==================== mtx_ch_arb_flat
### Routing congestion map, mtx_ch_arb_flat

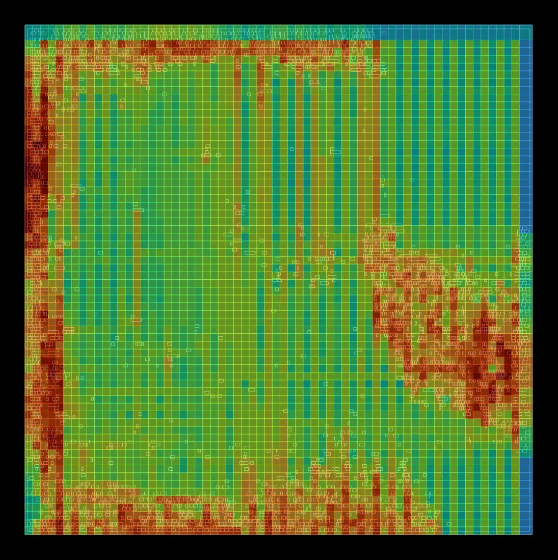
File: config.mk
export PLATFORM = sky130hd
export DESIGN_NAME = mtx_ch_arb_flat
export DESIGN_NICKNAME = d
export VERILOG_FILES = /design/src/rtl/mtx_ch_arb_if.sv /design/src/rtl/mtx_ch_arb.sv /design/src/flat_wrapper.sv
export SDC_FILE = /design/constraint.sdc
export NUM_CORES = 1
export LEC_CHECK = 0
export ABC_AREA = 1
export CORE_AREA = 2 2 451 453
export DETAILED_ROUTE_END_ITERATION = 8
export DIE_AREA = 0 0 453 455
export RECOVER_POWER = 50
export SYNTH_ARGS = -nofsm -noshare
export SYNTH_HDL_FRONTEND = slang
export SYNTH_SLANG_ARGS = --single-unit
File: constraint.sdc
create_clock -name clk -period 8.2 [get_ports clk]
set_clock_uncertainty 0.2 [all_clocks]
set_input_delay 1.64 -clock clk [delete_from_list [all_inputs] [get_ports clk]]
set_output_delay 1.64 -clock clk [all_outputs]
set_load 0.02 [all_outputs]
File: src/rtl/mtx_ch_arb_if.sv
// Handshake bundle between NUM_CH input channels, the arbiter and its single output port.
// The slave modport is the arbiter's view; the master modport is the view of the sources and the sink.
interface mtx_ch_arb_if #(
   parameter int NUM_CH     = 32,
   parameter int DATA_WIDTH = 32
);
   localparam int CH_W = $clog2(NUM_CH);

   logic [NUM_CH-1:0]            in_valid;
   logic [NUM_CH*DATA_WIDTH-1:0] in_data;
   logic [NUM_CH-1:0]            in_last;
   logic [NUM_CH-1:0]            in_ready;
   logic                         out_valid;
   logic [DATA_WIDTH-1:0]        out_data;
   logic                         out_last;
   logic [CH_W-1:0]              out_ch;
   logic                         out_ready;
   logic                         busy;

   modport slave (
      input  in_valid, in_data, in_last, out_ready,
      output in_ready, out_valid, out_data, out_last, out_ch, busy
   );

   modport master (
      output in_valid, in_data, in_last, out_ready,
      input  in_ready, out_valid, out_data, out_last, out_ch, busy
   );
endinterface

File: src/rtl/mtx_ch_arb.sv
// Round-robin burst arbiter for one mtx output column: locks a grant for a whole burst
// and forwards its beats through a single registered valid/ready output stage.
`default_nettype none
module mtx_ch_arb #(
   parameter int NUM_CH     = 32,
   parameter int DATA_WIDTH = 32,
   parameter int MAX_BURST  = 16
) (
   input  logic        clk,
   input  logic        rst_n,
   mtx_ch_arb_if.slave bus
);
   localparam int CH_W = $clog2(NUM_CH);
   localparam int BC_W = $clog2(MAX_BURST + 1);

   typedef enum logic {IDLE, LOCK} state_t;

   state_t                state;
   logic [CH_W-1:0]       ptr;
   logic [CH_W-1:0]       gnt;
   logic [BC_W-1:0]       beat_cnt;
   logic                  busy_q;

   logic                  vld_p1;
   logic [DATA_WIDTH-1:0] data_p1;
   logic                  last_p1;
   logic [CH_W-1:0]       ch_p1;

   logic [DATA_WIDTH-1:0] ch_data [NUM_CH];
   logic [CH_W-1:0]       winner;
   logic                  win_vld;
   logic                  gnt_rdy;
   logic                  accept;
   logic                  release_gnt;
   logic [NUM_CH-1:0]     in_ready_c;

   for (genvar g = 0; g < NUM_CH; g++) begin : g_unpack
      assign ch_data[g] = bus.in_data[g*DATA_WIDTH +: DATA_WIDTH];
   end

   // Scan ptr+1 .. ptr+NUM_CH (mod NUM_CH); walking downward lets the nearest requester win last.
   always_comb begin : p_pick
      int idx;
      winner  = '0;
      win_vld = |bus.in_valid;
      for (int i = NUM_CH; i >= 1; i--) begin
         idx = int'(ptr) + i;
         if (idx >= NUM_CH) idx = idx - NUM_CH;
         if (bus.in_valid[idx]) winner = CH_W'(idx);
      end
   end

   assign gnt_rdy     = !vld_p1 || bus.out_ready;
   assign accept      = (state == LOCK) && bus.in_valid[gnt] && gnt_rdy;
   assign release_gnt = accept && (bus.in_last[gnt] || (beat_cnt == BC_W'(MAX_BURST - 1)));

   always_comb begin
      in_ready_c = '0;
      if (state == LOCK) in_ready_c[gnt] = gnt_rdy;
   end

   assign bus.in_ready  = in_ready_c;
   assign bus.out_valid = vld_p1;
   assign bus.out_data  = data_p1;
   assign bus.out_last  = last_p1;
   assign bus.out_ch    = ch_p1;
   assign bus.busy      = busy_q;

   always_ff @(posedge clk or negedge rst_n) begin
      if (!rst_n) begin
         state    <= IDLE;
         ptr      <= CH_W'(NUM_CH - 1);
         gnt      <= '0;
         beat_cnt <= '0;
         busy_q   <= 1'b0;
         vld_p1   <= 1'b0;
         data_p1  <= '0;
         last_p1  <= 1'b0;
         ch_p1    <= '0;
      end else begin
         case (state)
            IDLE: begin
               if (win_vld) begin
                  gnt      <= winner;
                  beat_cnt <= '0;
                  state    <= LOCK;
                  busy_q   <= 1'b1;
               end
            end
            LOCK: begin
               if (accept) beat_cnt <= beat_cnt + BC_W'(1);
               // Forced release leaves out_last as sent; the channel simply re-arbitrates.
               if (release_gnt) begin
                  state  <= IDLE;
                  ptr    <= gnt;
                  busy_q <= 1'b0;
               end
            end
            default: state <= IDLE;
         endcase

         // ---- output register stage ----
         if (accept) begin
            vld_p1  <= 1'b1;
            data_p1 <= ch_data[gnt];
            last_p1 <= bus.in_last[gnt];
            ch_p1   <= gnt;
         end else if (bus.out_ready) begin
            vld_p1  <= 1'b0;
         end
      end
   end

`ifndef SYNTHESIS
   a_cnt_bound: assert property (@(posedge clk) disable iff (!rst_n)
      (state == LOCK) |-> (beat_cnt < BC_W'(MAX_BURST)));
   a_onehot_rdy: assert property (@(posedge clk) disable iff (!rst_n)
      $onehot0(in_ready_c));
   a_hold_out: assert property (@(posedge clk) disable iff (!rst_n)
      (vld_p1 && !bus.out_ready) |=> (vld_p1 && $stable(data_p1) && $stable(ch_p1) && $stable(last_p1)));
`endif

endmodule
`default_nettype wire

File: src/flat_wrapper.sv
// flat-port wrapper written by rule: the top's interface ports become plain ports
module mtx_ch_arb_flat 
#(
   parameter int NUM_CH     = 32,
   parameter int DATA_WIDTH = 32,
   parameter int MAX_BURST  = 16
)
  (clk, rst_n, bus_in_valid, bus_in_data, bus_in_last, bus_out_ready, bus_in_ready, bus_out_valid, bus_out_data, bus_out_last, bus_out_ch, bus_busy);
  mtx_ch_arb_if #(.NUM_CH(NUM_CH), .DATA_WIDTH(DATA_WIDTH)) bus_i ();
  input  logic clk;
  input  logic rst_n;
  input wire logic [$bits(bus_i.in_valid)-1:0] bus_in_valid;
  input wire logic [$bits(bus_i.in_data)-1:0] bus_in_data;
  input wire logic [$bits(bus_i.in_last)-1:0] bus_in_last;
  input wire logic [$bits(bus_i.out_ready)-1:0] bus_out_ready;
  output wire logic [$bits(bus_i.in_ready)-1:0] bus_in_ready;
  output wire logic [$bits(bus_i.out_valid)-1:0] bus_out_valid;
  output wire logic [$bits(bus_i.out_data)-1:0] bus_out_data;
  output wire logic [$bits(bus_i.out_last)-1:0] bus_out_last;
  output wire logic [$bits(bus_i.out_ch)-1:0] bus_out_ch;
  output wire logic [$bits(bus_i.busy)-1:0] bus_busy;
  assign bus_i.in_valid = bus_in_valid;
  assign bus_i.in_data = bus_in_data;
  assign bus_i.in_last = bus_in_last;
  assign bus_i.out_ready = bus_out_ready;
  assign bus_in_ready = bus_i.in_ready;
  assign bus_out_valid = bus_i.out_valid;
  assign bus_out_data = bus_i.out_data;
  assign bus_out_last = bus_i.out_last;
  assign bus_out_ch = bus_i.out_ch;
  assign bus_busy = bus_i.busy;
  mtx_ch_arb #(.NUM_CH(NUM_CH), .DATA_WIDTH(DATA_WIDTH), .MAX_BURST(MAX_BURST)) u_core (.clk(clk), .rst_n(rst_n), .bus(bus_i));
endmodule
==> flow_summary.yaml <==
# yosys + openroad results
global_routing:
  grt_busiest_layer: "met2"
  grt_overflow: 0
layout:
  signal_buffers: 1241
  comb-cell-share: 0.390
  regArea_um2: 1420
  logic_area_um2: 11300
  fin_cells: 6194
run_status:
  violations: "max-capacitance violations, max-slew violations"
  status: "finished, violations left"
timing:
  slew_viol_final: 57
  slew_headroom: -2.10
worst_setup_path:
  path_delay_family: "buffers and inverters"
  critPathMaxFanout: 56
  crit_required_ns: 6.70
route:
  route.met3.wl_um: 14300
power:
  ir_drop_mv: 0.318
flow_run:
  max-cap-violations: 1
logic_synthesis:
  syn-num-nets: 3562
  ys_sh_simple: 0.409
floorplan:
  core-area_um2: 201000
  taps: 2672
placement:
  hpwl_um: 161000
## Picture notes: 'Routing congestion map' of mtx_ch_arb_flat
GR Util All Layers: 0.173
final cell utilization of the core: 0.144

==> Yosys cell counts (6+ instances only) <==
library cell,instances
ha_1,15
inv_2,17
a2111oi_0,41
xor2_1,12
nor4_1,25
or2_2,25
a22oi_1,272
o21ai_0,45
o21ai_1,23
a41oi_1,6
nor3_1,8
buf_1,26
nand2_1,611
buf_6,7
inv_1,82
clkbuf_1,169
dfrtp_1,51
a21oi_1,107
a31oi_1,249
nand3_1,499
nor2_1,100
buf_2,12
==> report_power, final <==
part           internal (mW)  switching [mW]  total (mW)
logic                   3.06            7.48        10.5
registers              0.436           0.202       0.638
clock network          0.118           0.165       0.284

==================== pq_op_sched
### Routing congestion map, pq_op_sched

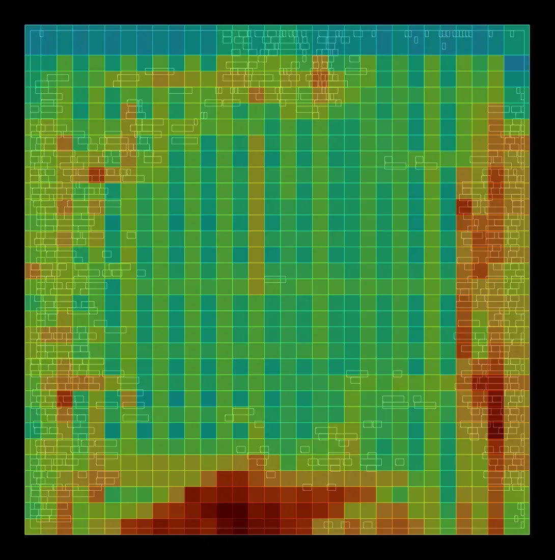
[src/rtl/pq_op_sched.sv]
// pq_op_sched: schedules enqueue, dequeue and read-modify-write requests
// onto a priority-queue command port, one queue command per cycle.
// Enq/deq are granted in a single cycle; an RMW issues a lookup, waits for
// the hit result, then commits an update or delete in its CHECK cycle.
// The fce_t/tuple_t record types live in package my_struct_s at the top of
// this file. Optional macro PQ_SCHED_STATS_EN enables the stat_* counters;
// without it the stat_* ports read as zero.
`timescale 1ns/1ps

package my_struct_s;
  typedef struct packed {
    logic [15:0] src_id;
    logic [15:0] dst_id;
  } tuple_t;

  typedef struct packed {
    tuple_t      tuple;
    logic [15:0] meta;
  } fce_t;
endpackage

module pq_op_sched
  import my_struct_s::*;
#(
  parameter int PQ_DEPTH  = 8,
  parameter int PQ_AWIDTH = 3
) (
  input  logic                clk,
  input  logic                rst_n,
  // enqueue requester
  input  logic                enq_req,
  output logic                enq_ack,
  input  fce_t                enq_fce,
  // dequeue requester
  input  logic                deq_req,
  output logic                deq_ack,
  output fce_t                deq_fce,
  // read-modify-write requester
  input  logic                rmw_req,
  output logic                rmw_ack,
  input  tuple_t              rmw_tuple,
  input  logic                rmw_del,
  input  fce_t                rmw_fce,
  output logic                rmw_done,
  output logic                rmw_hit,
  output fce_t                rmw_old_fce,
  output logic                err_multi_hit,
  // queue command port
  output logic                q_enq,
  output logic                q_deq,
  output logic                q_lookup,
  output logic                q_update,
  output logic                q_delete,
  output fce_t                q_enq_fce,
  output fce_t                q_update_fce,
  output tuple_t              q_lookup_tuple,
  output logic [PQ_DEPTH-1:0] q_update_bitmap,
  output logic [PQ_DEPTH-1:0] q_delete_bitmap,
  // queue status / lookup result
  input  logic                q_full,
  input  logic                q_empty,
  input  logic                q_hit,
  input  logic                q_hit_valid,
  input  logic [PQ_DEPTH-1:0] q_hit_bitmap,
  input  fce_t                q_hit_fce,
  input  fce_t                q_deq_fce,
  // operation counters
  output logic [15:0]         stat_enq,
  output logic [15:0]         stat_deq,
  output logic [15:0]         stat_rmw,
  output logic [15:0]         stat_miss
);

  typedef enum logic [1:0] {ST_IDLE, ST_LKWAIT, ST_CHECK} state_t;
  typedef enum logic [1:0] {RR_ENQ, RR_DEQ, RR_RMW} rr_t;

  localparam logic [PQ_AWIDTH:0] CNT_ONE = 1;

  state_t              state_reg;
  rr_t                 rr_ptr_reg;
  rr_t                 rr_ptr_next;
  logic                rmw_del_reg;
  fce_t                rmw_fce_reg;
  logic                rmw_done_reg;
  logic                rmw_hit_reg;
  logic                q_update_reg;
  logic                q_delete_reg;
  logic                err_multi_hit_reg;
  fce_t                rmw_old_fce_reg;
  logic [PQ_DEPTH-1:0] commit_bitmap_reg;

  logic idle_ok;
  logic elig_enq, elig_deq, elig_rmw;
  logic grant_enq, grant_deq, grant_rmw;
  logic hit_one, hit_multi;

  // Grants only come from IDLE and never while reset is asserted.
  assign idle_ok  = rst_n && (state_reg == ST_IDLE);
  assign elig_enq = idle_ok && enq_req && !q_full;
  assign elig_deq = idle_ok && deq_req && !q_empty;
  assign elig_rmw = idle_ok && rmw_req;

  // Population count of the hit bitmap as a ripple of small adders.
  logic [PQ_AWIDTH:0] cnt_chain [PQ_DEPTH+1];
  assign cnt_chain[0] = '0;
  generate
    for (genvar gi = 0; gi < PQ_DEPTH; gi++) begin : g_hit_cnt
      assign cnt_chain[gi+1] = cnt_chain[gi] + {{PQ_AWIDTH{1'b0}}, q_hit_bitmap[gi]};
    end
  endgenerate

  assign hit_one   = q_hit && (cnt_chain[PQ_DEPTH] == CNT_ONE);
  assign hit_multi = q_hit && (cnt_chain[PQ_DEPTH] > CNT_ONE);

  // Round-robin pick starting at the pointer; pointer moves past the winner.
  always_comb begin
    grant_enq   = 1'b0;
    grant_deq   = 1'b0;
    grant_rmw   = 1'b0;
    rr_ptr_next = rr_ptr_reg;
    case (rr_ptr_reg)
      RR_DEQ: begin
        if (elig_deq)      grant_deq = 1'b1;
        else if (elig_rmw) grant_rmw = 1'b1;
        else if (elig_enq) grant_enq = 1'b1;
      end
      RR_RMW: begin
        if (elig_rmw)      grant_rmw = 1'b1;
        else if (elig_enq) grant_enq = 1'b1;
        else if (elig_deq) grant_deq = 1'b1;
      end
      default: begin
        if (elig_enq)      grant_enq = 1'b1;
        else if (elig_deq) grant_deq = 1'b1;
        else if (elig_rmw) grant_rmw = 1'b1;
      end
    endcase
    if (grant_enq)      rr_ptr_next = RR_DEQ;
    else if (grant_deq) rr_ptr_next = RR_RMW;
    else if (grant_rmw) rr_ptr_next = RR_ENQ;
  end

  // RMW sequencer: capture request, wait for lookup, register commit outputs for CHECK.
  always_ff @(posedge clk or negedge rst_n) begin
    if (!rst_n) begin
      state_reg         <= ST_IDLE;
      rr_ptr_reg        <= RR_ENQ;
      rmw_del_reg       <= 1'b0;
      rmw_fce_reg       <= '0;
      rmw_done_reg      <= 1'b0;
      rmw_hit_reg       <= 1'b0;
      q_update_reg      <= 1'b0;
      q_delete_reg      <= 1'b0;
      err_multi_hit_reg <= 1'b0;
      rmw_old_fce_reg   <= '0;
      commit_bitmap_reg <= '0;
    end else begin
      rr_ptr_reg <= rr_ptr_next;
      case (state_reg)
        ST_IDLE: begin
          if (grant_rmw) begin
            rmw_del_reg <= rmw_del;
            rmw_fce_reg <= rmw_fce;
            state_reg   <= ST_LKWAIT;
          end
        end
        ST_LKWAIT: begin
          if (q_hit_valid) begin
            rmw_done_reg      <= 1'b1;
            rmw_hit_reg       <= hit_one;
            q_update_reg      <= hit_one && !rmw_del_reg;
            q_delete_reg      <= hit_one && rmw_del_reg;
            commit_bitmap_reg <= hit_one ? q_hit_bitmap : '0;
            rmw_old_fce_reg   <= q_hit_fce;
            if (hit_multi) err_multi_hit_reg <= 1'b1;
            state_reg         <= ST_CHECK;
          end
        end
        ST_CHECK: begin
          rmw_done_reg      <= 1'b0;
          rmw_hit_reg       <= 1'b0;
          q_update_reg      <= 1'b0;
          q_delete_reg      <= 1'b0;
          commit_bitmap_reg <= '0;
          state_reg         <= ST_IDLE;
        end
        default: state_reg <= ST_IDLE;
      endcase
    end
  end

  assign enq_ack         = grant_enq;
  assign q_enq           = grant_enq;
  assign q_enq_fce       = enq_fce;
  assign deq_ack         = grant_deq;
  assign q_deq           = grant_deq;
  assign deq_fce         = q_deq_fce;
  assign rmw_ack         = grant_rmw;
  assign q_lookup        = grant_rmw;
  assign q_lookup_tuple  = rmw_tuple;
  assign q_update        = q_update_reg;
  assign q_delete        = q_delete_reg;
  assign q_update_fce    = rmw_fce_reg;
  assign q_update_bitmap = commit_bitmap_reg;
  assign q_delete_bitmap = commit_bitmap_reg;
  assign rmw_done        = rmw_done_reg;
  assign rmw_hit         = rmw_hit_reg;
  assign rmw_old_fce     = rmw_old_fce_reg;
  assign err_multi_hit   = err_multi_hit_reg;

`ifdef PQ_SCHED_STATS_EN
  // Event order: enq, deq, rmw completion, rmw miss.
  logic [3:0] stat_inc;
  assign stat_inc = {rmw_done_reg && !rmw_hit_reg, rmw_done_reg, grant_deq, grant_enq};

  generate
    for (genvar gi = 0; gi < 4; gi++) begin : g_stat
      logic [15:0] cnt_reg;
      // Saturating event counter.
      always_ff @(posedge clk or negedge rst_n) begin
        if (!rst_n) begin
          cnt_reg <= '0;
        end else if (stat_inc[gi] && (cnt_reg != 16'hFFFF)) begin
          cnt_reg <= cnt_reg + 16'd1;
        end
      end
    end
  endgenerate

  assign stat_enq  = g_stat[0].cnt_reg;
  assign stat_deq  = g_stat[1].cnt_reg;
  assign stat_rmw  = g_stat[2].cnt_reg;
  assign stat_miss = g_stat[3].cnt_reg;
`else
  assign stat_enq  = '0;
  assign stat_deq  = '0;
  assign stat_rmw  = '0;
  assign stat_miss = '0;
`endif

endmodule

[config.mk]
export PLATFORM = sky130hd
export DESIGN_NAME = pq_op_sched
export DESIGN_NICKNAME = d
export VERILOG_FILES = /design/src/rtl/pq_op_sched.sv
export SDC_FILE = /design/constraint.sdc
export NUM_CORES = 1
export LEC_CHECK = 0
export CORE_AREA = 2 2 216 218
export DETAILED_ROUTE_END_ITERATION = 8
export DIE_AREA = 0 0 218 220
export GPL_TIMING_DRIVEN = 0
export PLACE_DENSITY = 0.51
export REMOVE_ABC_BUFFERS = 1
export SYNTH_ARGS = -nofsm -noshare
export SYNTH_HDL_FRONTEND = slang
export SYNTH_SLANG_ARGS = --single-unit
[constraint.sdc]
create_clock -name clk -period 2.5 [get_ports clk]
set_input_delay 0.5 -clock clk [delete_from_list [all_inputs] [get_ports clk]]
set_output_delay 0.5 -clock clk [all_outputs]
set_load 0.02 [all_outputs]
==> flow_summary.yaml <==
# yosys + openroad results
worst_setup_path:
  slowest_stage: "fa_1"
  reg2reg_depth: 9
  path_buffers: 6
  critPathArrivalTime_ns: 3.68
  critPathLaunchType: "input pin"
  endpoint_kind: "flip-flop"
  crit_path_max_incr_delay_ns: 0.58
  path_delay_family: "adder cells"
  path_class: "in -> reg"
logic_synthesis:
  ff_type: "dfrtp_1"
  synth_flops: 114
  yosys-stat-cells: 496
route:
  vias: 3976
  drt_iter0_markers: 174
floorplan:
  fp-utilization: 0.138
  io_pins: 557
power:
  ir_drop_mv: 0.640
  internal_power_mw: 7.33
run_status:
  violations: "negative setup slack"
  status: "finished, violations left"
timing:
  hold_viol_final: 0
  final-setup-viol-count: 12
  fin_ws_ns: -0.806
cts:
  clock-sinks: 114
  post_cts_buffers: 6
placement:
  portBuffers: 236
  hpwl_um: 24100
  dp_slack_ns: -1.87
layout:
  logic_area_um2: 2030
  num-multi-input-gates: 214
About 'Routing congestion map' of pq_op_sched:
met1 GRT Util: 0.127
final cell utilization of the core: 0.195
met3 global-route usage: 0.126

[power by group through the flow]
| stage | Sequential, mW | Combinational (mW) | Clock (mW) |
|---|---|---|---|
| 3_3_place_gp | 3.27 | 5.11 | 0 |
| 4_1_cts | 3.28 | 5.30 | 2.90 |
| 2_1_floorplan | 4.25 | 1.61 | 0 |
| 5_1_grt | 3.39 | 5.58 | 2.97 |
| 3_5_place_dp | 3.26 | 5.16 | 0 |
| 6_report | 3.26 | 5.24 | 2.77 |

==================== seq_alu
### Cell classes on the final placement, seq_alu

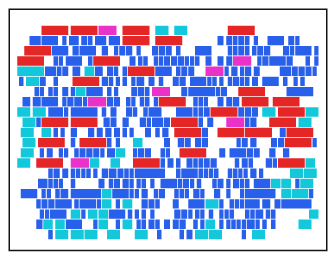
### Signal wires by layer, seq_alu

Two of the layers only.
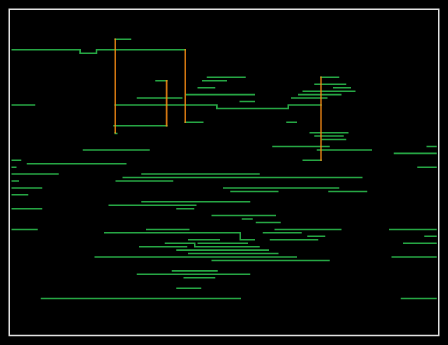
### Routing congestion map, seq_alu

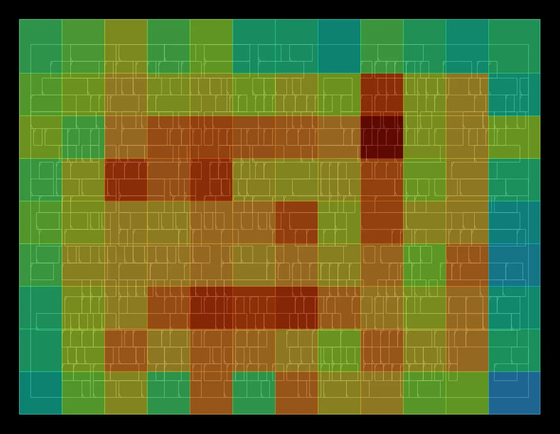
<file path="src/rtl/seq_alu.sv">
// Clocked ALU behind a start/ready/done handshake. Logic, shift, add and subtract
// finish in one cycle; multiply (shift-add) and divide (restoring) take WIDTH steps.
module seq_alu #(
    parameter int WIDTH = 4
) (
    input  logic                 clk,
    input  logic                 reset,
    input  logic                 start,
    input  logic [3:0]           op,
    input  logic [WIDTH-1:0]     A,
    input  logic [WIDTH-1:0]     B,
    input  logic                 carry_in,
    output logic                 ready,
    output logic                 done,
    output logic [2*WIDTH-1:0]   result,
    output logic                 carry_out,
    output logic                 div_by_zero,
    output logic                 bad_op
);

    localparam int CNT_W = $clog2(WIDTH + 1);

    localparam logic [1:0] IDLE   = 2'd0;
    localparam logic [1:0] MUL_IT = 2'd1;
    localparam logic [1:0] DIV_IT = 2'd2;
    localparam logic [1:0] DONE   = 2'd3;

    logic [1:0]           state;
    logic [CNT_W-1:0]     cnt;
    logic [WIDTH-1:0]     a_q;
    logic [WIDTH-1:0]     b_q;
    logic [2*WIDTH-1:0]   work;

    logic [2*WIDTH-1:0]   imm_result;
    logic                 imm_carry;
    logic                 imm_dbz;
    logic                 imm_bad;
    logic [WIDTH:0]       sum_ext;
    logic [WIDTH:0]       diff_ext;

    logic [WIDTH:0]       mul_sum;
    logic [2*WIDTH-1:0]   mul_next;
    logic [WIDTH:0]       div_shift;
    logic [WIDTH:0]       div_diff;
    logic [2*WIDTH-1:0]   div_next;

    assign ready = (state == IDLE) && !reset;
    assign done  = (state == DONE);

    assign sum_ext  = {1'b0, A} + {1'b0, B} + {{WIDTH{1'b0}}, carry_in};
    assign diff_ext = {1'b0, A} - {1'b0, B} - {{WIDTH{1'b0}}, carry_in};

    always_comb begin
        imm_result = '0;
        imm_carry  = 1'b0;
        imm_dbz    = 1'b0;
        imm_bad    = 1'b0;
        case (op)
            4'd0: imm_result[WIDTH-1:0] = A & B;
            4'd1: imm_result[WIDTH-1:0] = ~(A & B);
            4'd2: imm_result[WIDTH-1:0] = A | B;
            4'd3: imm_result[WIDTH-1:0] = ~(A | B);
            4'd4: imm_result[WIDTH-1:0] = A ^ B;
            4'd5: imm_result[WIDTH-1:0] = ~(A ^ B);
            4'd6: imm_result[WIDTH-1:0] = ~A;
            4'd7: begin
                imm_result[WIDTH-1:0] = {A[WIDTH-2:0], 1'b0};
                imm_carry             = A[WIDTH-1];
            end
            4'd8: begin
                imm_result[WIDTH-1:0] = sum_ext[WIDTH-1:0];
                imm_carry             = sum_ext[WIDTH];
            end
            4'd9: begin
                imm_result[WIDTH-1:0] = diff_ext[WIDTH-1:0];
                imm_carry             = diff_ext[WIDTH];
            end
            4'd10: imm_result = '0;
            // Only reached for a zero divisor; a non-zero divisor goes to DIV_IT
            4'd11: begin
                imm_result = {A, {WIDTH{1'b1}}};
                imm_dbz    = 1'b1;
            end
            default: imm_bad = 1'b1;
        endcase
    end

    // work holds {partial product high, multiplier remaining} during MUL and
    // {remainder, dividend/quotient} during DIV
    always_comb begin
        mul_sum   = {1'b0, work[2*WIDTH-1:WIDTH]} + (work[0] ? {1'b0, a_q} : '0);
        mul_next  = {mul_sum, work[WIDTH-1:1]};
        div_shift = {work[2*WIDTH-1:WIDTH], work[WIDTH-1]};
        div_diff  = div_shift - {1'b0, b_q};
        if (!div_diff[WIDTH])
            div_next = {div_diff[WIDTH-1:0], work[WIDTH-2:0], 1'b1};
        else
            div_next = {div_shift[WIDTH-1:0], work[WIDTH-2:0], 1'b0};
    end

    always_ff @(posedge clk) begin
        if (reset) begin
            state       <= IDLE;
            cnt         <= '0;
            a_q         <= '0;
            b_q         <= '0;
            work        <= '0;
            result      <= '0;
            carry_out   <= 1'b0;
            div_by_zero <= 1'b0;
            bad_op      <= 1'b0;
        end else begin
            case (state)
                IDLE: begin
                    if (start) begin
                        a_q         <= A;
                        b_q         <= B;
                        carry_out   <= 1'b0;
                        div_by_zero <= 1'b0;
                        bad_op      <= 1'b0;
                        if (op == 4'd10) begin
                            work  <= {{WIDTH{1'b0}}, B};
                            cnt   <= CNT_W'(WIDTH);
                            state <= MUL_IT;
                        end else if (op == 4'd11 && B != '0) begin
                            work  <= {{WIDTH{1'b0}}, A};
                            cnt   <= CNT_W'(WIDTH);
                            state <= DIV_IT;
                        end else begin
                            result      <= imm_result;
                            carry_out   <= imm_carry;
                            div_by_zero <= imm_dbz;
                            bad_op      <= imm_bad;
                            state       <= DONE;
                        end
                    end
                end
                MUL_IT: begin
                    work <= mul_next;
                    cnt  <= cnt - CNT_W'(1);
                    if (cnt == CNT_W'(1)) begin
                        result <= mul_next;
                        state  <= DONE;
                    end
                end
                DIV_IT: begin
                    work <= div_next;
                    cnt  <= cnt - CNT_W'(1);
                    if (cnt == CNT_W'(1)) begin
                        result <= div_next;
                        state  <= DONE;
                    end
                end
                DONE:    state <= IDLE;
                default: state <= IDLE;
            endcase
        end
    end

endmodule

</file>
<file path="config.mk">
export PLATFORM = sky130hd
export DESIGN_NAME = seq_alu
export DESIGN_NICKNAME = d
export VERILOG_FILES = /design/src/rtl/seq_alu.sv
export SDC_FILE = /design/constraint.sdc
export NUM_CORES = 1
export LEC_CHECK = 0
export ABC_AREA = 1
export ABC_CLOCK_PERIOD_IN_PS = 2520
export CORE_ASPECT_RATIO = 0.75
export CORE_MARGIN = 1.5
export CORE_UTILIZATION = 55
export CTS_BUF_LIST = sky130_fd_sc_hd__clkbuf_2 sky130_fd_sc_hd__clkbuf_4 sky130_fd_sc_hd__clkbuf_8
export DETAILED_ROUTE_END_ITERATION = 10
export PLACE_DENSITY_LB_ADDON = 0.2
export SETUP_SLACK_MARGIN = 0.05
export SLEW_MARGIN = 0
export SYNTH_ARGS = -nofsm -noshare
export SYNTH_HDL_FRONTEND = slang
export SYNTH_SLANG_ARGS = --single-unit
</file>
<file path="constraint.sdc">
create_clock -name clk -period 2.52 [get_ports clk]
set_input_delay 0.504 -clock clk [delete_from_list [all_inputs] [get_ports clk]]
set_output_delay 0.504 -clock clk [all_outputs]
set_load 0.05 [all_outputs]
</file>
==> flow_summary.yaml <==
# yosys + openroad results
worst_setup_path:
  critPathLaunchType: "input pin"
  reg2reg_to: "result[0]$_SDFFE_PP0P_"
cts:
  cts_tree: "done"
logic_synthesis:
  netlist_area_um2: 2720
  synthTopCellsByArea: "dfxtp_1 24%, nand2_1 14%, ha_1 12%"
  syn-num-nets: 474
  synth_async_sr_flop_share: 0
  yosys_warnings: 0
  ff_type: "dfxtp_1"
power:
  power.share.clock: 0.126
  power_leader: "combinational cells"
layout:
  logic_area_um2: 1810
  clock_buffers: 7
timing:
  fin_crit_sh: 0.932
  skew_ns: 0.00672
min_path:
  hold-path-endpoint: "work[1]$_SDFFE_PP0P_"
global_routing:
  grt_max_degree: 18
run_status:
  status: "finished clean"
Notes on 'Cell classes on the final placement' of seq_alu above:
cyan -> other buffers and delay cells  # cells 51
magenta -> clock drivers and dummy loads  # cells 7
red -> flops  # cells 32
blue -> combinational and other logic  # cells 385
final cell utilization of the core: 0.722
design area: 3320 um^2

Notes on 'Signal wires by layer' of seq_alu above:
green -> metal 3  # wire length 808 um
orange -> metal 4  # wire length 57.8 um
Vias: 2,900
final wirelength: 7610 um
GR Util All Layers: 0.299
WL per Instance: 14.3 um

Notes on 'Routing congestion map' of seq_alu above:
layer with the highest usage: met1
met1 GRT Util: 0.441
met3 global-route usage: 0.0827
met2 Use GR: 0.437

metal layers:
layer  global-route usage  vias up  share of wire
li1                     -     1485              -
met1                0.441     1274           0.49
met2                0.437      131           0.39
met3               0.0827       10           0.11
met4               0.0553        0         0.0075
met5                    0        -              0
logic make-up after synthesis:
logic type | synth area share
and+or+nand+nor | 0.306
AOI/OAI and AO/OA | 0.183
buffers and inverters | 0.105
adders and majority gates | 0.164
DFF | 0.235
xor gates and xnor gates | 0.00644

==================== onehot_mux_reg
### I/O pins on the die edge, onehot_mux_reg

Pins as bars across the die edge, other pins in grey.
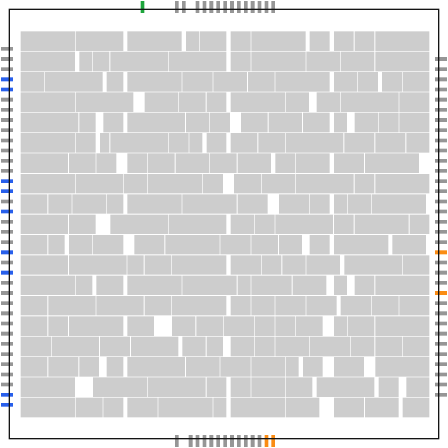
[config.mk]
export PLATFORM = sky130hd
export DESIGN_NAME = onehot_mux_reg
export DESIGN_NICKNAME = d
export VERILOG_FILES = /design/src/rtl/onehot_mux_reg.sv
export SDC_FILE = /design/constraint.sdc
export NUM_CORES = 1
export LEC_CHECK = 0
export CORE_UTILIZATION = 25
export CTS_CLUSTER_DIAMETER = 100
export CTS_CLUSTER_SIZE = 12
export DETAILED_ROUTE_END_ITERATION = 10
export GPL_TIMING_DRIVEN = 1
export PLACE_DENSITY = 0.77
export SKIP_LAST_GASP = 1
export SLEW_MARGIN = 25
export SYNTH_ARGS = -nofsm -noshare
export SYNTH_HDL_FRONTEND = slang
export SYNTH_SLANG_ARGS = --single-unit
[constraint.sdc]
create_clock -name clk -period 0.88 [get_ports clk]
set_clock_uncertainty 0.1 [all_clocks]
set_input_delay 0.176 -clock clk [delete_from_list [all_inputs] [get_ports clk]]
set_output_delay 0.176 -clock clk [all_outputs]
set_load 0.05 [all_outputs]
[src/rtl/onehot_mux_reg.sv]
// onehot_mux_reg: one-hot AND-OR 2/4-way muxes with registered copies; ONEHOT_CHECK_EN adds select-legality flag sel_err
module onehot_mux_reg #(
  parameter int WIDTH = 9
) (
  input  logic             clk,
  input  logic             rst,
  input  logic [1:0]       sel2,
  input  logic [WIDTH-1:0] d2_1,
  input  logic [WIDTH-1:0] d2_0,
  input  logic [3:0]       sel4,
  input  logic [WIDTH-1:0] d4_3,
  input  logic [WIDTH-1:0] d4_2,
  input  logic [WIDTH-1:0] d4_1,
  input  logic [WIDTH-1:0] d4_0,
  output logic [WIDTH-1:0] m2,
  output logic [WIDTH-1:0] m4,
  output logic [WIDTH-1:0] q2,
  output logic [WIDTH-1:0] q4,
  output logic             sel_err
);
  logic [WIDTH-1:0] q2_q, q2_d, q4_q, q4_d;
  always_comb begin
    m2 = ({WIDTH{sel2[1]}} & d2_1) | ({WIDTH{sel2[0]}} & d2_0);
    m4 = ({WIDTH{sel4[3]}} & d4_3) | ({WIDTH{sel4[2]}} & d4_2)
       | ({WIDTH{sel4[1]}} & d4_1) | ({WIDTH{sel4[0]}} & d4_0);
    q2_d = m2;
    q4_d = m4;
  end
  always_ff @(posedge clk) begin
    if (rst) begin
      q2_q <= '0;
      q4_q <= '0;
    end else begin
      q2_q <= q2_d;
      q4_q <= q4_d;
    end
  end
  assign q2 = q2_q;
  assign q4 = q4_q;
`ifdef ONEHOT_CHECK_EN
  logic sel_err_q, sel_err_d;
  always_comb
    sel_err_d = !(sel2[0] ^ sel2[1]) || (sel4 == 4'd0) || ((sel4 & (sel4 - 4'd1)) != 4'd0);
  always_ff @(posedge clk) sel_err_q <= rst ? 1'b0 : sel_err_d;
  assign sel_err = sel_err_q;
`else
  assign sel_err = 1'b0;
`endif
endmodule

==> flow_summary.yaml <==
# yosys + openroad results
run_status:
  status: "finished, violations left"
  violations: "design-rule violations, negative setup slack"
layout:
  logic_area_um2: 593
  comb-cell-share: 0.217
  fin_cells: 249
  fill_cells: 52
cts:
  cts.clk_slew.worst_paths_ns: 0.12
  root_buffer: "clkbuf_4"
power:
  ir_drop_mv: 1.53
route:
  drc: 9
timing:
  final-setup-viol-count: 42
  fin_ws_ns: -0.400
worst_setup_path:
  slowest_stage: "a22oi_2"
  endpoint_kind: "output port"
  path_class: "in -> out"
logic_synthesis:
  syn-instance-count: 81
placement:
  gp_congestion: 0.744
Notes on 'I/O pins on the die edge' of onehot_mux_reg above:
green -> sel_err  # pins 1, direction output, edge top
orange -> sel4  # pins 4, direction input, edge 2 bottom, 2 right
blue -> d2_0  # pins 9, direction input, edge left
Die Y: 57.2 um
Chip Width: 57.2 um
number of port buffers: 97

==> how the worst min path moves through the flow <==
stage,startpoint,end,slack (ns),cells after the start
detailed placement,q4[7]$_SDFF_PP0_,q4[7],0.52,1
CTS,sel4[3],q4[8]$_SDFF_PP0_,0.22,4
finish,d2_1[2],q2[2]$_SDFF_PP0_,0.18,3
global placement,q4[1]$_SDFF_PP0_,q4[1],0.52,1
global route,d2_1[2],q2[2]$_SDFF_PP0_,0.19,3
floorplan,rst,q2[0]$_SDFF_PP0_,0.15,1
==> registers in the layout, indices dropped and copies added (netlist names) <==
name  flops
q2        9
q4        9

==================== axi_lite_master
### I/O pins on the die edge, axi_lite_master

Pins as bars across the die edge, other pins in grey.
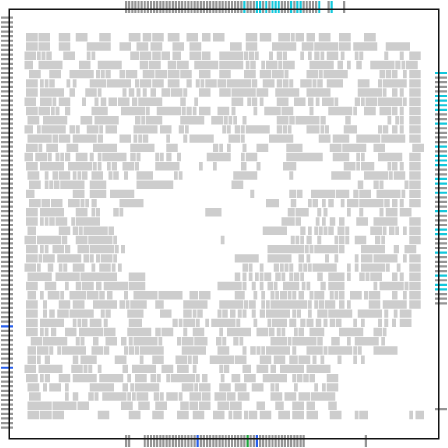
`src/rtl/axi_lite_pkg.sv`:
```
// Shared AXI4-Lite definitions: response codes, protection default and the
// initiator FSM state encoding (also used by the timer's slave wrapper).
package axi_lite_pkg;

   localparam logic [1:0] RESP_OKAY   = 2'b00;
   localparam logic [1:0] RESP_EXOKAY = 2'b01;
   localparam logic [1:0] RESP_SLVERR = 2'b10;
   localparam logic [1:0] RESP_DECERR = 2'b11;

   localparam logic [2:0] PROT_DEFAULT = 3'b000;

   typedef enum logic [2:0] {
      IDLE    = 3'd0,
      WR_REQ  = 3'd1,
      WR_RESP = 3'd2,
      RD_REQ  = 3'd3,
      RD_RESP = 3'd4,
      RSP     = 3'd5
   } state_t;

endpackage

```
`src/rtl/axi_lite_watchdog.sv`:
```
// Saturating bus-wait counter; expired stays high until cleared or reset.
module axi_lite_watchdog #(
   parameter int TIMEOUT_CYCLES = 256
) (
   input  logic clk,
   input  logic reset,
   input  logic clear,
   input  logic enable,
   output logic expired
);

   localparam int CW = $clog2(TIMEOUT_CYCLES + 1);
   localparam logic [CW-1:0] LIMIT = CW'(TIMEOUT_CYCLES);

   logic [CW-1:0] cnt;

   always_ff @(posedge clk) begin
      if (reset || clear) begin
         cnt <= '0;
      end else if (enable && (cnt != LIMIT)) begin
         cnt <= cnt + CW'(1);
      end
   end

   assign expired = (cnt == LIMIT);

endmodule

```
`src/rtl/axi_lite_master.sv`:
```
// Single-outstanding AXI4-Lite initiator: one command in, one AXI transaction,
// one response out. The watchdog only flags a stall; it never aborts the bus.
module axi_lite_master #(
   parameter int ADDR_WIDTH     = 32,
   parameter int DATA_WIDTH     = 32,
   parameter int TIMEOUT_CYCLES = 256
) (
   input  logic                    clk,
   input  logic                    reset,
   input  logic                    cmd_valid,
   output logic                    cmd_ready,
   input  logic                    cmd_write,
   input  logic [ADDR_WIDTH-1:0]   cmd_addr,
   input  logic [DATA_WIDTH-1:0]   cmd_wdata,
   input  logic [DATA_WIDTH/8-1:0] cmd_wstrb,
   output logic                    rsp_valid,
   input  logic                    rsp_ready,
   output logic [DATA_WIDTH-1:0]   rsp_rdata,
   output logic [1:0]              rsp_resp,
   output logic                    rsp_write,
   output logic                    timeout,
   output logic                    m_axi_awvalid,
   input  logic                    m_axi_awready,
   output logic [ADDR_WIDTH-1:0]   m_axi_awaddr,
   output logic [2:0]              m_axi_awprot,
   output logic                    m_axi_wvalid,
   input  logic                    m_axi_wready,
   output logic [DATA_WIDTH-1:0]   m_axi_wdata,
   output logic [DATA_WIDTH/8-1:0] m_axi_wstrb,
   input  logic                    m_axi_bvalid,
   output logic                    m_axi_bready,
   input  logic [1:0]              m_axi_bresp,
   output logic                    m_axi_arvalid,
   input  logic                    m_axi_arready,
   output logic [ADDR_WIDTH-1:0]   m_axi_araddr,
   output logic [2:0]              m_axi_arprot,
   input  logic                    m_axi_rvalid,
   output logic                    m_axi_rready,
   input  logic [DATA_WIDTH-1:0]   m_axi_rdata,
   input  logic [1:0]              m_axi_rresp
);

   import axi_lite_pkg::*;

   state_t                  state;
   logic                    aw_done, w_done;
   logic                    accept, aw_hs, w_hs, bus_wait;
   logic [ADDR_WIDTH-1:0]   addr_q;

   assign cmd_ready = (state == IDLE) && !reset;
   assign accept    = cmd_valid && cmd_ready;
   assign aw_hs     = m_axi_awvalid && m_axi_awready;
   assign w_hs      = m_axi_wvalid && m_axi_wready;
   assign bus_wait  = (state == WR_REQ) || (state == WR_RESP) ||
                      (state == RD_REQ) || (state == RD_RESP);

   // Single-phase handshakes decode straight from the state register
   assign m_axi_arvalid = (state == RD_REQ);
   assign m_axi_bready  = (state == WR_RESP);
   assign m_axi_rready  = (state == RD_RESP);
   assign rsp_valid     = (state == RSP);
   assign m_axi_awaddr  = addr_q;
   assign m_axi_araddr  = addr_q;
   assign m_axi_awprot  = PROT_DEFAULT;
   assign m_axi_arprot  = PROT_DEFAULT;

   always_ff @(posedge clk) begin
      if (reset) begin
         state         <= IDLE;
         m_axi_awvalid <= 1'b0;
         m_axi_wvalid  <= 1'b0;
         aw_done       <= 1'b0;
         w_done        <= 1'b0;
         addr_q        <= '0;
         m_axi_wdata   <= '0;
         m_axi_wstrb   <= '0;
         rsp_rdata     <= '0;
         rsp_resp      <= RESP_OKAY;
         rsp_write     <= 1'b0;
      end else begin
         case (state)
            IDLE: begin
               if (cmd_valid) begin
                  addr_q      <= cmd_addr;
                  m_axi_wdata <= cmd_wdata;
                  m_axi_wstrb <= cmd_wstrb;
                  aw_done     <= 1'b0;
                  w_done      <= 1'b0;
                  if (cmd_write) begin
                     state         <= WR_REQ;
                     m_axi_awvalid <= 1'b1;
                     m_axi_wvalid  <= 1'b1;
                  end else begin
                     state <= RD_REQ;
                  end
               end
            end
            WR_REQ: begin
               // AW and W retire independently; leave once both have, even in one cycle
               if (aw_hs) begin
                  m_axi_awvalid <= 1'b0;
                  aw_done       <= 1'b1;
               end
               if (w_hs) begin
                  m_axi_wvalid <= 1'b0;
                  w_done       <= 1'b1;
               end
               if ((aw_done || aw_hs) && (w_done || w_hs)) begin
                  state <= WR_RESP;
               end
            end
            WR_RESP: begin
               if (m_axi_bvalid) begin
                  rsp_resp  <= m_axi_bresp;
                  rsp_rdata <= '0;
                  rsp_write <= 1'b1;
                  state     <= RSP;
               end
            end
            RD_REQ: begin
               if (m_axi_arready) begin
                  state <= RD_RESP;
               end
            end
            RD_RESP: begin
               if (m_axi_rvalid) begin
                  rsp_rdata <= m_axi_rdata;
                  rsp_resp  <= m_axi_rresp;
                  rsp_write <= 1'b0;
                  state     <= RSP;
               end
            end
            RSP: begin
               if (rsp_ready) begin
                  state <= IDLE;
               end
            end
            default: state <= IDLE;
         endcase
      end
   end

   axi_lite_watchdog #(
      .TIMEOUT_CYCLES(TIMEOUT_CYCLES)
   ) u_watchdog (
      .clk    (clk),
      .reset  (reset),
      .clear  (accept),
      .enable (bus_wait),
      .expired(timeout)
   );

endmodule

```
`config.mk`:
```
export PLATFORM = sky130hd
export DESIGN_NAME = axi_lite_master
export DESIGN_NICKNAME = d
export VERILOG_FILES = /design/src/rtl/axi_lite_pkg.sv /design/src/rtl/axi_lite_watchdog.sv /design/src/rtl/axi_lite_master.sv
export SDC_FILE = /design/constraint.sdc
export NUM_CORES = 1
export LEC_CHECK = 0
export ABC_AREA = 1
export CAP_MARGIN = 20
export CORE_MARGIN = 4
export CORE_UTILIZATION = 35
export CTS_BUF_LIST = sky130_fd_sc_hd__clkbuf_8
export DETAILED_ROUTE_END_ITERATION = 6
export GPL_TIMING_DRIVEN = 0
export PLACE_DENSITY = 0.73
export SLEW_MARGIN = 20
export SYNTH_ARGS = -nofsm -noshare
export SYNTH_HDL_FRONTEND = slang
export SYNTH_SLANG_ARGS = --single-unit
```
`constraint.sdc`:
```
create_clock -name clk -period 3.8 [get_ports clk]
set_clock_uncertainty 0.1 [all_clocks]
set_input_delay 1.14 -clock clk [delete_from_list [all_inputs] [get_ports clk]]
set_output_delay 1.14 -clock clk [all_outputs]
set_load 0.02 [all_outputs]
```
==> flow_summary.yaml <==
# yosys + openroad results
run_status:
  status: "finished clean"
logic_synthesis:
  ys_sh_xor: 0.00714
  synth_flops: 119
  netlist_area_um2: 4900
  synthTopCellsByArea: "dfxtp_1 49%, nor2_1 13%, nand2_1 9.0%"
  yosys-stat-cells: 662
  ys_chip_area_um2: 4900
  top_cell_area_share: 0.486
  mux_share: 0
cts:
  clk_latency_ns: 0.43
  cts_resized: 1
power:
  power.share.clock: 0.250
  p_switching_mw: 1.99
layout:
  ff_count: 119
  comb-cell-share: 0.237
  final_cell_mix: "255 x clkdlybuf4s50_1, 164 x nor2_1, 119 x dfxtp_1"
  n_all_inverters: 32
  fill_cells: 1250
timing:
  slew_headroom: 0.665
  max_slew.worst_pin.slew_ns: 0.502
global_routing:
  grt_busiest_layer: "met2"
  grt_pass1_vias: 4907
  antenna_found_initial: 0
placement:
  gp_congestion: 0.818
route:
  drc: 0
worst_setup_path:
  rrSetupSlack_ns: 1.98
flow_run:
  warning_count: 27
  max-cap-violations: 0
floorplan:
  io_pins: 263
  core-area_um2: 13500
## Picture notes: 'I/O pins on the die edge' of axi_lite_master
green -> cmd_write  # pins 1, direction input, edge bottom
blue -> cmd_wstrb  # pins 4, direction input, edge 2 bottom, 2 left
cyan -> m_axi_rdata  # pins 32, direction input, edge 20 right, 12 top
all pins by edge = 90 left, 66 top, 55 bottom, 52 right
Chip Width: 126 um
Die Y: 126 um

==> critical path, stage by stage <==
cell	delay, ns
clkbuf_2	0.25
clkbuf_1	0.38
nor2_1	0.09
clkdlybuf4s50_1	0.56
==> power groups by stage <==
stage,Combinational (mW),Sequential [mW],Clock [mW]
3_3_place_gp,2.43,1.73,0
6_report,2.42,1.71,1.38
3_5_place_dp,2.43,1.73,0
4_1_cts,2.45,1.71,1.41
5_1_grt,2.62,1.75,1.47
2_1_floorplan,1.04,2.02,0

==================== mult_seq
`src/rtl/mult_seq.sv`:
```
// Sequential shift-add multiplier for MULT/MULTU with early exit once the
// remaining multiplier bits are zero; owns the architectural HI/LO registers.
module mult_seq (
    input  logic        clk,
    input  logic        rst,
    input  logic        start,
    input  logic        signed_op,
    input  logic [31:0] a,
    input  logic [31:0] b,
    input  logic        hi_we,
    input  logic        lo_we,
    input  logic [31:0] wdata,
    output logic        busy,
    output logic        done,
    output logic [31:0] hi,
    output logic [31:0] lo,
    output logic [1:0]  dbg_state
);

    localparam logic [1:0] IDLE = 2'd0;
    localparam logic [1:0] CALC = 2'd1;
    localparam logic [1:0] FIX  = 2'd2;

    logic [1:0]  state;
    logic [63:0] mcand;
    logic [31:0] mplr;
    logic [63:0] acc;
    logic        neg;
    logic [31:0] abs_a;
    logic [31:0] abs_b;

    // Handshake: start/hi_we/lo_we are accepted only on an edge where busy=0;
    // the issuer must hold off while busy=1. done marks the edge HI/LO got the product.
    assign busy      = (state != IDLE);
    assign dbg_state = state;

    // Magnitudes; negating 0x80000000 yields 0x80000000, correct as unsigned.
    assign abs_a = (signed_op && a[31]) ? (~a + 32'd1) : a;
    assign abs_b = (signed_op && b[31]) ? (~b + 32'd1) : b;

    always_ff @(posedge clk or posedge rst) begin
        if (rst) begin
            state <= IDLE;
            mcand <= 64'd0;
            mplr  <= 32'd0;
            acc   <= 64'd0;
            neg   <= 1'b0;
            hi    <= 32'd0;
            lo    <= 32'd0;
            done  <= 1'b0;
        end else begin
            done <= 1'b0;
            case (state)
                IDLE: begin
                    if (hi_we) hi <= wdata;
                    if (lo_we) lo <= wdata;
                    if (start) begin
                        mcand <= {32'd0, abs_a};
                        mplr  <= abs_b;
                        acc   <= 64'd0;
                        neg   <= signed_op & (a[31] ^ b[31]);
                        state <= CALC;
                    end
                end
                CALC: begin
                    if (mplr == 32'd0) begin
                        state <= FIX;
                    end else begin
                        if (mplr[0]) acc <= acc + mcand;
                        mcand <= mcand << 1;
                        mplr  <= mplr >> 1;
                    end
                end
                FIX: begin
                    {hi, lo} <= neg ? (64'd0 - acc) : acc;
                    done     <= 1'b1;
                    state    <= IDLE;
                end
                default: state <= IDLE;
            endcase
        end
    end

endmodule

```
`config.mk`:
```
export PLATFORM = sky130hd
export DESIGN_NAME = mult_seq
export DESIGN_NICKNAME = d
export VERILOG_FILES = /design/src/rtl/mult_seq.sv
export SDC_FILE = /design/constraint.sdc
export NUM_CORES = 1
export LEC_CHECK = 0
export ABC_CLOCK_PERIOD_IN_PS = 9600
export CORE_UTILIZATION = 28
export CTS_BUF_LIST = sky130_fd_sc_hd__clkbuf_8
export DETAILED_ROUTE_END_ITERATION = 8
export PLACE_DENSITY = 0.51
export SYNTH_ARGS = -nofsm -noshare
export SYNTH_HDL_FRONTEND = slang
export SYNTH_SLANG_ARGS = --single-unit
```
`constraint.sdc`:
```
create_clock -name clk -period 9.6 [get_ports clk]
set_clock_uncertainty 0.05 [all_clocks]
set_input_delay 0.96 -clock clk [delete_from_list [all_inputs] [get_ports clk]]
set_output_delay 0.96 -clock clk [all_outputs]
set_load 0.03 [all_outputs]
```
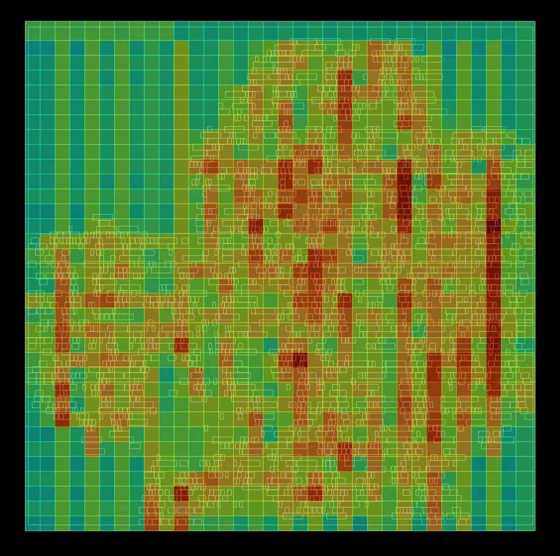
*Routing congestion map, mult_seq*
met2 Use GR: 0.269
GR Util All Layers: 0.182
met1 GRT Util: 0.269

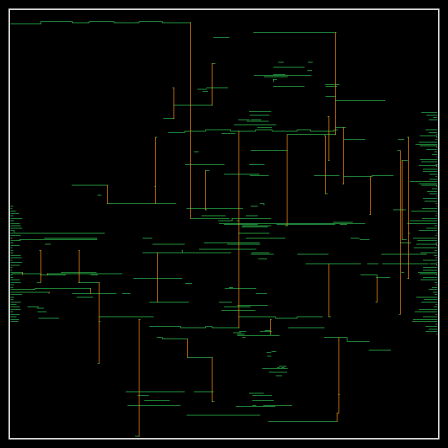
*Signal wires by layer, mult_seq*
Two of the layers only.
green -> metal 3  # wire length 3,140 um
orange -> metal 4  # wire length 1,060 um
Vias: 14.5k
WL per Instance: 18.2 um

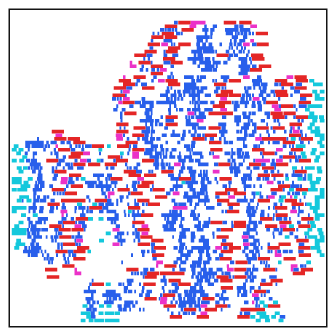
*Cell classes on the final placement, mult_seq*
cyan -> other buffers and delay cells  # cells 180
magenta -> clock drivers and dummy loads  # cells 80
red -> flops  # cells 228
blue -> combinational and other logic  # cells 1,601
Rows: 85
final cell utilization of the core: 0.346
core area: 54,100 um^2
design area: 18,700 um^2

==> flow_summary.yaml <==
# yosys + openroad results
layout:
  largest_registers: "acc x64, mcand x64"
  area_growth_pct: 21.5
  drive_gt1_frac: 0.0531
  logic_area_um2: 9220
  comb-cell-share: 0.492
  clock_buffers: 62
  fin_cells: 2788
logic_synthesis:
  yosys_warnings: 0
  yosysTopAreaCell: "dfrtp_1"
  ys_seq_frac: 0.370
  yosys-stat-cells: 1935
  netlist_area_um2: 15400
  ys_chip_area_um2: 15400
placement:
  dp_cells: 2705
  dp_slack_ns: 5.54
cts:
  clk_latency_ns: 0.63
  htreeDepth: 2
worst_setup_path:
  critPathMaxFanout: 8
  crit_chain: "or4_4 > or4_1 > or3_4 > nor3_1 > nand2_1 > nor4_1 > nand3_1 > o41ai_1 > xor2_1 > a21oi_1"
  rrSetupSlack_ns: 5.52
  path_class: "reg -> reg"
route:
  route.antenna.remaining_nets: 0
timing:
  fin_ws_ns: 5.52
  fin_crit_sh: 0.425
  hold_viol_final: 0
run_status:
  status: "finished clean"
global_routing:
  grt_pass1_wl_um: 81100
power:
  p_leak_nw: 7.84
flow_run:
  max-cap-violations: 0
floorplan:
  dieArea_um2: 56000
[report_power, final]
part | total (mW) | switching (mW) | internal [mW]
clock network | 1.11 | 0.460 | 0.654
logic | 2.62 | 1.57 | 1.04
registers | 1.77 | 0.457 | 1.31
total | 5.50 | 2.49 | 3.01
[cells by family after synthesis]
group | Yosys count | synth area share
and+or+nand+nor | 717 | 0.206
buffers and inverters | 139 | 0.0340
DFF | 228 | 0.370
AOI/OAI and AO/OA | 613 | 0.237
adders and majority gates | 67 | 0.0549
xor gates and xnor gates | 170 | 0.0967
muxes | 1 | 0.000650

==================== addsub_seq_ctrl
### Signal wires by layer, addsub_seq_ctrl

Two of the layers only.
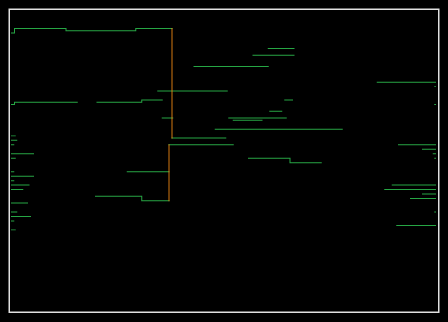
### I/O pins on the die edge, addsub_seq_ctrl

Pins as bars across the die edge, other pins in grey.
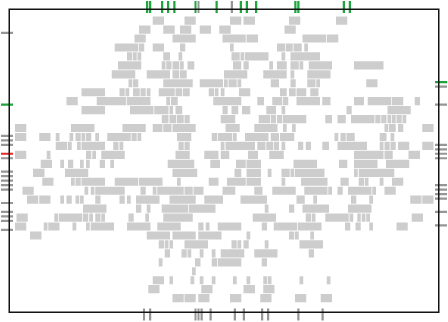
### Clock network drawn from the DEF, addsub_seq_ctrl

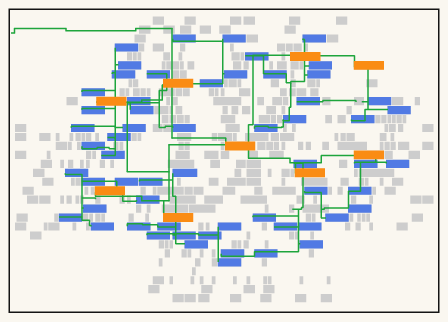
===== src/rtl/addsub_seq_pkg.sv =====
// Shared types and constants for the sequential add/subtract controller.
//   state_e          : controller FSM states
//   OpAdd / OpSub    : encoding of the one-bit operation select
//   DefaultWidth/Slice: default datapath and slice widths
package addsub_seq_pkg;

  typedef enum logic [1:0] {
    StIdle,
    StRun,
    StDone
  } state_e;

  localparam logic OpAdd = 1'b0;
  localparam logic OpSub = 1'b1;

  localparam int unsigned DefaultWidth = 16;
  localparam int unsigned DefaultSlice = 4;

endpackage


===== src/rtl/addsub_slice.sv =====
// Combinational SLICE-bit adder-subtractor slice.
//   a_i, b_i : operand chunks
//   sub_i    : 1 inverts b_i (the +1 of two's complement arrives via cin_i)
//   cin_i    : carry in
//   sum_o    : sum chunk
//   cout_o   : carry out of the slice MSB
module addsub_slice #(
  parameter int unsigned SLICE = 4
) (
  input  logic [SLICE-1:0] a_i,
  input  logic [SLICE-1:0] b_i,
  input  logic             sub_i,
  input  logic             cin_i,
  output logic [SLICE-1:0] sum_o,
  output logic             cout_o
);

  logic [SLICE:0] total;

  always_comb begin
    total = {1'b0, a_i} + {1'b0, b_i ^ {SLICE{sub_i}}} + {{SLICE{1'b0}}, cin_i};
  end

  assign sum_o  = total[SLICE-1:0];
  assign cout_o = total[SLICE];

endmodule


===== src/rtl/addsub_seq_ctrl.sv =====
// WIDTH-bit add/subtract computed over WIDTH/SLICE cycles on one shared slice,
// with the carry chained through a register between cycles.
//   clk_i, rst_i          : clock, synchronous active-high reset
//   in_valid_i/in_ready_o : command handshake; in_op_i selects ADD(0)/SUB(1)
//   in_a_i, in_b_i        : operands, captured on acceptance
//   out_valid_o/out_ready_i: result handshake
//   out_result_o          : a+b or a-b modulo 2^WIDTH
//   out_carry_o           : carry out of MSB (for SUB, 1 = no borrow)
//   out_ovf_o             : signed overflow
//   out_zero_o            : result is zero
module addsub_seq_ctrl
  import addsub_seq_pkg::*;
#(
  parameter int unsigned WIDTH = DefaultWidth,
  parameter int unsigned SLICE = DefaultSlice
) (
  input  logic             clk_i,
  input  logic             rst_i,
  input  logic             in_valid_i,
  output logic             in_ready_o,
  input  logic             in_op_i,
  input  logic [WIDTH-1:0] in_a_i,
  input  logic [WIDTH-1:0] in_b_i,
  output logic             out_valid_o,
  input  logic             out_ready_i,
  output logic [WIDTH-1:0] out_result_o,
  output logic             out_carry_o,
  output logic             out_ovf_o,
  output logic             out_zero_o
);

  localparam int unsigned NSLICE = WIDTH / SLICE;
  localparam int unsigned IdxW   = (NSLICE > 1) ? $clog2(NSLICE) : 1;
  localparam logic [IdxW-1:0] LastIdx = IdxW'(NSLICE - 1);

  if ((WIDTH % SLICE) != 0 || SLICE == 0) begin : g_width_check
    $error("WIDTH must be a non-zero integer multiple of SLICE");
  end

  state_e            state_q;
  logic [WIDTH-1:0]  a_q, b_q, result_q, result_d;
  logic              op_q, carry_q;
  logic [IdxW-1:0]   idx_q;
  logic              in_ready_q, out_valid_q;
  logic              out_carry_q, out_ovf_q, out_zero_q;

  logic [SLICE-1:0]  slice_sum;
  logic              slice_cout;
  logic              ovf_d;

  addsub_slice #(
    .SLICE (SLICE)
  ) u_slice (
    .a_i    (a_q[idx_q*SLICE +: SLICE]),
    .b_i    (b_q[idx_q*SLICE +: SLICE]),
    .sub_i  (op_q),
    .cin_i  (carry_q),
    .sum_o  (slice_sum),
    .cout_o (slice_cout)
  );

  // Result with the current chunk merged in; on the last slice this is final.
  always_comb begin
    result_d = result_q;
    result_d[idx_q*SLICE +: SLICE] = slice_sum;
  end

  always_comb begin
    if (op_q == OpAdd) begin
      ovf_d = (a_q[WIDTH-1] == b_q[WIDTH-1]) && (result_d[WIDTH-1] != a_q[WIDTH-1]);
    end else begin
      ovf_d = (a_q[WIDTH-1] != b_q[WIDTH-1]) && (result_d[WIDTH-1] != a_q[WIDTH-1]);
    end
  end

  always_ff @(posedge clk_i) begin
    if (rst_i) begin
      state_q     <= StIdle;
      a_q         <= '0;
      b_q         <= '0;
      op_q        <= OpAdd;
      carry_q     <= 1'b0;
      idx_q       <= '0;
      result_q    <= '0;
      in_ready_q  <= 1'b1;
      out_valid_q <= 1'b0;
      out_carry_q <= 1'b0;
      out_ovf_q   <= 1'b0;
      out_zero_q  <= 1'b0;
    end else begin
      unique case (state_q)
        StIdle: begin
          if (in_valid_i && in_ready_q) begin
            a_q        <= in_a_i;
            b_q        <= in_b_i;
            op_q       <= in_op_i;
            // SUB supplies the two's-complement +1 through the first carry in.
            carry_q    <= (in_op_i == OpSub);
            idx_q      <= '0;
            in_ready_q <= 1'b0;
            state_q    <= StRun;
          end
        end
        StRun: begin
          result_q <= result_d;
          carry_q  <= slice_cout;
          idx_q    <= idx_q + IdxW'(1);
          if (idx_q == LastIdx) begin
            out_carry_q <= slice_cout;
            out_ovf_q   <= ovf_d;
            out_zero_q  <= ~|result_d;
            out_valid_q <= 1'b1;
            state_q     <= StDone;
          end
        end
        StDone: begin
          // Ready rises only after the handshake edge, leaving one idle bubble.
          if (out_ready_i) begin
            out_valid_q <= 1'b0;
            in_ready_q  <= 1'b1;
            state_q     <= StIdle;
          end
        end
        default: state_q <= StIdle;
      endcase
    end
  end

  assign in_ready_o   = in_ready_q;
  assign out_valid_o  = out_valid_q;
  assign out_result_o = result_q;
  assign out_carry_o  = out_carry_q;
  assign out_ovf_o    = out_ovf_q;
  assign out_zero_o   = out_zero_q;

endmodule


===== config.mk =====
export PLATFORM = sky130hd
export DESIGN_NAME = addsub_seq_ctrl
export DESIGN_NICKNAME = d
export VERILOG_FILES = /design/src/rtl/addsub_seq_pkg.sv /design/src/rtl/addsub_slice.sv /design/src/rtl/addsub_seq_ctrl.sv
export SDC_FILE = /design/constraint.sdc
export NUM_CORES = 1
export LEC_CHECK = 0
export ABC_CLOCK_PERIOD_IN_PS = 3300
export CORE_ASPECT_RATIO = 0.7
export CORE_UTILIZATION = 24
export DETAILED_ROUTE_END_ITERATION = 16
export PLACE_DENSITY = 0.46
export SLEW_MARGIN = 20
export SYNTH_ARGS = -nofsm -noshare
export SYNTH_HDL_FRONTEND = slang
export SYNTH_HIERARCHICAL = 1
export SYNTH_SLANG_ARGS = --single-unit
export TNS_END_PERCENT = 1

===== constraint.sdc =====
create_clock -name clk_i -period 3.3 [get_ports clk_i]
set_clock_uncertainty 0.05 [all_clocks]
set_input_delay 0.66 -clock clk_i [delete_from_list [all_inputs] [get_ports clk_i]]
set_output_delay 0.66 -clock clk_i [all_outputs]
set_load 0.02 [all_outputs]

==> flow_summary.yaml <==
# yosys + openroad results
route:
  route.met3.wl_um: 454
  routed.top_layer: "met4"
  route.antenna.remaining_nets: 0
logic_synthesis:
  ys_chip_area_um2: 2750
  syn-num-nets: 371
  top_cell_area_share: 0.429
  ys_top_cells_by_count: "84 x nand2_1, 59 x dfxtp_1, 48 x a21oi_1"
  synth-compound-area-share: 0.158
  ys_seq_frac: 0.429
timing:
  fin_ws_ns: 0.215
  rsz0062_at_grt: "false"
  fin_crit_ns: 3.08
power:
  ir_drop_mv: 0.259
  combPwrFrac: 0.160
  internal_power_mw: 1.50
  p_leak_nw: 1.41
  pwr-share-seq: 0.385
  pg_seq_uw: 780
worst_setup_path:
  crit_chain: "buf_6 > mux4_2 > ha_1 > a21o_1 > a31oi_2 > xnor2_2 > or3_1 > a311oi_1 > nand4_1 > o21ai_0"
global_routing:
  antenna_found_initial: 0
run_status:
  status: "finished clean"
layout:
  regArea_um2: 1180
## Picture notes: 'Signal wires by layer' of addsub_seq_ctrl
orange -> metal 4  # wire length 50.3 um
green -> metal 3  # wire length 455 um
GR Util All Layers: 0.138
WL per Instance: 14.0 um
final wirelength: 7540 um
Vias: 2,436

## Picture notes: 'I/O pins on the die edge' of addsub_seq_ctrl
green -> out_result_o  # pins 16, direction output, edge 14 top, 1 right, 1 left
red -> in_op_i  # pins 1, direction input, edge left
all pins by edge = 17 left, 16 top, 13 right, 12 bottom
number of port buffers: 57
Chip Width: 130 um
Die Y: 91.6 um

## Picture notes: 'Clock network drawn from the DEF' of addsub_seq_ctrl
blue -> flip-flops  # count 59
green -> clock wires  # length 921 um
orange -> clock drivers  # count 9
routed clock nets = 10
clock share of power: 0.455
clock-net power: 921 uW
clk ins delay skew pair: 0.33 ns

## worst register-to-register path: cells and delay by family (launching register included)
| kind | cells | cell delay, ns |
|---|---|---|
| compound gates | 4 | 0.82 |
| xor+xnor | 1 | 0.16 |
| fa+ha+maj | 1 | 0.37 |
| buf+inv | 1 | 0.18 |
| flops | 1 | 0.40 |
| mux | 1 | 0.51 |
| simple gates | 2 | 0.53 |
## timing repair
item | CTS | global route
setup endpoints to repair | 0 | 2
hold endpoints to repair | 0 | 0
gates resized | 0 | 5

==================== mbscore_int_pending
## config.mk

```make
export PLATFORM = sky130hd
export DESIGN_NAME = mbscore_int_pending
export DESIGN_NICKNAME = d
export VERILOG_FILES = /design/src/rtl/mbscore_int_pending.sv
export SDC_FILE = /design/constraint.sdc
export NUM_CORES = 1
export LEC_CHECK = 0
export ABC_CLOCK_PERIOD_IN_PS = 5010
export CAP_MARGIN = 10
export CORE_MARGIN = 3
export CORE_UTILIZATION = 54
export DETAILED_ROUTE_END_ITERATION = 12
export GPL_TIMING_DRIVEN = 0
export PLACE_DENSITY = 0.9
export SKIP_CTS_REPAIR_TIMING = 1
export SLEW_MARGIN = 20
export SYNTH_ARGS = -nofsm -noshare
export SYNTH_HDL_FRONTEND = slang
export SYNTH_SLANG_ARGS = --single-unit
export TNS_END_PERCENT = 50
```

## constraint.sdc

```tcl
create_clock -name clk -period 5.01 [get_ports clk]
set_clock_uncertainty 0.05 [all_clocks]
set_input_delay 0.501 -clock clk [delete_from_list [all_inputs] [get_ports clk]]
set_output_delay 0.501 -clock clk [all_outputs]
set_load 0.05 [all_outputs]
```

## src/rtl/mbscore_int_pending.sv

```systemverilog
// mbscore_int_pending
// Upstream feeder of the MBScore interrupt controller. Device IRQ lines are
// synchronised and edge-detected, then latched (or tracked, in level mode) as
// pending bits together with the on-clock syscall request. Pending bits are
// qualified by the mask and the global enable. The lowest-index eligible source
// is presented one-hot on int_vec with int_en_n low. The controller's
// acknowledge (int_jump) moves the core into service. No further request is
// raised until the handler returns (eret). A small CSR port exposes MASK,
// PENDING (write-1-to-clear), CTRL (GIE) and STATUS.
module mbscore_int_pending #(
  parameter int                N_SRC      = 7,
  parameter logic [N_SRC-1:0]  LEVEL_MODE = {N_SRC{1'b0}},
  parameter logic [N_SRC-1:0]  SYNC_EN    = {1'b0, {(N_SRC-1){1'b1}}}
) (
  input  logic             clk,
  input  logic             rst,
  input  logic [N_SRC-1:0] irq_in,
  input  logic             syscall_req,
  input  logic             int_jump,
  input  logic             eret,
  input  logic             csr_we,
  input  logic [1:0]       csr_addr,
  input  logic [N_SRC-1:0] csr_wdata,
  output logic [N_SRC-1:0] csr_rdata,
  output logic [N_SRC-1:0] int_vec,
  output logic             int_en_n,
  output logic             in_service
);

  // The top source index is the syscall; only the lower lines come from devices.
  localparam int NDEV = N_SRC - 1;

  localparam logic [1:0] ADDR_MASK    = 2'd0;
  localparam logic [1:0] ADDR_PENDING = 2'd1;
  localparam logic [1:0] ADDR_CTRL    = 2'd2;
  localparam logic [1:0] ADDR_STATUS  = 2'd3;

  typedef enum logic [1:0] {
    IDLE     = 2'd0,
    WAIT_ACK = 2'd1,
    IN_SVC   = 2'd2
  } state_t;

  // The syscall travels on syscall_req, so the matching irq_in bit is never used.
  logic unused_irq_sys;
  assign unused_irq_sys = irq_in[N_SRC-1];

  // ---------------------------------------------------------------------------
  // Input synchronisation and edge detection (device lines only)
  // ---------------------------------------------------------------------------
  logic [NDEV-1:0] sync1_q, sync2_q, prev_q;
  logic [NDEV-1:0] dev_lvl;
  logic [NDEV-1:0] dev_rise;

  // Two-flop synchroniser chain plus the previous-sample register for edge detect.
  always_ff @(posedge clk) begin
    if (rst) begin
      sync1_q <= '0;
      sync2_q <= '0;
      prev_q  <= '0;
    end else begin
      sync1_q <= irq_in[NDEV-1:0];
      sync2_q <= sync1_q;
      prev_q  <= dev_lvl;
    end
  end

  // Pick the synchronised or raw level per line, then derive its rising edge.
  always_comb begin
    dev_lvl = '0;
    for (int i = 0; i < NDEV; i++) begin
      dev_lvl[i] = SYNC_EN[i] ? sync2_q[i] : irq_in[i];
    end
    dev_rise = dev_lvl & ~prev_q;
  end

  // ---------------------------------------------------------------------------
  // Pending / mask / enable state
  // ---------------------------------------------------------------------------
  state_t           state_q, state_d;
  logic [N_SRC-1:0] pending_q, pending_d;
  logic [N_SRC-1:0] mask_q, mask_d;
  logic             gie_q, gie_d;
  logic [N_SRC-1:0] int_vec_q, int_vec_d;
  logic             int_en_n_q, int_en_n_d;
  logic             in_service_q, in_service_d;

  logic [N_SRC-1:0] set_vec;
  logic [N_SRC-1:0] lvl_vec;
  logic [N_SRC-1:0] lvl_sel;
  logic [N_SRC-1:0] w1c_clr;
  logic [N_SRC-1:0] ack_clr;
  logic [N_SRC-1:0] eligible;
  logic [N_SRC-1:0] grant;
  logic             grant_valid;
  logic             still_valid;

  // Next pending/mask/GIE: a new edge beats a same-cycle clear; level bits mirror the line.
  always_comb begin
    set_vec = {syscall_req, dev_rise};
    lvl_vec = {1'b0, dev_lvl};
    lvl_sel = {1'b0, LEVEL_MODE[NDEV-1:0]};

    w1c_clr = '0;
    if (csr_we && (csr_addr == ADDR_PENDING)) begin
      w1c_clr = csr_wdata;
    end

    ack_clr = '0;
    if ((state_q == WAIT_ACK) && int_jump) begin
      ack_clr = int_vec_q;
    end

    pending_d = (lvl_sel & lvl_vec)
              | (~lvl_sel & ((pending_q & ~(w1c_clr | ack_clr)) | set_vec));

    mask_d = mask_q;
    gie_d  = gie_q;
    if (csr_we && (csr_addr == ADDR_MASK)) begin
      mask_d = csr_wdata;
    end
    if (csr_we && (csr_addr == ADDR_CTRL)) begin
      gie_d = csr_wdata[0];
    end
  end

  // Priority encode: lowest-index eligible source wins.
  always_comb begin
    eligible    = pending_q & mask_q & {N_SRC{gie_q}};
    grant       = '0;
    grant_valid = 1'b0;
    for (int i = N_SRC - 1; i >= 0; i--) begin
      if (eligible[i]) begin
        grant       = '0;
        grant[i]    = 1'b1;
        grant_valid = 1'b1;
      end
    end
    // A W1C on the granted bit revokes immediately; mask/GIE changes act from their register.
    still_valid = |(int_vec_q & pending_d & mask_q & {N_SRC{gie_q}});
  end

  // ---------------------------------------------------------------------------
  // Request / acknowledge FSM
  // ---------------------------------------------------------------------------
  // FSM next state and registered request outputs; the granted vector is frozen while waiting.
  always_comb begin
    state_d      = state_q;
    int_vec_d    = int_vec_q;
    int_en_n_d   = int_en_n_q;
    in_service_d = in_service_q;
    unique case (state_q)
      IDLE: begin
        if (grant_valid) begin
          state_d    = WAIT_ACK;
          int_vec_d  = grant;
          int_en_n_d = 1'b0;
        end
      end
      WAIT_ACK: begin
        if (int_jump) begin
          state_d      = IN_SVC;
          int_vec_d    = '0;
          int_en_n_d   = 1'b1;
          in_service_d = 1'b1;
        end else if (!still_valid) begin
          state_d    = IDLE;
          int_vec_d  = '0;
          int_en_n_d = 1'b1;
        end
      end
      IN_SVC: begin
        int_en_n_d = 1'b1;
        if (eret) begin
          state_d      = IDLE;
          in_service_d = 1'b0;
        end
      end
      default: begin
        state_d      = IDLE;
        int_vec_d    = '0;
        int_en_n_d   = 1'b1;
        in_service_d = 1'b0;
      end
    endcase
  end

  // Architectural state registers; reset returns everything to idle in one cycle.
  always_ff @(posedge clk) begin
    if (rst) begin
      state_q      <= IDLE;
      pending_q    <= '0;
      mask_q       <= '0;
      gie_q        <= 1'b0;
      int_vec_q    <= '0;
      int_en_n_q   <= 1'b1;
      in_service_q <= 1'b0;
    end else begin
      state_q      <= state_d;
      pending_q    <= pending_d;
      mask_q       <= mask_d;
      gie_q        <= gie_d;
      int_vec_q    <= int_vec_d;
      int_en_n_q   <= int_en_n_d;
      in_service_q <= in_service_d;
    end
  end

  // ---------------------------------------------------------------------------
  // CSR read mux and outputs
  // ---------------------------------------------------------------------------
  // Combinational read of the addressed register.
  always_comb begin
    csr_rdata = '0;
    unique case (csr_addr)
      ADDR_MASK:    csr_rdata = mask_q;
      ADDR_PENDING: csr_rdata = pending_q;
      ADDR_CTRL:    csr_rdata = {{(N_SRC-1){1'b0}}, gie_q};
      ADDR_STATUS:  csr_rdata = {{(N_SRC-3){1'b0}}, in_service_q, state_q};
      default:      csr_rdata = '0;
    endcase
  end

  assign int_vec    = int_vec_q;
  assign int_en_n   = int_en_n_q;
  assign in_service = in_service_q;

endmodule

```

==> flow_summary.yaml <==
# yosys + openroad results
timing:
  max_slew.worst_pin.slew_ns: 0.721
  fin_crit_ns: 3.51
  hold_viol_final: 0
  tns_ns: 0
  final-setup-viol-count: 0
  fmax_mhz: 285
logic_synthesis:
  yosys-stat-cells: 206
  ys_seq_frac: 0.460
  ff_type: "dfxtp_1"
  synth.avg_cell_area_um2: 9.29
  yosysMostFrequentCell: "dfxtp_1"
  ys_sh_xor: 0
layout:
  logic_area_um2: 975
  area_growth_pct: 26.8
worst_setup_path:
  crit_path_start: "csr_addr[0]"
  critPathMaxFanout: 10
  rrSetupSlack_ns: 3.06
  endpoint_kind: "output port"
run_status:
  status: "finished clean"
global_routing:
  grt_overflow: 0
  grt_pass1_vias: 1677
  antenna_found_initial: 0
  grt_busiest_layer: "met2"
  use_met1: 0.290
route:
  route.met2.wl_um: 2260
  route.met3.wl_um: 358
  viasPerCell: 5.97
power:
  combPwrFrac: 0.100
placement:
  dp_cells: 286
  post_dp_cell_area_um2: 2330
## final cells by class
| type | instances | area share |
|---|---|---|
| Clock buffer | 5 | 0.0155 |
| Inverter | 5 | 0.00773 |
| Tap cell | 44 | 0.0227 |
| Buffer | 10 | 0.0165 |
| Timing Repair Buffer | 36 | 0.148 |
| Sequential cell | 44 | 0.363 |
| Clock inverter | 2 | 0.0247 |
| Multi-Input combinational cell | 147 | 0.402 |
## sequential cells by signal, summed over array words and instances (netlist names)
name,flops
in_service,1
sync1_q,6
state_q,2
int_en_n,1
int_vec,7
gie_q,1
dev_lvl,6
mask_q,7
prev_q,6
pending_q,7
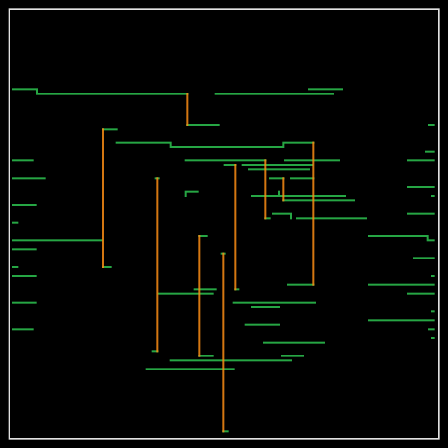
*Signal wires by layer, mbscore_int_pending*
Two of the layers only.
orange -> metal 4  # wire length 151 um
green -> metal 3  # wire length 359 um
GR Util All Layers: 0.240
WL per Instance: 15.8 um

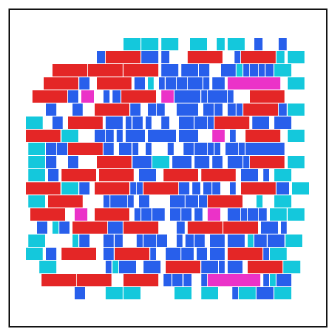
*Cell classes on the final placement, mbscore_int_pending*
red -> flops  # cells 44
cyan -> other buffers and delay cells  # cells 46
blue -> combinational and other logic  # cells 152
magenta -> clock drivers and dummy loads  # cells 7
final cell utilization of the core: 0.758
Rows: 20
design area: 2430 um^2
core area: 3200 um^2

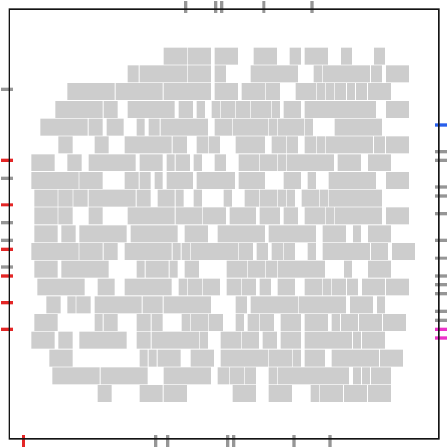
*I/O pins on the die edge, mbscore_int_pending*
Pins as bars across the die edge, other pins in grey.
red -> irq_in  # pins 7, direction input, edge 6 left, 1 bottom
blue -> eret  # pins 1, direction input, edge right
magenta -> csr_addr  # pins 2, direction input, edge right
all pins by edge = 15 right, 11 left, 7 bottom, 5 top
Die Y: 65.5 um
Chip Width: 65.5 um


==================== pipe_adder
<file path="src/rtl/adder_pkg.sv">
// -----------------------------------------------------------------------------
// adder_pkg
// Shared definitions for the pipelined segment adder.
//   DEFAULT_WIDTH / DEFAULT_SEG_W : default operand width and bits per stage.
//   seg_count(width, seg_w)       : number of pipeline stages for a given split.
// -----------------------------------------------------------------------------
package adder_pkg;

    localparam int DEFAULT_WIDTH = 16;
    localparam int DEFAULT_SEG_W = 4;

    // Stage count for a width/segment split. A zero segment width returns
    // a single stage so that the bad configuration is caught by the
    // divisibility check in the top rather than by a divide-by-zero.
    function automatic int seg_count(input int width, input int seg_w);
        if (seg_w <= 0) begin
            return 1;
        end
        return width / seg_w;
    endfunction

endpackage : adder_pkg

</file>
<file path="src/rtl/adder_seg.sv">
// -----------------------------------------------------------------------------
// adder_seg
// Purely combinational SEG_W-bit ripple-carry segment.
// Ports:
//   a, b   in  SEG_W  operand slices
//   ci     in  1      carry into bit 0
//   s      out SEG_W  slice sum
//   co     out 1      carry out of the top bit
//   c_msb  out 1      carry into the top bit (signed-overflow detection)
// -----------------------------------------------------------------------------
module adder_seg #(
    parameter int SEG_W = 4
) (
    input  logic [SEG_W-1:0] a,
    input  logic [SEG_W-1:0] b,
    input  logic             ci,
    output logic [SEG_W-1:0] s,
    output logic             co,
    output logic             c_msb
);

    // w_c[i] is the carry into bit i; w_c[SEG_W] is the carry out.
    logic [SEG_W:0] w_c;

    assign w_c[0] = ci;

    genvar gi;
    generate
        for (gi = 0; gi < SEG_W; gi++) begin : g_bit
            assign s[gi]     = a[gi] ^ b[gi] ^ w_c[gi];
            assign w_c[gi+1] = (a[gi] & b[gi]) | (a[gi] & w_c[gi]) | (b[gi] & w_c[gi]);
        end
    endgenerate

    assign co    = w_c[SEG_W];
    assign c_msb = w_c[SEG_W-1];

endmodule : adder_seg

</file>
<file path="src/rtl/pipe_adder.sv">
// -----------------------------------------------------------------------------
// pipe_adder
// Pipelined ripple-segment adder: sum = a + b + cin (mod 2^WIDTH), one SEG_W
// slice per stage, carry registered between stages. Latency NSEG cycles,
// one operation per cycle, valid/ready handshake with a global stall.
//
// Optional feature macro: PIPE_ADDER_OVF_EN adds the registered signed
// overflow output ovf.
//
// Ports:
//   clk        in  1      rising-edge clock
//   rst        in  1      asynchronous active-high reset
//   in_valid   in  1      operands present
//   in_ready   out 1      block can accept this cycle
//   a, b       in  WIDTH  operands
//   cin        in  1      carry-in
//   out_valid  out 1      result present
//   out_ready  in  1      downstream accepts result
//   sum        out WIDTH  result
//   cout       out 1      carry out of the MSB
//   ovf        out 1      signed overflow (PIPE_ADDER_OVF_EN only)
// -----------------------------------------------------------------------------
module pipe_adder
    import adder_pkg::*;
#(
    parameter int WIDTH = DEFAULT_WIDTH,
    parameter int SEG_W = DEFAULT_SEG_W
) (
    input  logic             clk,
    input  logic             rst,
    input  logic             in_valid,
    output logic             in_ready,
    input  logic [WIDTH-1:0] a,
    input  logic [WIDTH-1:0] b,
    input  logic             cin,
    output logic             out_valid,
    input  logic             out_ready,
    output logic [WIDTH-1:0] sum,
    output logic             cout
`ifdef PIPE_ADDER_OVF_EN
    ,
    output logic             ovf
`endif
);

    localparam int NSEG = seg_count(WIDTH, SEG_W);

    generate
        if ((SEG_W <= 0) || ((WIDTH % SEG_W) != 0)) begin : g_bad_cfg
            $error("pipe_adder: WIDTH (%0d) must be a multiple of SEG_W (%0d)", WIDTH, SEG_W);
        end
    endgenerate

    // Single global enable: the whole pipe moves or the whole pipe holds.
    logic w_en;
    assign w_en     = !out_valid || out_ready;
    assign in_ready = w_en;

    genvar gi;
    generate
        for (gi = 0; gi < NSEG; gi++) begin : g_stage
            // Result bits accumulated up to and including this stage.
            localparam int LO_W = (gi + 1) * SEG_W;

            logic [SEG_W-1:0] w_a;
            logic [SEG_W-1:0] w_b;
            logic             w_ci;
            logic [SEG_W-1:0] w_s;
            logic             w_co;
            logic             w_cmsb;
            logic             w_unused_cmsb;

            logic [LO_W-1:0]  r_s;
            logic             r_c;
            logic             r_v;

            adder_seg #(
                .SEG_W (SEG_W)
            ) u_seg (
                .a     (w_a),
                .b     (w_b),
                .ci    (w_ci),
                .s     (w_s),
                .co    (w_co),
                .c_msb (w_cmsb)
            );

            // Only the last stage's top-bit carry feeds overflow detection.
            assign w_unused_cmsb = w_cmsb;

            if (gi == 0) begin : g_first
                assign w_a  = a[SEG_W-1:0];
                assign w_b  = b[SEG_W-1:0];
                assign w_ci = cin;

                always_ff @(posedge clk or posedge rst) begin
                    if (rst) begin
                        r_s <= '0;
                        r_c <= 1'b0;
                        r_v <= 1'b0;
                    end else if (w_en) begin
                        r_s <= w_s;
                        r_c <= w_co;
                        r_v <= in_valid;
                    end
                end
            end else begin : g_next
                // Operand slice arrives through the skew chain in step with
                // the carry registered by the previous stage.
                assign w_a  = g_stage[gi-1].g_skew.r_a_hi[SEG_W-1:0];
                assign w_b  = g_stage[gi-1].g_skew.r_b_hi[SEG_W-1:0];
                assign w_ci = g_stage[gi-1].r_c;

                always_ff @(posedge clk or posedge rst) begin
                    if (rst) begin
                        r_s <= '0;
                        r_c <= 1'b0;
                        r_v <= 1'b0;
                    end else if (w_en) begin
                        // Lower result slices ride along (deskew) with the new one.
                        r_s <= {w_s, g_stage[gi-1].r_s};
                        r_c <= w_co;
                        r_v <= g_stage[gi-1].r_v;
                    end
                end
            end

            // Operand bits not yet consumed travel down the pipe; each stage
            // peels off its lowest SEG_W bits. The last stage needs none.
            if (gi < NSEG - 1) begin : g_skew
                localparam int HI_W = WIDTH - LO_W;

                logic [HI_W-1:0] w_a_src;
                logic [HI_W-1:0] w_b_src;
                logic [HI_W-1:0] r_a_hi;
                logic [HI_W-1:0] r_b_hi;

                if (gi == 0) begin : g_src_in
                    assign w_a_src = a[WIDTH-1:SEG_W];
                    assign w_b_src = b[WIDTH-1:SEG_W];
                end else begin : g_src_prev
                    assign w_a_src = g_stage[gi-1].g_skew.r_a_hi[HI_W+SEG_W-1:SEG_W];
                    assign w_b_src = g_stage[gi-1].g_skew.r_b_hi[HI_W+SEG_W-1:SEG_W];
                end

                always_ff @(posedge clk or posedge rst) begin
                    if (rst) begin
                        r_a_hi <= '0;
                        r_b_hi <= '0;
                    end else if (w_en) begin
                        r_a_hi <= w_a_src;
                        r_b_hi <= w_b_src;
                    end
                end
            end
        end
    endgenerate

    // Outputs come straight from the last stage registers.
    assign out_valid = g_stage[NSEG-1].r_v;
    assign sum       = g_stage[NSEG-1].r_s;
    assign cout      = g_stage[NSEG-1].r_c;

`ifdef PIPE_ADDER_OVF_EN
    // Signed overflow: carry into the MSB differs from carry out of it.
    // Registered alongside the last segment so it stays aligned with sum.
    logic r_ovf;

    always_ff @(posedge clk or posedge rst) begin
        if (rst) begin
            r_ovf <= 1'b0;
        end else if (w_en) begin
            r_ovf <= g_stage[NSEG-1].w_cmsb ^ g_stage[NSEG-1].w_co;
        end
    end

    assign ovf = r_ovf;
`endif

endmodule : pipe_adder

</file>
<file path="config.mk">
export PLATFORM = sky130hd
export DESIGN_NAME = pipe_adder
export DESIGN_NICKNAME = d
export VERILOG_FILES = /design/src/rtl/adder_pkg.sv /design/src/rtl/adder_seg.sv /design/src/rtl/pipe_adder.sv
export SDC_FILE = /design/constraint.sdc
export NUM_CORES = 1
export LEC_CHECK = 0
export ABC_AREA = 1
export CAP_MARGIN = 30
export CORE_MARGIN = 5
export CORE_UTILIZATION = 38
export DETAILED_ROUTE_END_ITERATION = 16
export PLACE_DENSITY = 0.61
export SLEW_MARGIN = 20
export SYNTH_ARGS = -nofsm -noshare
export SYNTH_HDL_FRONTEND = slang
export SYNTH_SLANG_ARGS = --single-unit
</file>
<file path="constraint.sdc">
create_clock -name clk -period 5.9 [get_ports clk]
set_input_delay 1.18 -clock clk [delete_from_list [all_inputs] [get_ports clk]]
set_output_delay 1.18 -clock clk [all_outputs]
set_load 0.005 [all_outputs]
</file>
==> flow_summary.yaml <==
# yosys + openroad results
logic_synthesis:
  yosysMostFrequentCell: "nand2_1"
  synth.avg_cell_area_um2: 9.05
layout:
  layout_top_cell: "nand2_1"
  final_cell_mix: "191 x nand2_1, 95 x nand3_1, 95 x dfrtp_1"
  seq_area_frac: 0.470
  fill_cells: 1084
  regArea_um2: 2400
min_path:
  min_path_type: "reg -> reg"
  hold-path-endpoint: "out_valid$_DFFE_PP0P_"
placement:
  gp_congestion: 0.706
  post_dp_cell_area_um2: 4850
global_routing:
  grt_pass1_vias: 3100
  grt_overflow: 0
run_status:
  status: "finished clean"
floorplan:
  io_pins: 56
  fp-utilization: 0.392
worst_setup_path:
  crit_chain: "clkdlybuf4s50_1 > inv_2 > nand2_4 > clkdlybuf4s50_1"
timing:
  tns_ns: 0
cts:
  htreeDepth: 3
  cts.clk_slew.worst_paths_ns: 0.06
  cts_tree: "done"
layer usage:
layer	GRT usage	part of all wire
met3	0.0264	0.041
met2	0.211	0.47
met1	0.185	0.48
met5	0	0
met4	0.0371	0.0094
power by group:
group | switching (mW) | leakage, nW | total, mW | internal, mW
clock | 0.221 | 0.130 | 0.522 | 0.301
sequential | 0.185 | 1.17 | 1.13 | 0.943
combinational | 0.473 | 1.38 | 0.845 | 0.373
total | 0.879 | 2.68 | 2.50 | 1.62
kinds of logic after synthesis:
group	count (synthesis)
AND/OR/NAND/NOR	287
adder cells (fa/ha/maj)	16
flip-flops	96
buffers and inverters	74
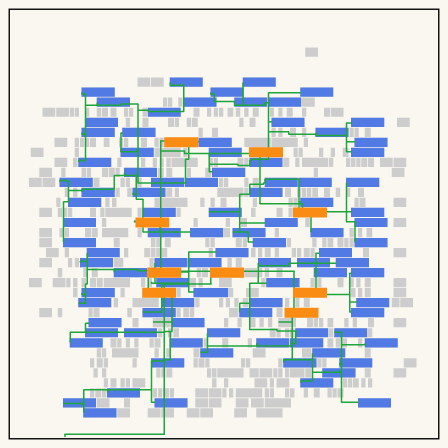
*Clock network drawn from the DEF, pipe_adder*
blue -> flip-flops  # count 96
green -> clock wires  # length 1,060 um
orange -> clock drivers  # count 9
routed clock nets = 10
clk_skew: 0.00497 ns
clock-net power: 522 uW
clock share of power: 0.209
clk ins delay skew pair: 0.33 ns

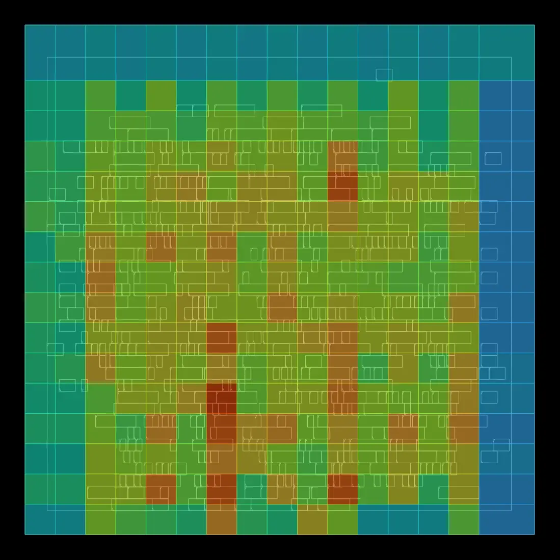
*Routing congestion map, pipe_adder*
final cell utilization of the core: 0.467
WL per Instance: 12.3 um
met2 Use GR: 0.211
met3 global-route usage: 0.0264
layer with the highest usage: met2


==================== rcosc_reset_sequencer
$ cat config.mk
export PLATFORM = sky130hd
export DESIGN_NAME = rcosc_reset_sequencer
export DESIGN_NICKNAME = d
export VERILOG_FILES = /design/src/rtl/rcosc_reset_sequencer.sv
export SDC_FILE = /design/constraint.sdc
export NUM_CORES = 1
export LEC_CHECK = 0
export ABC_CLOCK_PERIOD_IN_PS = 4800
export CELL_PAD_IN_SITES_DETAIL_PLACEMENT = 1
export CELL_PAD_IN_SITES_GLOBAL_PLACEMENT = 2
export CORE_UTILIZATION = 35
export CTS_CLUSTER_DIAMETER = 80
export DETAILED_ROUTE_END_ITERATION = 7
export GPL_ROUTABILITY_DRIVEN = 0
export PLACE_DENSITY = 0.76
export SLEW_MARGIN = 0
export SYNTH_ARGS = -nofsm -noshare
export SYNTH_HDL_FRONTEND = slang
export SYNTH_SLANG_ARGS = --single-unit
$ cat constraint.sdc
create_clock -name clk_i -period 4.8 [get_ports clk_i]
set_input_delay 0.96 -clock clk_i [delete_from_list [all_inputs] [get_ports clk_i]]
set_output_delay 0.96 -clock clk_i [all_outputs]
set_load 0.005 [all_outputs]
$ cat src/rtl/rcosc_reset_sequencer.sv
// Power-up / recovery reset sequencer: init wait, oscillator settle, PLL lock wait, staggered domain release.
// Optional lock-timeout fault path enabled by defining RCOSC_SEQ_LOCK_TIMEOUT_EN.
module rcosc_reset_sequencer #(
    parameter int NUM_DOMAINS    = 4,
    parameter int STARTUP_CYCLES = 1600,
    parameter int STAGGER_CYCLES = 160,
    parameter int LOCK_TIMEOUT   = 16000
) (
    input  logic                   clk_i,
    input  logic                   rst_i,
    input  logic                   init_done_i,
    input  logic                   pll_lock_i,
    input  logic                   sw_rst_req_i,
    output logic                   clk_en_o,
    output logic [NUM_DOMAINS-1:0] domain_reset_n_o,
    output logic                   seq_done_o,
    output logic                   lock_fault_o,
    output logic [2:0]             state_o
);
    localparam int REL_CYCLES = NUM_DOMAINS * STAGGER_CYCLES;
    localparam int MAX_A      = (STARTUP_CYCLES > REL_CYCLES) ? STARTUP_CYCLES : REL_CYCLES;
    localparam int CNT_MAX    = (MAX_A > LOCK_TIMEOUT) ? MAX_A : LOCK_TIMEOUT;
    localparam int CW         = $clog2(CNT_MAX + 1);

    typedef enum logic [2:0] {
        IDLE      = 3'd0,
        WAIT_INIT = 3'd1,
        SETTLE    = 3'd2,
        WAIT_LOCK = 3'd3,
        RELEASE   = 3'd4,
        RUN       = 3'd5,
        FAULT     = 3'd6
    } state_e;

    logic [1:0]             init_sync_q, lock_sync_q;
    state_e                 state_q, state_d;
    logic [CW-1:0]          cnt_q, cnt_d;
    int                     cnt_v;
    logic                   restart;
    logic                   init_s, lock_s;
    logic                   clk_en_d, seq_done_d;
    logic [NUM_DOMAINS-1:0] dom_d;
`ifdef RCOSC_SEQ_LOCK_TIMEOUT_EN
    logic                   lf_q, lf_d;
`endif

    assign init_s = init_sync_q[1];
    assign lock_s = lock_sync_q[1];
    assign cnt_v  = int'(cnt_q);

    always_comb begin
        state_d = state_q;
        restart = 1'b0;
`ifdef RCOSC_SEQ_LOCK_TIMEOUT_EN
        lf_d    = lf_q;
`endif
        case (state_q)
            IDLE:      state_d = WAIT_INIT;
            WAIT_INIT: if (init_s) state_d = SETTLE;
            SETTLE:    if (cnt_v >= STARTUP_CYCLES - 1) state_d = WAIT_LOCK;
            WAIT_LOCK: begin
                if (lock_s) state_d = RELEASE;
`ifdef RCOSC_SEQ_LOCK_TIMEOUT_EN
                else if (cnt_v >= LOCK_TIMEOUT - 1) begin
                    state_d = FAULT;
                    lf_d    = 1'b1;
                end
`endif
            end
            RELEASE:   if (cnt_v >= REL_CYCLES) state_d = RUN;
            RUN:       state_d = RUN;
            FAULT:     if (lock_s) state_d = RELEASE;
            default:   state_d = IDLE;
        endcase
        // Aborts override normal flow; the software request outranks lock loss.
        if (!lock_s && (state_q == RELEASE || state_q == RUN)) state_d = WAIT_LOCK;
        if (sw_rst_req_i && state_q != IDLE && state_q != WAIT_INIT) begin
            state_d = SETTLE;
            restart = 1'b1;
`ifdef RCOSC_SEQ_LOCK_TIMEOUT_EN
            lf_d    = 1'b0;
`endif
        end
        if (restart || state_d != state_q) cnt_d = '0;
        else if (cnt_q == {CW{1'b1}})      cnt_d = cnt_q;
        else                               cnt_d = cnt_q + CW'(1);
    end

    // Outputs are a registered decode of the state, so they trail it by one cycle.
    always_comb begin
        clk_en_d   = (state_q == RELEASE) || (state_q == RUN);
        seq_done_d = (state_q == RUN) || (state_q == RELEASE && cnt_v >= REL_CYCLES);
        dom_d      = '0;
        for (int k = 0; k < NUM_DOMAINS; k++)
            dom_d[k] = (state_q == RUN) ||
                       (state_q == RELEASE && cnt_v >= (k + 1) * STAGGER_CYCLES);
    end

    always_ff @(posedge clk_i or posedge rst_i) begin
        if (rst_i) begin
            init_sync_q      <= '0;
            lock_sync_q      <= '0;
            state_q          <= IDLE;
            cnt_q            <= '0;
            clk_en_o         <= 1'b0;
            domain_reset_n_o <= '0;
            seq_done_o       <= 1'b0;
            state_o          <= 3'd0;
        end else begin
            init_sync_q      <= {init_sync_q[0], init_done_i};
            lock_sync_q      <= {lock_sync_q[0], pll_lock_i};
            state_q          <= state_d;
            cnt_q            <= cnt_d;
            clk_en_o         <= clk_en_d;
            domain_reset_n_o <= dom_d;
            seq_done_o       <= seq_done_d;
            state_o          <= state_q;
        end
    end

`ifdef RCOSC_SEQ_LOCK_TIMEOUT_EN
    always_ff @(posedge clk_i or posedge rst_i) begin
        if (rst_i) begin
            lf_q         <= 1'b0;
            lock_fault_o <= 1'b0;
        end else begin
            lf_q         <= lf_d;
            lock_fault_o <= lf_q;
        end
    end
`else
    assign lock_fault_o = 1'b0;
`endif

endmodule

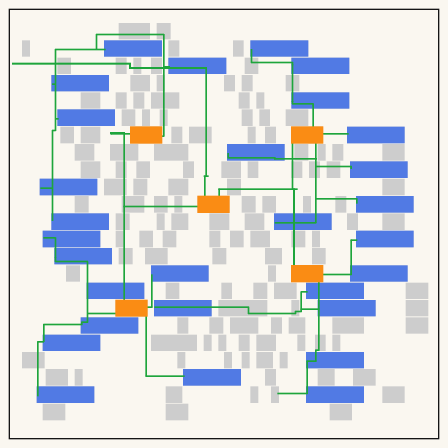
*Clock network drawn from the DEF, rcosc_reset_sequencer*
blue -> flip-flops  # count 29
orange -> clock drivers  # count 5
green -> clock wires  # length 427 um
routed clock nets = 6
clock share of power: 0.277
clk ins delay skew pair: 0.28 ns
clk_skew: 0.00366 ns
clock-net power: 201 uW

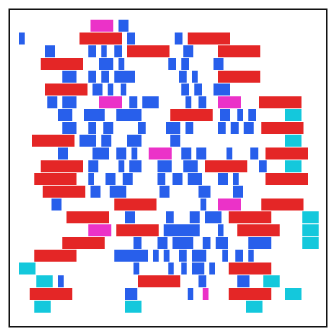
*Cell classes on the final placement, rcosc_reset_sequencer*
blue -> combinational and other logic  # cells 110
magenta -> clock drivers and dummy loads  # cells 7
cyan -> other buffers and delay cells  # cells 13
red -> flops  # cells 29
core area: 4060 um^2
design area: 1720 um^2

==> flow_summary.yaml <==
# yosys + openroad results
global_routing:
  antenna_found_initial: 0
placement:
  hpwl_um: 2270
logic_synthesis:
  ff_type: "dfrtp_1"
  ys_seq_frac: 0.487
  top_cell_area_share: 0.487
  synth.avg_cell_area_um2: 10.2
  synth_async_sr_flop_share: 1.00
worst_setup_path:
  reg2reg_to: "cnt_q[7]$_DFFE_PP0P_"
  rr_startpoint: "cnt_q[1]$_DFFE_PP0P_"
timing:
  fin_ws_ns: 2.47
  slew_viol_final: 0
  final-setup-viol-count: 0
cts:
  cts.clk_slew.worst_paths_ns: 0.06
layout:
  signal_buffers: 13
  logic_area_um2: 682
  fill_cells: 460
  dominant_cells: "sequential cells"
route:
  wl_met1_um: 1530
  drt_iter0_markers: 40
floorplan:
  fp-row-count: 23
  dieArea_um2: 4520
  taps: 50
power:
  combPwrFrac: 0.280
  internal_power_uw: 469
min_path:
  min_path_type: "reg -> reg"
  hold-path-endpoint: "lock_sync_q[1]$_DFF_PP0_"
run_status:
  status: "finished clean"
==> kinds of logic after synthesis <==
logic type | synth area share
multiplexers | 0.0202
adder cells (fa/ha/maj) | 0.0168
buffers and inverters | 0.0554
AND/OR/NAND/NOR | 0.221
XOR/XNOR | 0.0353
AND-OR/OR-AND | 0.162
flip-flops | 0.487
other | 0.00252
==> critical path, stage by stage <==
cell	delay [ns]
clkdlybuf4s50_1	0.53
nor2b_1	0.22
a21oi_1	0.09
a31oi_4	0.54
nor3_1	0.13

==================== jio_kbd
### src/rtl/jio_kbd.sv
// jio_kbd: keyboard-style input responder for the jcscpu IO protocol.
// The operator keys a byte on SW and presses BTN. Each press queues one byte in a
// small FIFO. When this device is selected, the CPU reads the bytes back through
// data-read windows and reads flags through status-read windows.
//
// Handshake: the CPU strobes (io_s, io_e) are levels held for many CLK cycles.
// Address select acts on the registered rising edge of the OUT-address strobe.
// A data read shows the FIFO head for as long as the window is open. The pop
// (consume) happens on the first clock after the window closes, so the value on
// the bus stays stable for the whole enable. bus_out is 8'h00 whenever this
// device is not driving, so it can be wired-OR onto the shared bus.
module jio_kbd #(
    parameter logic [7:0] DEV_ADDR = 8'h01,
    parameter int         DEPTH    = 4,
    parameter int         AW       = 2
) (
    input  logic          CLK,
    input  logic          resetn,
    input  logic [7:0]    SW,
    input  logic          BTN,
    input  logic          io_s,
    input  logic          io_e,
    input  logic          io_da,
    input  logic          io_io,
    input  logic [7:0]    bus_in,
    output logic [7:0]    bus_out,
    output logic          selected,
    output logic [AW:0]   count,
    output logic          ovf
);

    // FIFO storage and pointers
    logic [7:0]    mem [DEPTH];
    logic [AW-1:0] wp;
    logic [AW-1:0] rp;

    // BTN synchronizer (btn_s1, btn_s2) and the history bit used for edge detection
    logic btn_s1, btn_s2, btn_prev;

    // registered address-strobe history and read-window history
    logic asel_q, asel_prev;
    logic rd_prev, st_prev;

    // decoded events
    logic asel_raw, asel_ev;
    logic rd_win, st_win;
    logic push_ev, pop_ev, st_clr;
    logic full, empty;
    logic accept, pop_eff;
    logic [3:0] cnt4;

    assign full  = (count == (AW+1)'(DEPTH));
    assign empty = (count == '0);
    assign cnt4  = 4'(count);

    assign asel_raw = io_s & io_da & io_io;
    assign asel_ev  = asel_q & ~asel_prev;

    assign rd_win = selected & io_e & ~io_da & ~io_io;
    assign st_win = selected & io_e &  io_da & ~io_io;

    assign push_ev = btn_s2 & ~btn_prev;
    assign pop_ev  = rd_prev & ~rd_win;
    assign st_clr  = st_prev & ~st_win;

    // A pop from an empty FIFO does nothing. A push into a full FIFO is taken only
    // when a pop frees a slot at the same edge.
    assign pop_eff = pop_ev & ~empty;
    assign accept  = push_ev & (~full | pop_eff);

    // Drive the bus only while a read window is open. In every other case the bus is 0.
    always_comb begin
        bus_out = 8'h00;
        if (rd_win) begin
            bus_out = empty ? 8'h00 : mem[rp];
        end else if (st_win) begin
            bus_out = {full, empty, ovf, 1'b0, cnt4};
        end
    end

    // Write an accepted byte into the FIFO. The storage has no reset.
    always_ff @(posedge CLK) begin
        if (accept) begin
            mem[wp] <= SW;
        end
    end

    // Control state: synchronizers, strobe history, selection, pointers, count and overflow
    always_ff @(posedge CLK or negedge resetn) begin
        if (!resetn) begin
            btn_s1    <= 1'b0;
            btn_s2    <= 1'b0;
            btn_prev  <= 1'b0;
            asel_q    <= 1'b0;
            asel_prev <= 1'b0;
            rd_prev   <= 1'b0;
            st_prev   <= 1'b0;
            selected  <= 1'b0;
            ovf       <= 1'b0;
            wp        <= '0;
            rp        <= '0;
            count     <= '0;
        end else begin
            btn_s1    <= BTN;
            btn_s2    <= btn_s1;
            btn_prev  <= btn_s2;
            asel_q    <= asel_raw;
            asel_prev <= asel_q;
            rd_prev   <= rd_win;
            st_prev   <= st_win;

            if (asel_ev) begin
                selected <= (bus_in == DEV_ADDR);
            end

            if (accept) begin
                wp <= wp + AW'(1);
            end
            if (pop_eff) begin
                rp <= rp + AW'(1);
            end

            case ({accept, pop_eff})
                2'b10:   count <= count + (AW+1)'(1);
                2'b01:   count <= count - (AW+1)'(1);
                default: count <= count;
            endcase

            // If a new overflow and a status clear happen at the same edge, the overflow wins.
            if (push_ev && !accept) begin
                ovf <= 1'b1;
            end else if (st_clr) begin
                ovf <= 1'b0;
            end
        end
    end

endmodule

### config.mk
export PLATFORM = sky130hd
export DESIGN_NAME = jio_kbd
export DESIGN_NICKNAME = d
export VERILOG_FILES = /design/src/rtl/jio_kbd.sv
export SDC_FILE = /design/constraint.sdc
export NUM_CORES = 1
export LEC_CHECK = 0
export ABC_AREA = 1
export CAP_MARGIN = 20
export CORE_AREA = 5 5 89 66
export DETAILED_ROUTE_END_ITERATION = 12
export DIE_AREA = 0 0 94 71
export GPL_TIMING_DRIVEN = 1
export PLACE_DENSITY = 0.67
export RECOVER_POWER = 100
export SKIP_CTS_REPAIR_TIMING = 1
export SLEW_MARGIN = 15
export SYNTH_ARGS = -nofsm -noshare
export SYNTH_HDL_FRONTEND = slang
export SYNTH_SLANG_ARGS = --single-unit
### constraint.sdc
create_clock -name CLK -period 4.5 [get_ports CLK]
set_clock_uncertainty 0.2 [all_clocks]
set_input_delay 1.35 -clock CLK [delete_from_list [all_inputs] [get_ports CLK]]
set_output_delay 1.35 -clock CLK [all_outputs]
set_load 0.1 [all_outputs]
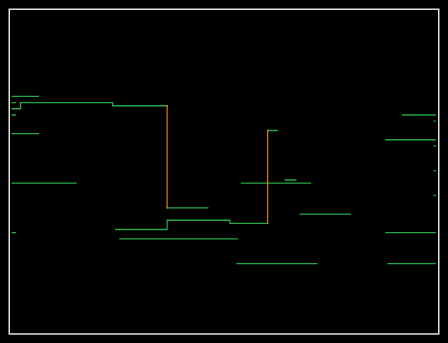
*Signal wires by layer, jio_kbd*
Two of the layers only.
orange -> metal 4  # wire length 42.8 um
green -> metal 3  # wire length 223 um
WL per Instance: 13.1 um
Vias: 1,334
final wirelength: 3850 um

-- cell families after synthesis --
kind of cell	after synthesis
compound gates	34
xor+xnor	4
fa+ha+maj	5
buf+inv	23
flops	48
simple gates	64
-- cell type report --
| cell class | instances | area, um^2 | area share |
|---|---|---|---|
| Timing Repair Buffer | 38 | 389 | 0.146 |
| Sequential cell | 48 | 1360 | 0.512 |
| Clock buffer | 5 | 68.8 | 0.0259 |
| Inverter | 20 | 75.1 | 0.0282 |
| Tap cell | 72 | 90.1 | 0.0339 |
| Multi-Input combinational cell | 107 | 587 | 0.220 |
| Clock inverter | 3 | 90.1 | 0.0339 |
==> flow_summary.yaml <==
# yosys + openroad results
layout:
  nets: 248
  fin_cells: 293
  utilization: 0.531
power:
  combPwrFrac: 0.318
  power_leader: "sequential cells"
  swShare: 0.364
global_routing:
  grt_overflow: 0
  use_met1: 0.181
  grt_util_met2: 0.172
  antenna_found_initial: 0
placement:
  hpwl_um: 2840
worst_setup_path:
  path_delay_family: "buffers and inverters"
  endpoint: "bus_out[6]"
  critPathArrivalTime_ns: 2.80
  crit_path_max_incr_delay_ns: 0.49
  endpoint_kind: "output port"
  crit_path_start: "io_da"
route:
  route.antenna.remaining_nets: 0
  routed.top_layer: "met4"
cts:
  htreeDepth: 2
floorplan:
  die_y_um: 71
run_status:
  status: "finished clean"
logic_synthesis:
  ys_seq_frac: 0.656
  ys_sh_xor: 0.0205
  synth_async_sr_flop_share: 0.333
  synth.avg_cell_area_um2: 11.7
timing:
  holdWs_ns: 0.153
  fin_crit_sh: 0.967
min_path:
  hold-path-endpoint: "btn_s2$_DFF_PN0_"
  min_path_type: "reg -> reg"

==================== univ_shift_reg
$ cat src/rtl/shift_pkg.sv
// Shared definitions for the universal shift register: the operating-mode
// encoding applied on the 2-bit mode input.
package shift_pkg;

    typedef enum logic [1:0] {
        MODE_HOLD = 2'b00,
        MODE_SHL  = 2'b01,
        MODE_SHR  = 2'b10,
        MODE_LOAD = 2'b11
    } mode_e;

endpackage : shift_pkg

$ cat src/rtl/shift_frame_counter.sv
// Counts executed shifts and emits a one-cycle frame_done pulse on the
// shift that completes a frame of WIDTH shifts.
module shift_frame_counter #(
    parameter int WIDTH = 8,
    parameter int CNT_W = $clog2(WIDTH + 1)
) (
    input  logic clk,
    input  logic rst,
    input  logic clr,
    input  logic step,
    input  logic restart,
    output logic frame_done
);

    logic [CNT_W-1:0] cnt;

    // NOTE: sequential state uses non-blocking assignments so every flop
    // samples pre-edge values regardless of block evaluation order.
    always_ff @(posedge clk or posedge rst) begin
        if (rst) begin
            cnt        <= '0;
            frame_done <= 1'b0;
        end else if (clr || restart) begin
            cnt        <= '0;
            frame_done <= 1'b0;
        end else if (step) begin
            if (cnt == CNT_W'(WIDTH - 1)) begin
                cnt        <= '0;
                frame_done <= 1'b1;
            end else begin
                cnt        <= cnt + CNT_W'(1);
                frame_done <= 1'b0;
            end
        end else begin
            frame_done <= 1'b0;
        end
    end

endmodule : shift_frame_counter

$ cat src/rtl/univ_shift_reg.sv
// Universal shift register: hold, shift left/right with serial in/out,
// parallel load, and a frame-complete pulse every WIDTH shifts.
module univ_shift_reg
    import shift_pkg::*;
#(
    parameter int WIDTH = 8,
    parameter int CNT_W = $clog2(WIDTH + 1)
) (
    input  logic             clk,
    input  logic             rst,
    input  logic             clr,
    input  logic             en,
    input  logic [1:0]       mode,
    input  logic             sin_l,
    input  logic             sin_r,
    input  logic [WIDTH-1:0] pin,
    output logic [WIDTH-1:0] q,
    output logic             sout_l,
    output logic             sout_r,
    output logic             frame_done
);

    mode_e op;
    logic  shift_step;
    logic  load_restart;

    assign op = mode_e'(mode);

    // NOTE: defaults first so no path through the case leaves a signal
    // unassigned, which would infer a latch.
    always_comb begin
        shift_step   = 1'b0;
        load_restart = 1'b0;
        if (!clr && en) begin
            case (op)
                MODE_SHL, MODE_SHR: shift_step   = 1'b1;
                MODE_LOAD:          load_restart = 1'b1;
                default:            ;
            endcase
        end
    end

    always_ff @(posedge clk or posedge rst) begin
        if (rst) begin
            q      <= '0;
            sout_l <= 1'b0;
            sout_r <= 1'b0;
        end else if (clr) begin
            q      <= '0;
            sout_l <= 1'b0;
            sout_r <= 1'b0;
        end else if (en) begin
            case (op)
                MODE_SHL: begin
                    q      <= {q[WIDTH-2:0], sin_l};
                    sout_l <= q[WIDTH-1];
                end
                MODE_SHR: begin
                    q      <= {sin_r, q[WIDTH-1:1]};
                    sout_r <= q[0];
                end
                MODE_LOAD: q <= pin;
                default:   ;
            endcase
        end
    end

    shift_frame_counter #(
        .WIDTH (WIDTH),
        .CNT_W (CNT_W)
    ) u_frame_counter (
        .clk        (clk),
        .rst        (rst),
        .clr        (clr),
        .step       (shift_step),
        .restart    (load_restart),
        .frame_done (frame_done)
    );

endmodule : univ_shift_reg
$ cat config.mk
export PLATFORM = sky130hd
export DESIGN_NAME = univ_shift_reg
export DESIGN_NICKNAME = d
export VERILOG_FILES = /design/src/rtl/shift_pkg.sv /design/src/rtl/shift_frame_counter.sv /design/src/rtl/univ_shift_reg.sv
export SDC_FILE = /design/constraint.sdc
export NUM_CORES = 1
export LEC_CHECK = 0
export CORE_MARGIN = 2
export CORE_UTILIZATION = 50
export CTS_CLUSTER_DIAMETER = 200
export CTS_CLUSTER_SIZE = 24
export DETAILED_ROUTE_END_ITERATION = 10
export PLACE_DENSITY_LB_ADDON = 0.05
export SYNTH_ARGS = -nofsm -noshare
export SYNTH_HDL_FRONTEND = slang
export SYNTH_HIERARCHICAL = 1
export SYNTH_SLANG_ARGS = --single-unit
$ cat constraint.sdc
create_clock -name clk -period 2.1 [get_ports clk]
set_clock_uncertainty 0.1 [all_clocks]
set_input_delay 0.42 -clock clk [delete_from_list [all_inputs] [get_ports clk]]
set_output_delay 0.42 -clock clk [all_outputs]
set_load 0.02 [all_outputs]
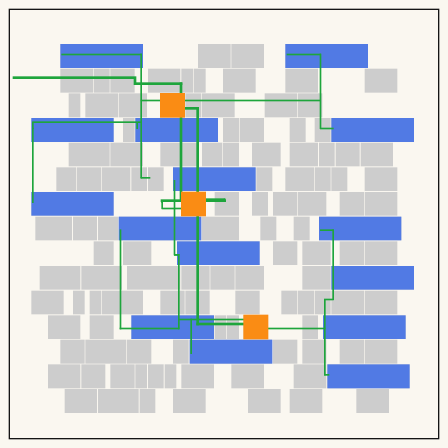
*Clock network drawn from the DEF, univ_shift_reg*
orange -> clock drivers  # count 3
blue -> flip-flops  # count 15
green -> clock wires  # length 227 um
routed clock nets = 4
clk ins delay skew pair: 0.29 ns
clock-net power: 175 uW
clock share of power: 0.266

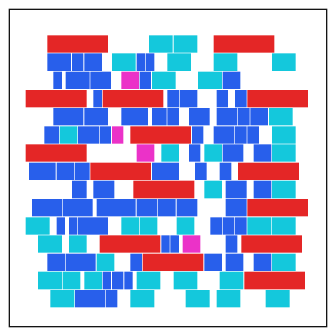
*Cell classes on the final placement, univ_shift_reg*
magenta -> clock drivers and dummy loads  # cells 4
cyan -> other buffers and delay cells  # cells 37
red -> flops  # cells 15
blue -> combinational and other logic  # cells 71
Rows: 15
Seq/total area: 0.292
final cell utilization of the core: 0.737

==> flow_summary.yaml <==
# yosys + openroad results
power:
  power.total_uw: 657
  internal_power_uw: 461
  p_switching_uw: 196
worst_setup_path:
  rr_startpoint: "u_frame_counter/cnt[0]$_DFFE_PP0P_"
  endpoint: "q[5]$_DFFE_PP0P_"
  path_buffers: 2
  crit_path_max_incr_delay_ns: 0.44
logic_synthesis:
  synth_flops: 15
  synth.avg_cell_area_um2: 9.94
  yosys_warnings: 6
cts:
  cts.clk_slew.worst_paths_ns: 0.10
  cts_hold_buf: 0
placement:
  hpwl_um: 1720
  dp_slack_ns: -0.274
  post_dp_cell_area_um2: 1260
global_routing:
  grt_busiest_layer: "met2"
  grt_pass1_vias: 806
layout:
  layout_top_cell: "clkdlybuf4s50_1"
  diodes: 0
  fin_cells: 152
  drive_gt1_frac: 0.150
timing:
  hold_viol_final: 0
  fin_crit_sh: 0.980
run_status:
  status: "finished clean"
[sequential cells by signal, summed over array words and instances (netlist names)]
name	flops
q	8
u_frame_counter/cnt	4
sout_l	1
sout_r	1
u_frame_counter/frame_done	1
[layout make-up]
type	instances	area (um^2)	share of cell area
flip-flops and latches	15	375	0.292
clock inverters	1	5.00	0.00389
repair buffers	37	343	0.267
multi-input cells	67	494	0.384
clock buffers	3	22.5	0.0175
inverters	4	15.0	0.0117
well taps	25	31.3	0.0243

==================== vram_console
File: config.mk
export PLATFORM = sky130hd
export DESIGN_NAME = vram_console
export DESIGN_NICKNAME = d
export VERILOG_FILES = /design/src/rtl/vram_console.sv
export SDC_FILE = /design/constraint.sdc
export NUM_CORES = 1
export LEC_CHECK = 0
export ABC_AREA = 0
export CAP_MARGIN = 40
export CORE_MARGIN = 3
export CORE_UTILIZATION = 30
export DETAILED_ROUTE_END_ITERATION = 12
export PLACE_DENSITY = 0.52
export SYNTH_ARGS = -nofsm -noshare
export SYNTH_HDL_FRONTEND = slang
export SYNTH_SLANG_ARGS = --single-unit
File: constraint.sdc
create_clock -name clk -period 2.6 [get_ports clk]
set_input_delay 0.78 -clock clk [delete_from_list [all_inputs] [get_ports clk]]
set_output_delay 0.78 -clock clk [all_outputs]
set_load 0.05 [all_outputs]
File: src/rtl/vram_console.sv
// Text-console writer: turns a byte stream into 40x30 character VRAM writes and clears.
// Latency: one cycle from byte acceptance to the VRAM write pulse; all outputs registered.
// Backpressure: in_ready is high only in IDLE and drops while a screen or line clear runs.
module vram_console #(
  parameter int          COLS  = 40,
  parameter int          ROWS  = 30,
  parameter int          AW    = 11,
  parameter logic [7:0]  BLANK = 8'h20
) (
  input  logic          clk,
  input  logic          reset,
  input  logic [7:0]    in_data,
  input  logic          in_valid,
  output logic          in_ready,
  output logic [AW-1:0] vram_waddr,
  output logic [7:0]    vram_wdata,
  output logic          vram_we,
  output logic [4:0]    cur_row,
  output logic [5:0]    cur_col,
  output logic          busy
);

  typedef enum logic [1:0] {
    CLR_SCREEN,
    CLR_LINE,
    IDLE
  } state_t;

  localparam logic [AW-1:0] LAST_CELL = AW'(COLS * ROWS - 1);
  localparam logic [AW-1:0] LAST_FILL_COL = AW'(COLS - 1);
  localparam logic [5:0]    LAST_COL  = 6'(COLS - 1);
  localparam logic [4:0]    LAST_ROW  = 5'(ROWS - 1);

  // Linear cell address; the product never exceeds COLS*ROWS-1, so AW bits suffice.
  function automatic logic [AW-1:0] addr_of(input logic [4:0] row, input logic [5:0] col);
    return AW'(row) * AW'(COLS) + AW'(col);
  endfunction

  state_t        state_q, state_d;
  logic [AW-1:0] fill_q, fill_d;
  logic [AW-1:0] waddr_q, waddr_d;
  logic [7:0]    wdata_q, wdata_d;
  logic          we_q, we_d;
  logic [4:0]    row_q, row_d;
  logic [5:0]    col_q, col_d;
  logic          in_ready_q, in_ready_d;
  logic          busy_q, busy_d;
  logic          accept;
  logic          advance;

  // Next-state and registered-output computation for the clear sequencer and byte decoder.
  always_comb begin
    state_d    = state_q;
    fill_d     = fill_q;
    waddr_d    = waddr_q;
    wdata_d    = wdata_q;
    we_d       = 1'b0;
    row_d      = row_q;
    col_d      = col_q;
    in_ready_d = in_ready_q;
    busy_d     = busy_q;
    advance    = 1'b0;
    accept     = in_valid && in_ready_q;

    case (state_q)
      CLR_SCREEN: begin
        we_d    = 1'b1;
        waddr_d = fill_q;
        wdata_d = BLANK;
        fill_d  = fill_q + 1'b1;
        if (fill_q == LAST_CELL) begin
          state_d    = IDLE;
          fill_d     = '0;
          row_d      = '0;
          col_d      = '0;
          in_ready_d = 1'b1;
          busy_d     = 1'b0;
        end
      end

      CLR_LINE: begin
        we_d    = 1'b1;
        waddr_d = addr_of(row_q, fill_q[5:0]);
        wdata_d = BLANK;
        fill_d  = fill_q + 1'b1;
        if (fill_q == LAST_FILL_COL) begin
          state_d    = IDLE;
          fill_d     = '0;
          in_ready_d = 1'b1;
          busy_d     = 1'b0;
        end
      end

      IDLE: begin
        if (accept) begin
          if (in_data >= 8'h20) begin
            we_d    = 1'b1;
            waddr_d = addr_of(row_q, col_q);
            wdata_d = in_data;
            if (col_q == LAST_COL) begin
              col_d   = '0;
              advance = 1'b1;
            end else begin
              col_d = col_q + 6'd1;
            end
          end else if (in_data == 8'h0D) begin
            col_d = '0;
          end else if (in_data == 8'h0A) begin
            advance = 1'b1;
          end else if (in_data == 8'h08) begin
            if (col_q != 6'd0) begin
              col_d = col_q - 6'd1;
            end
          end else if (in_data == 8'h0C) begin
            state_d    = CLR_SCREEN;
            fill_d     = '0;
            in_ready_d = 1'b0;
            busy_d     = 1'b1;
          end
        end

        // Moving past the bottom row scrolls nothing: it wraps to row 0 and blanks it first.
        if (advance) begin
          if (row_q != LAST_ROW) begin
            row_d = row_q + 5'd1;
          end else begin
            row_d      = '0;
            col_d      = '0;
            state_d    = CLR_LINE;
            fill_d     = '0;
            in_ready_d = 1'b0;
            busy_d     = 1'b1;
          end
        end
      end

      default: begin
        state_d    = CLR_SCREEN;
        fill_d     = '0;
        in_ready_d = 1'b0;
        busy_d     = 1'b1;
      end
    endcase
  end

  // State and output registers; reset restarts the full-screen clear from address 0.
  always_ff @(posedge clk or posedge reset) begin
    if (reset) begin
      state_q    <= CLR_SCREEN;
      fill_q     <= '0;
      waddr_q    <= '0;
      wdata_q    <= BLANK;
      we_q       <= 1'b0;
      row_q      <= '0;
      col_q      <= '0;
      in_ready_q <= 1'b0;
      busy_q     <= 1'b1;
    end else begin
      state_q    <= state_d;
      fill_q     <= fill_d;
      waddr_q    <= waddr_d;
      wdata_q    <= wdata_d;
      we_q       <= we_d;
      row_q      <= row_d;
      col_q      <= col_d;
      in_ready_q <= in_ready_d;
      busy_q     <= busy_d;
    end
  end

  assign vram_waddr = waddr_q;
  assign vram_wdata = wdata_q;
  assign vram_we    = we_q;
  assign cur_row    = row_q;
  assign cur_col    = col_q;
  assign in_ready   = in_ready_q;
  assign busy       = busy_q;

endmodule

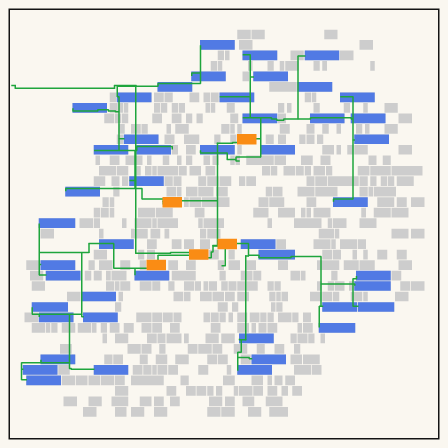
*Clock network drawn from the DEF, vram_console*
orange -> clock drivers  # count 5
green -> clock wires  # length 683 um
blue -> flip-flops  # count 46
routed clock nets = 6
clk_skew: 0.00644 ns
clock share of power: 0.360
clock-net power: 443 uW

==> flow_summary.yaml <==
# yosys + openroad results
global_routing:
  grt_util_met2: 0.251
  grt_overflow: 0
  use_met1: 0.227
run_status:
  status: "finished clean"
cts:
  cts.clk_slew.worst_paths_ns: 0.09
  cts_hold_buf: 0
logic_synthesis:
  syn-instance-count: 372
  synth_async_sr_flop_share: 1.00
  synthTopCellsByArea: "dfrtp_1 33%, ha_1 7.6%, a21oi_1 5.3%"
route:
  viasPerCell: 5.32
floorplan:
  die_x_um: 111
  core-area_um2: 10500
timing:
  hold_viol_final: 0
  slew_viol_final: 0
  fin_crit_ns: 2.54
power:
  ir_drop_mv: 0.195
  pg_seq_uw: 715
  power.total_mw: 1.23
layout:
  signal_buffers: 105
  clockNetworkAreaShare: 0.0184
min_path:
  min_path_type: "reg -> reg"
worst_setup_path:
  endpoint: "cur_col[3]$_DFFE_PP0P_"
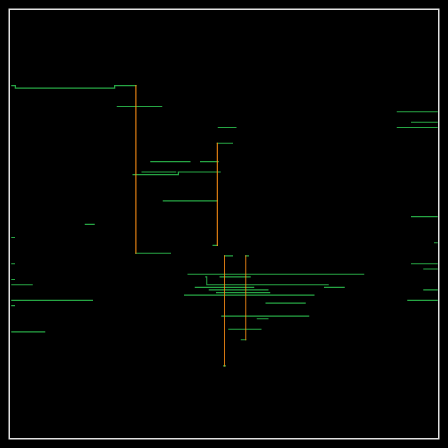
*Signal wires by layer, vram_console*
Two of the layers only.
green -> metal 3  # wire length 438 um
orange -> metal 4  # wire length 120 um
GR Util All Layers: 0.160
final wirelength: 9880 um

## cell families (layout without fill, tap and decap cells)
family                     after synthesis  after routing  share of synthesized area
and+or+nand+nor                        141            141                      0.228
buffers and inverters                   33            128                     0.0397
AOI/OAI and AO/OA                      113            113                      0.240
adders and majority gates               22             22                     0.0876
xor gates and xnor gates                 7              7                     0.0227
muxes                                   10             10                     0.0336
DFF                                     46             46                      0.348
## registers in the layout (all words and copies together), names as in the netlist
name and cells:
vram_we 1, cur_row 5, busy 1, fill_q 11, cur_col 6, state_q 2
in_ready 1, vram_waddr 11, vram_wdata 8


==> gallery <==
Routing congestion map.
image #1
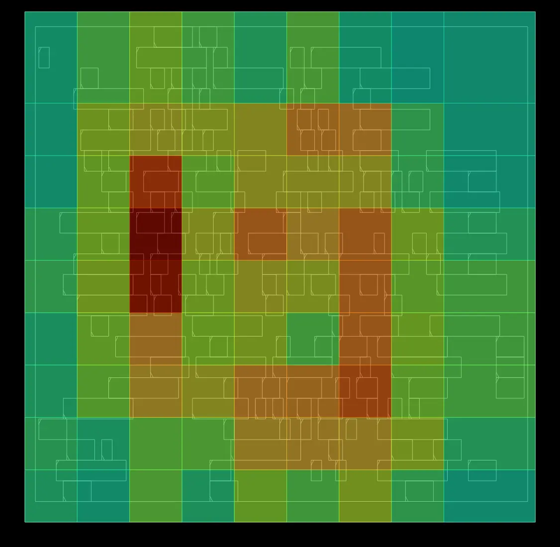
image #2
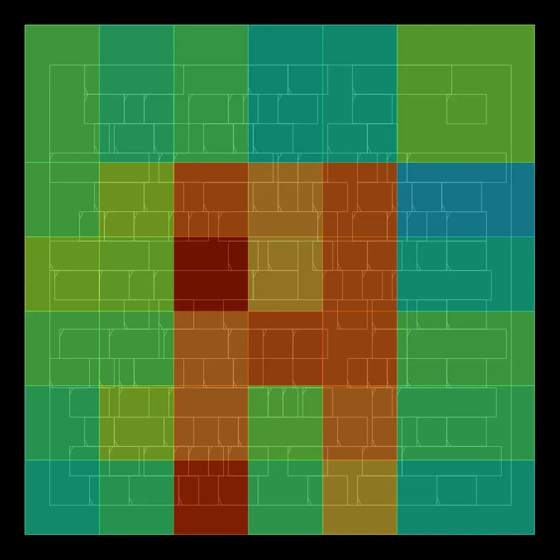
image #3
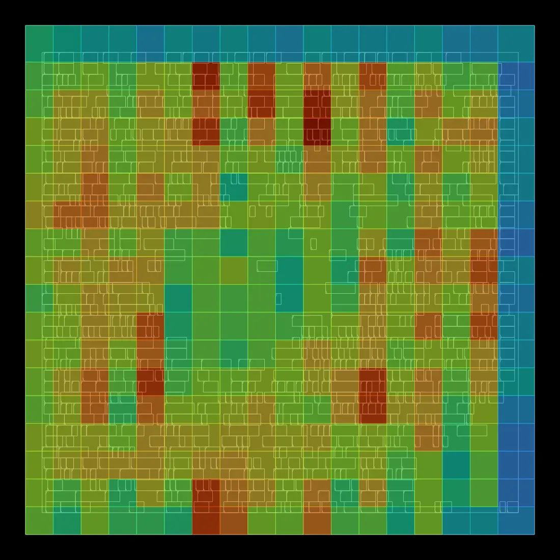
image #4
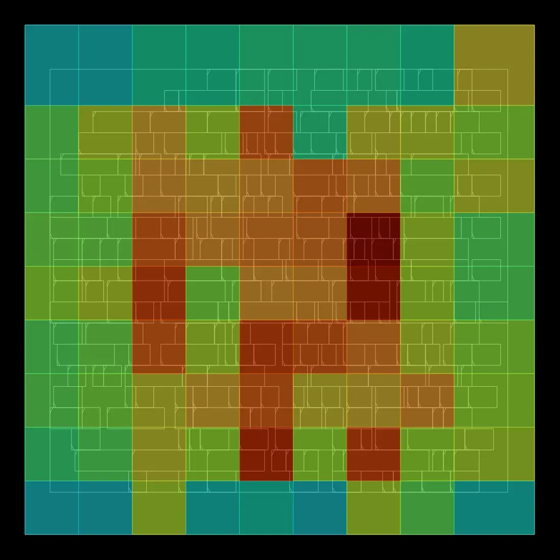
image #5
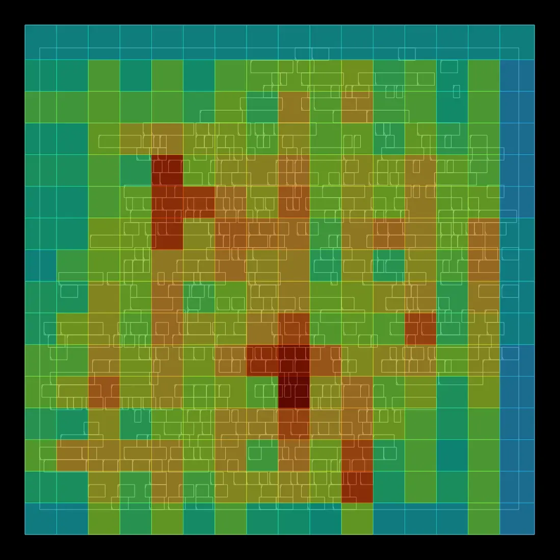
image #6
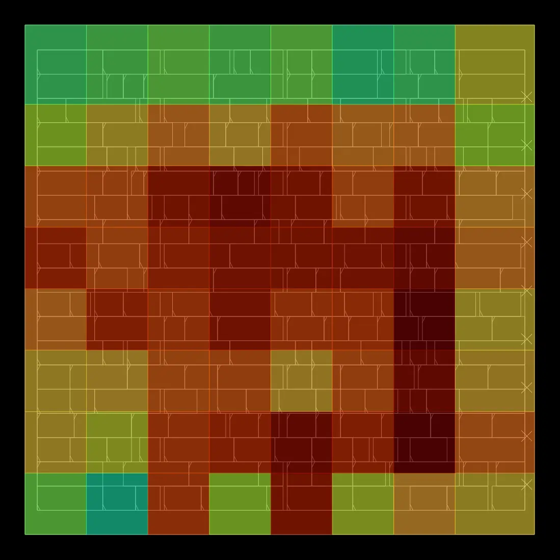
- image #6 = onehot_mux_reg
- image #1 = rcosc_reset_sequencer
- image #5 = vram_console
- image #3 = axi_lite_master
- image #2 = univ_shift_reg
- image #4 = mbscore_int_pending


==> gallery <==
I/O pins on the die edge.
Pins as bars across the die edge, other pins in grey.
(a)
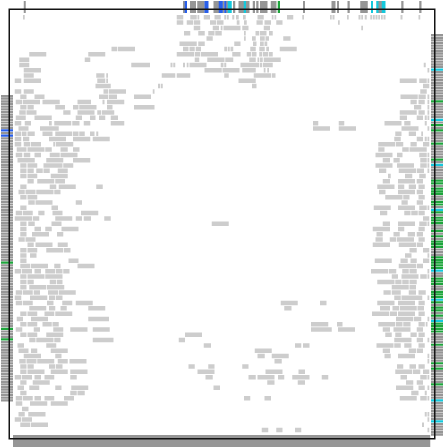
(b)
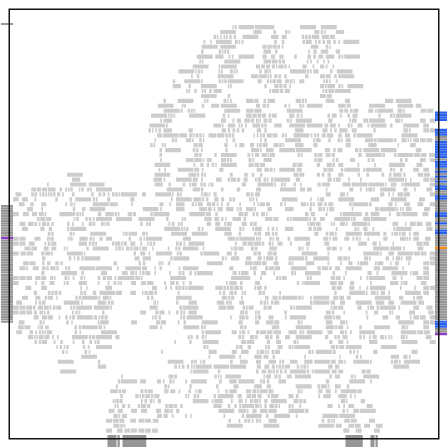
(c)
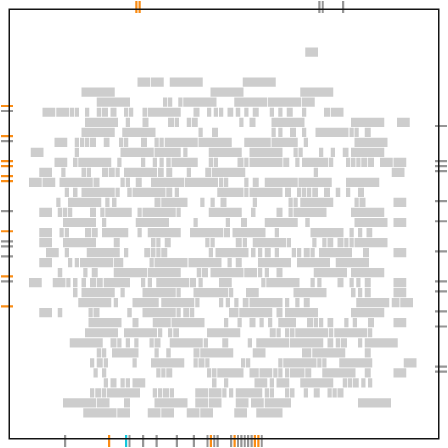
(d)
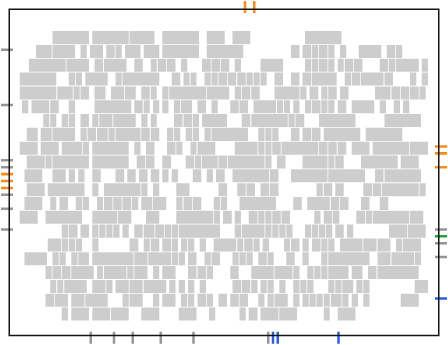
(e)
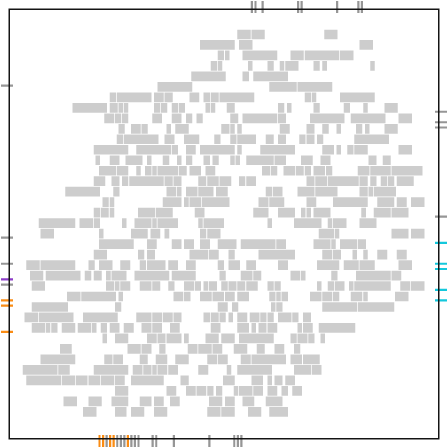
(f)
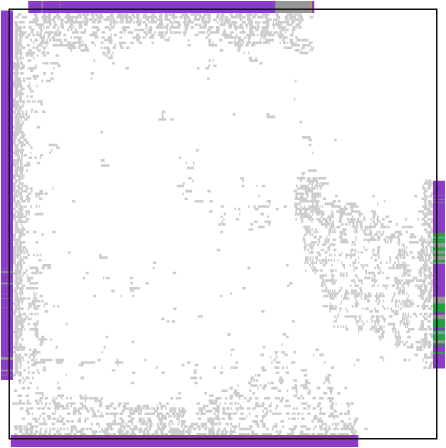
pq_op_sched is (a).
vram_console is (e).
pipe_adder is (c).
mtx_ch_arb_flat is (f).
mult_seq is (b).
seq_alu is (d).

Key to (d):
green -> bad_op  # pins 1, direction output, edge right
orange -> result  # pins 8, direction output, edge 3 left, 3 right, 2 top
blue -> op  # pins 4, direction input, edge 3 bottom, 1 right
all pins by edge = 10 left, 9 bottom, 8 right, 2 top

Power is estimated from default activity; no workload was simulated.
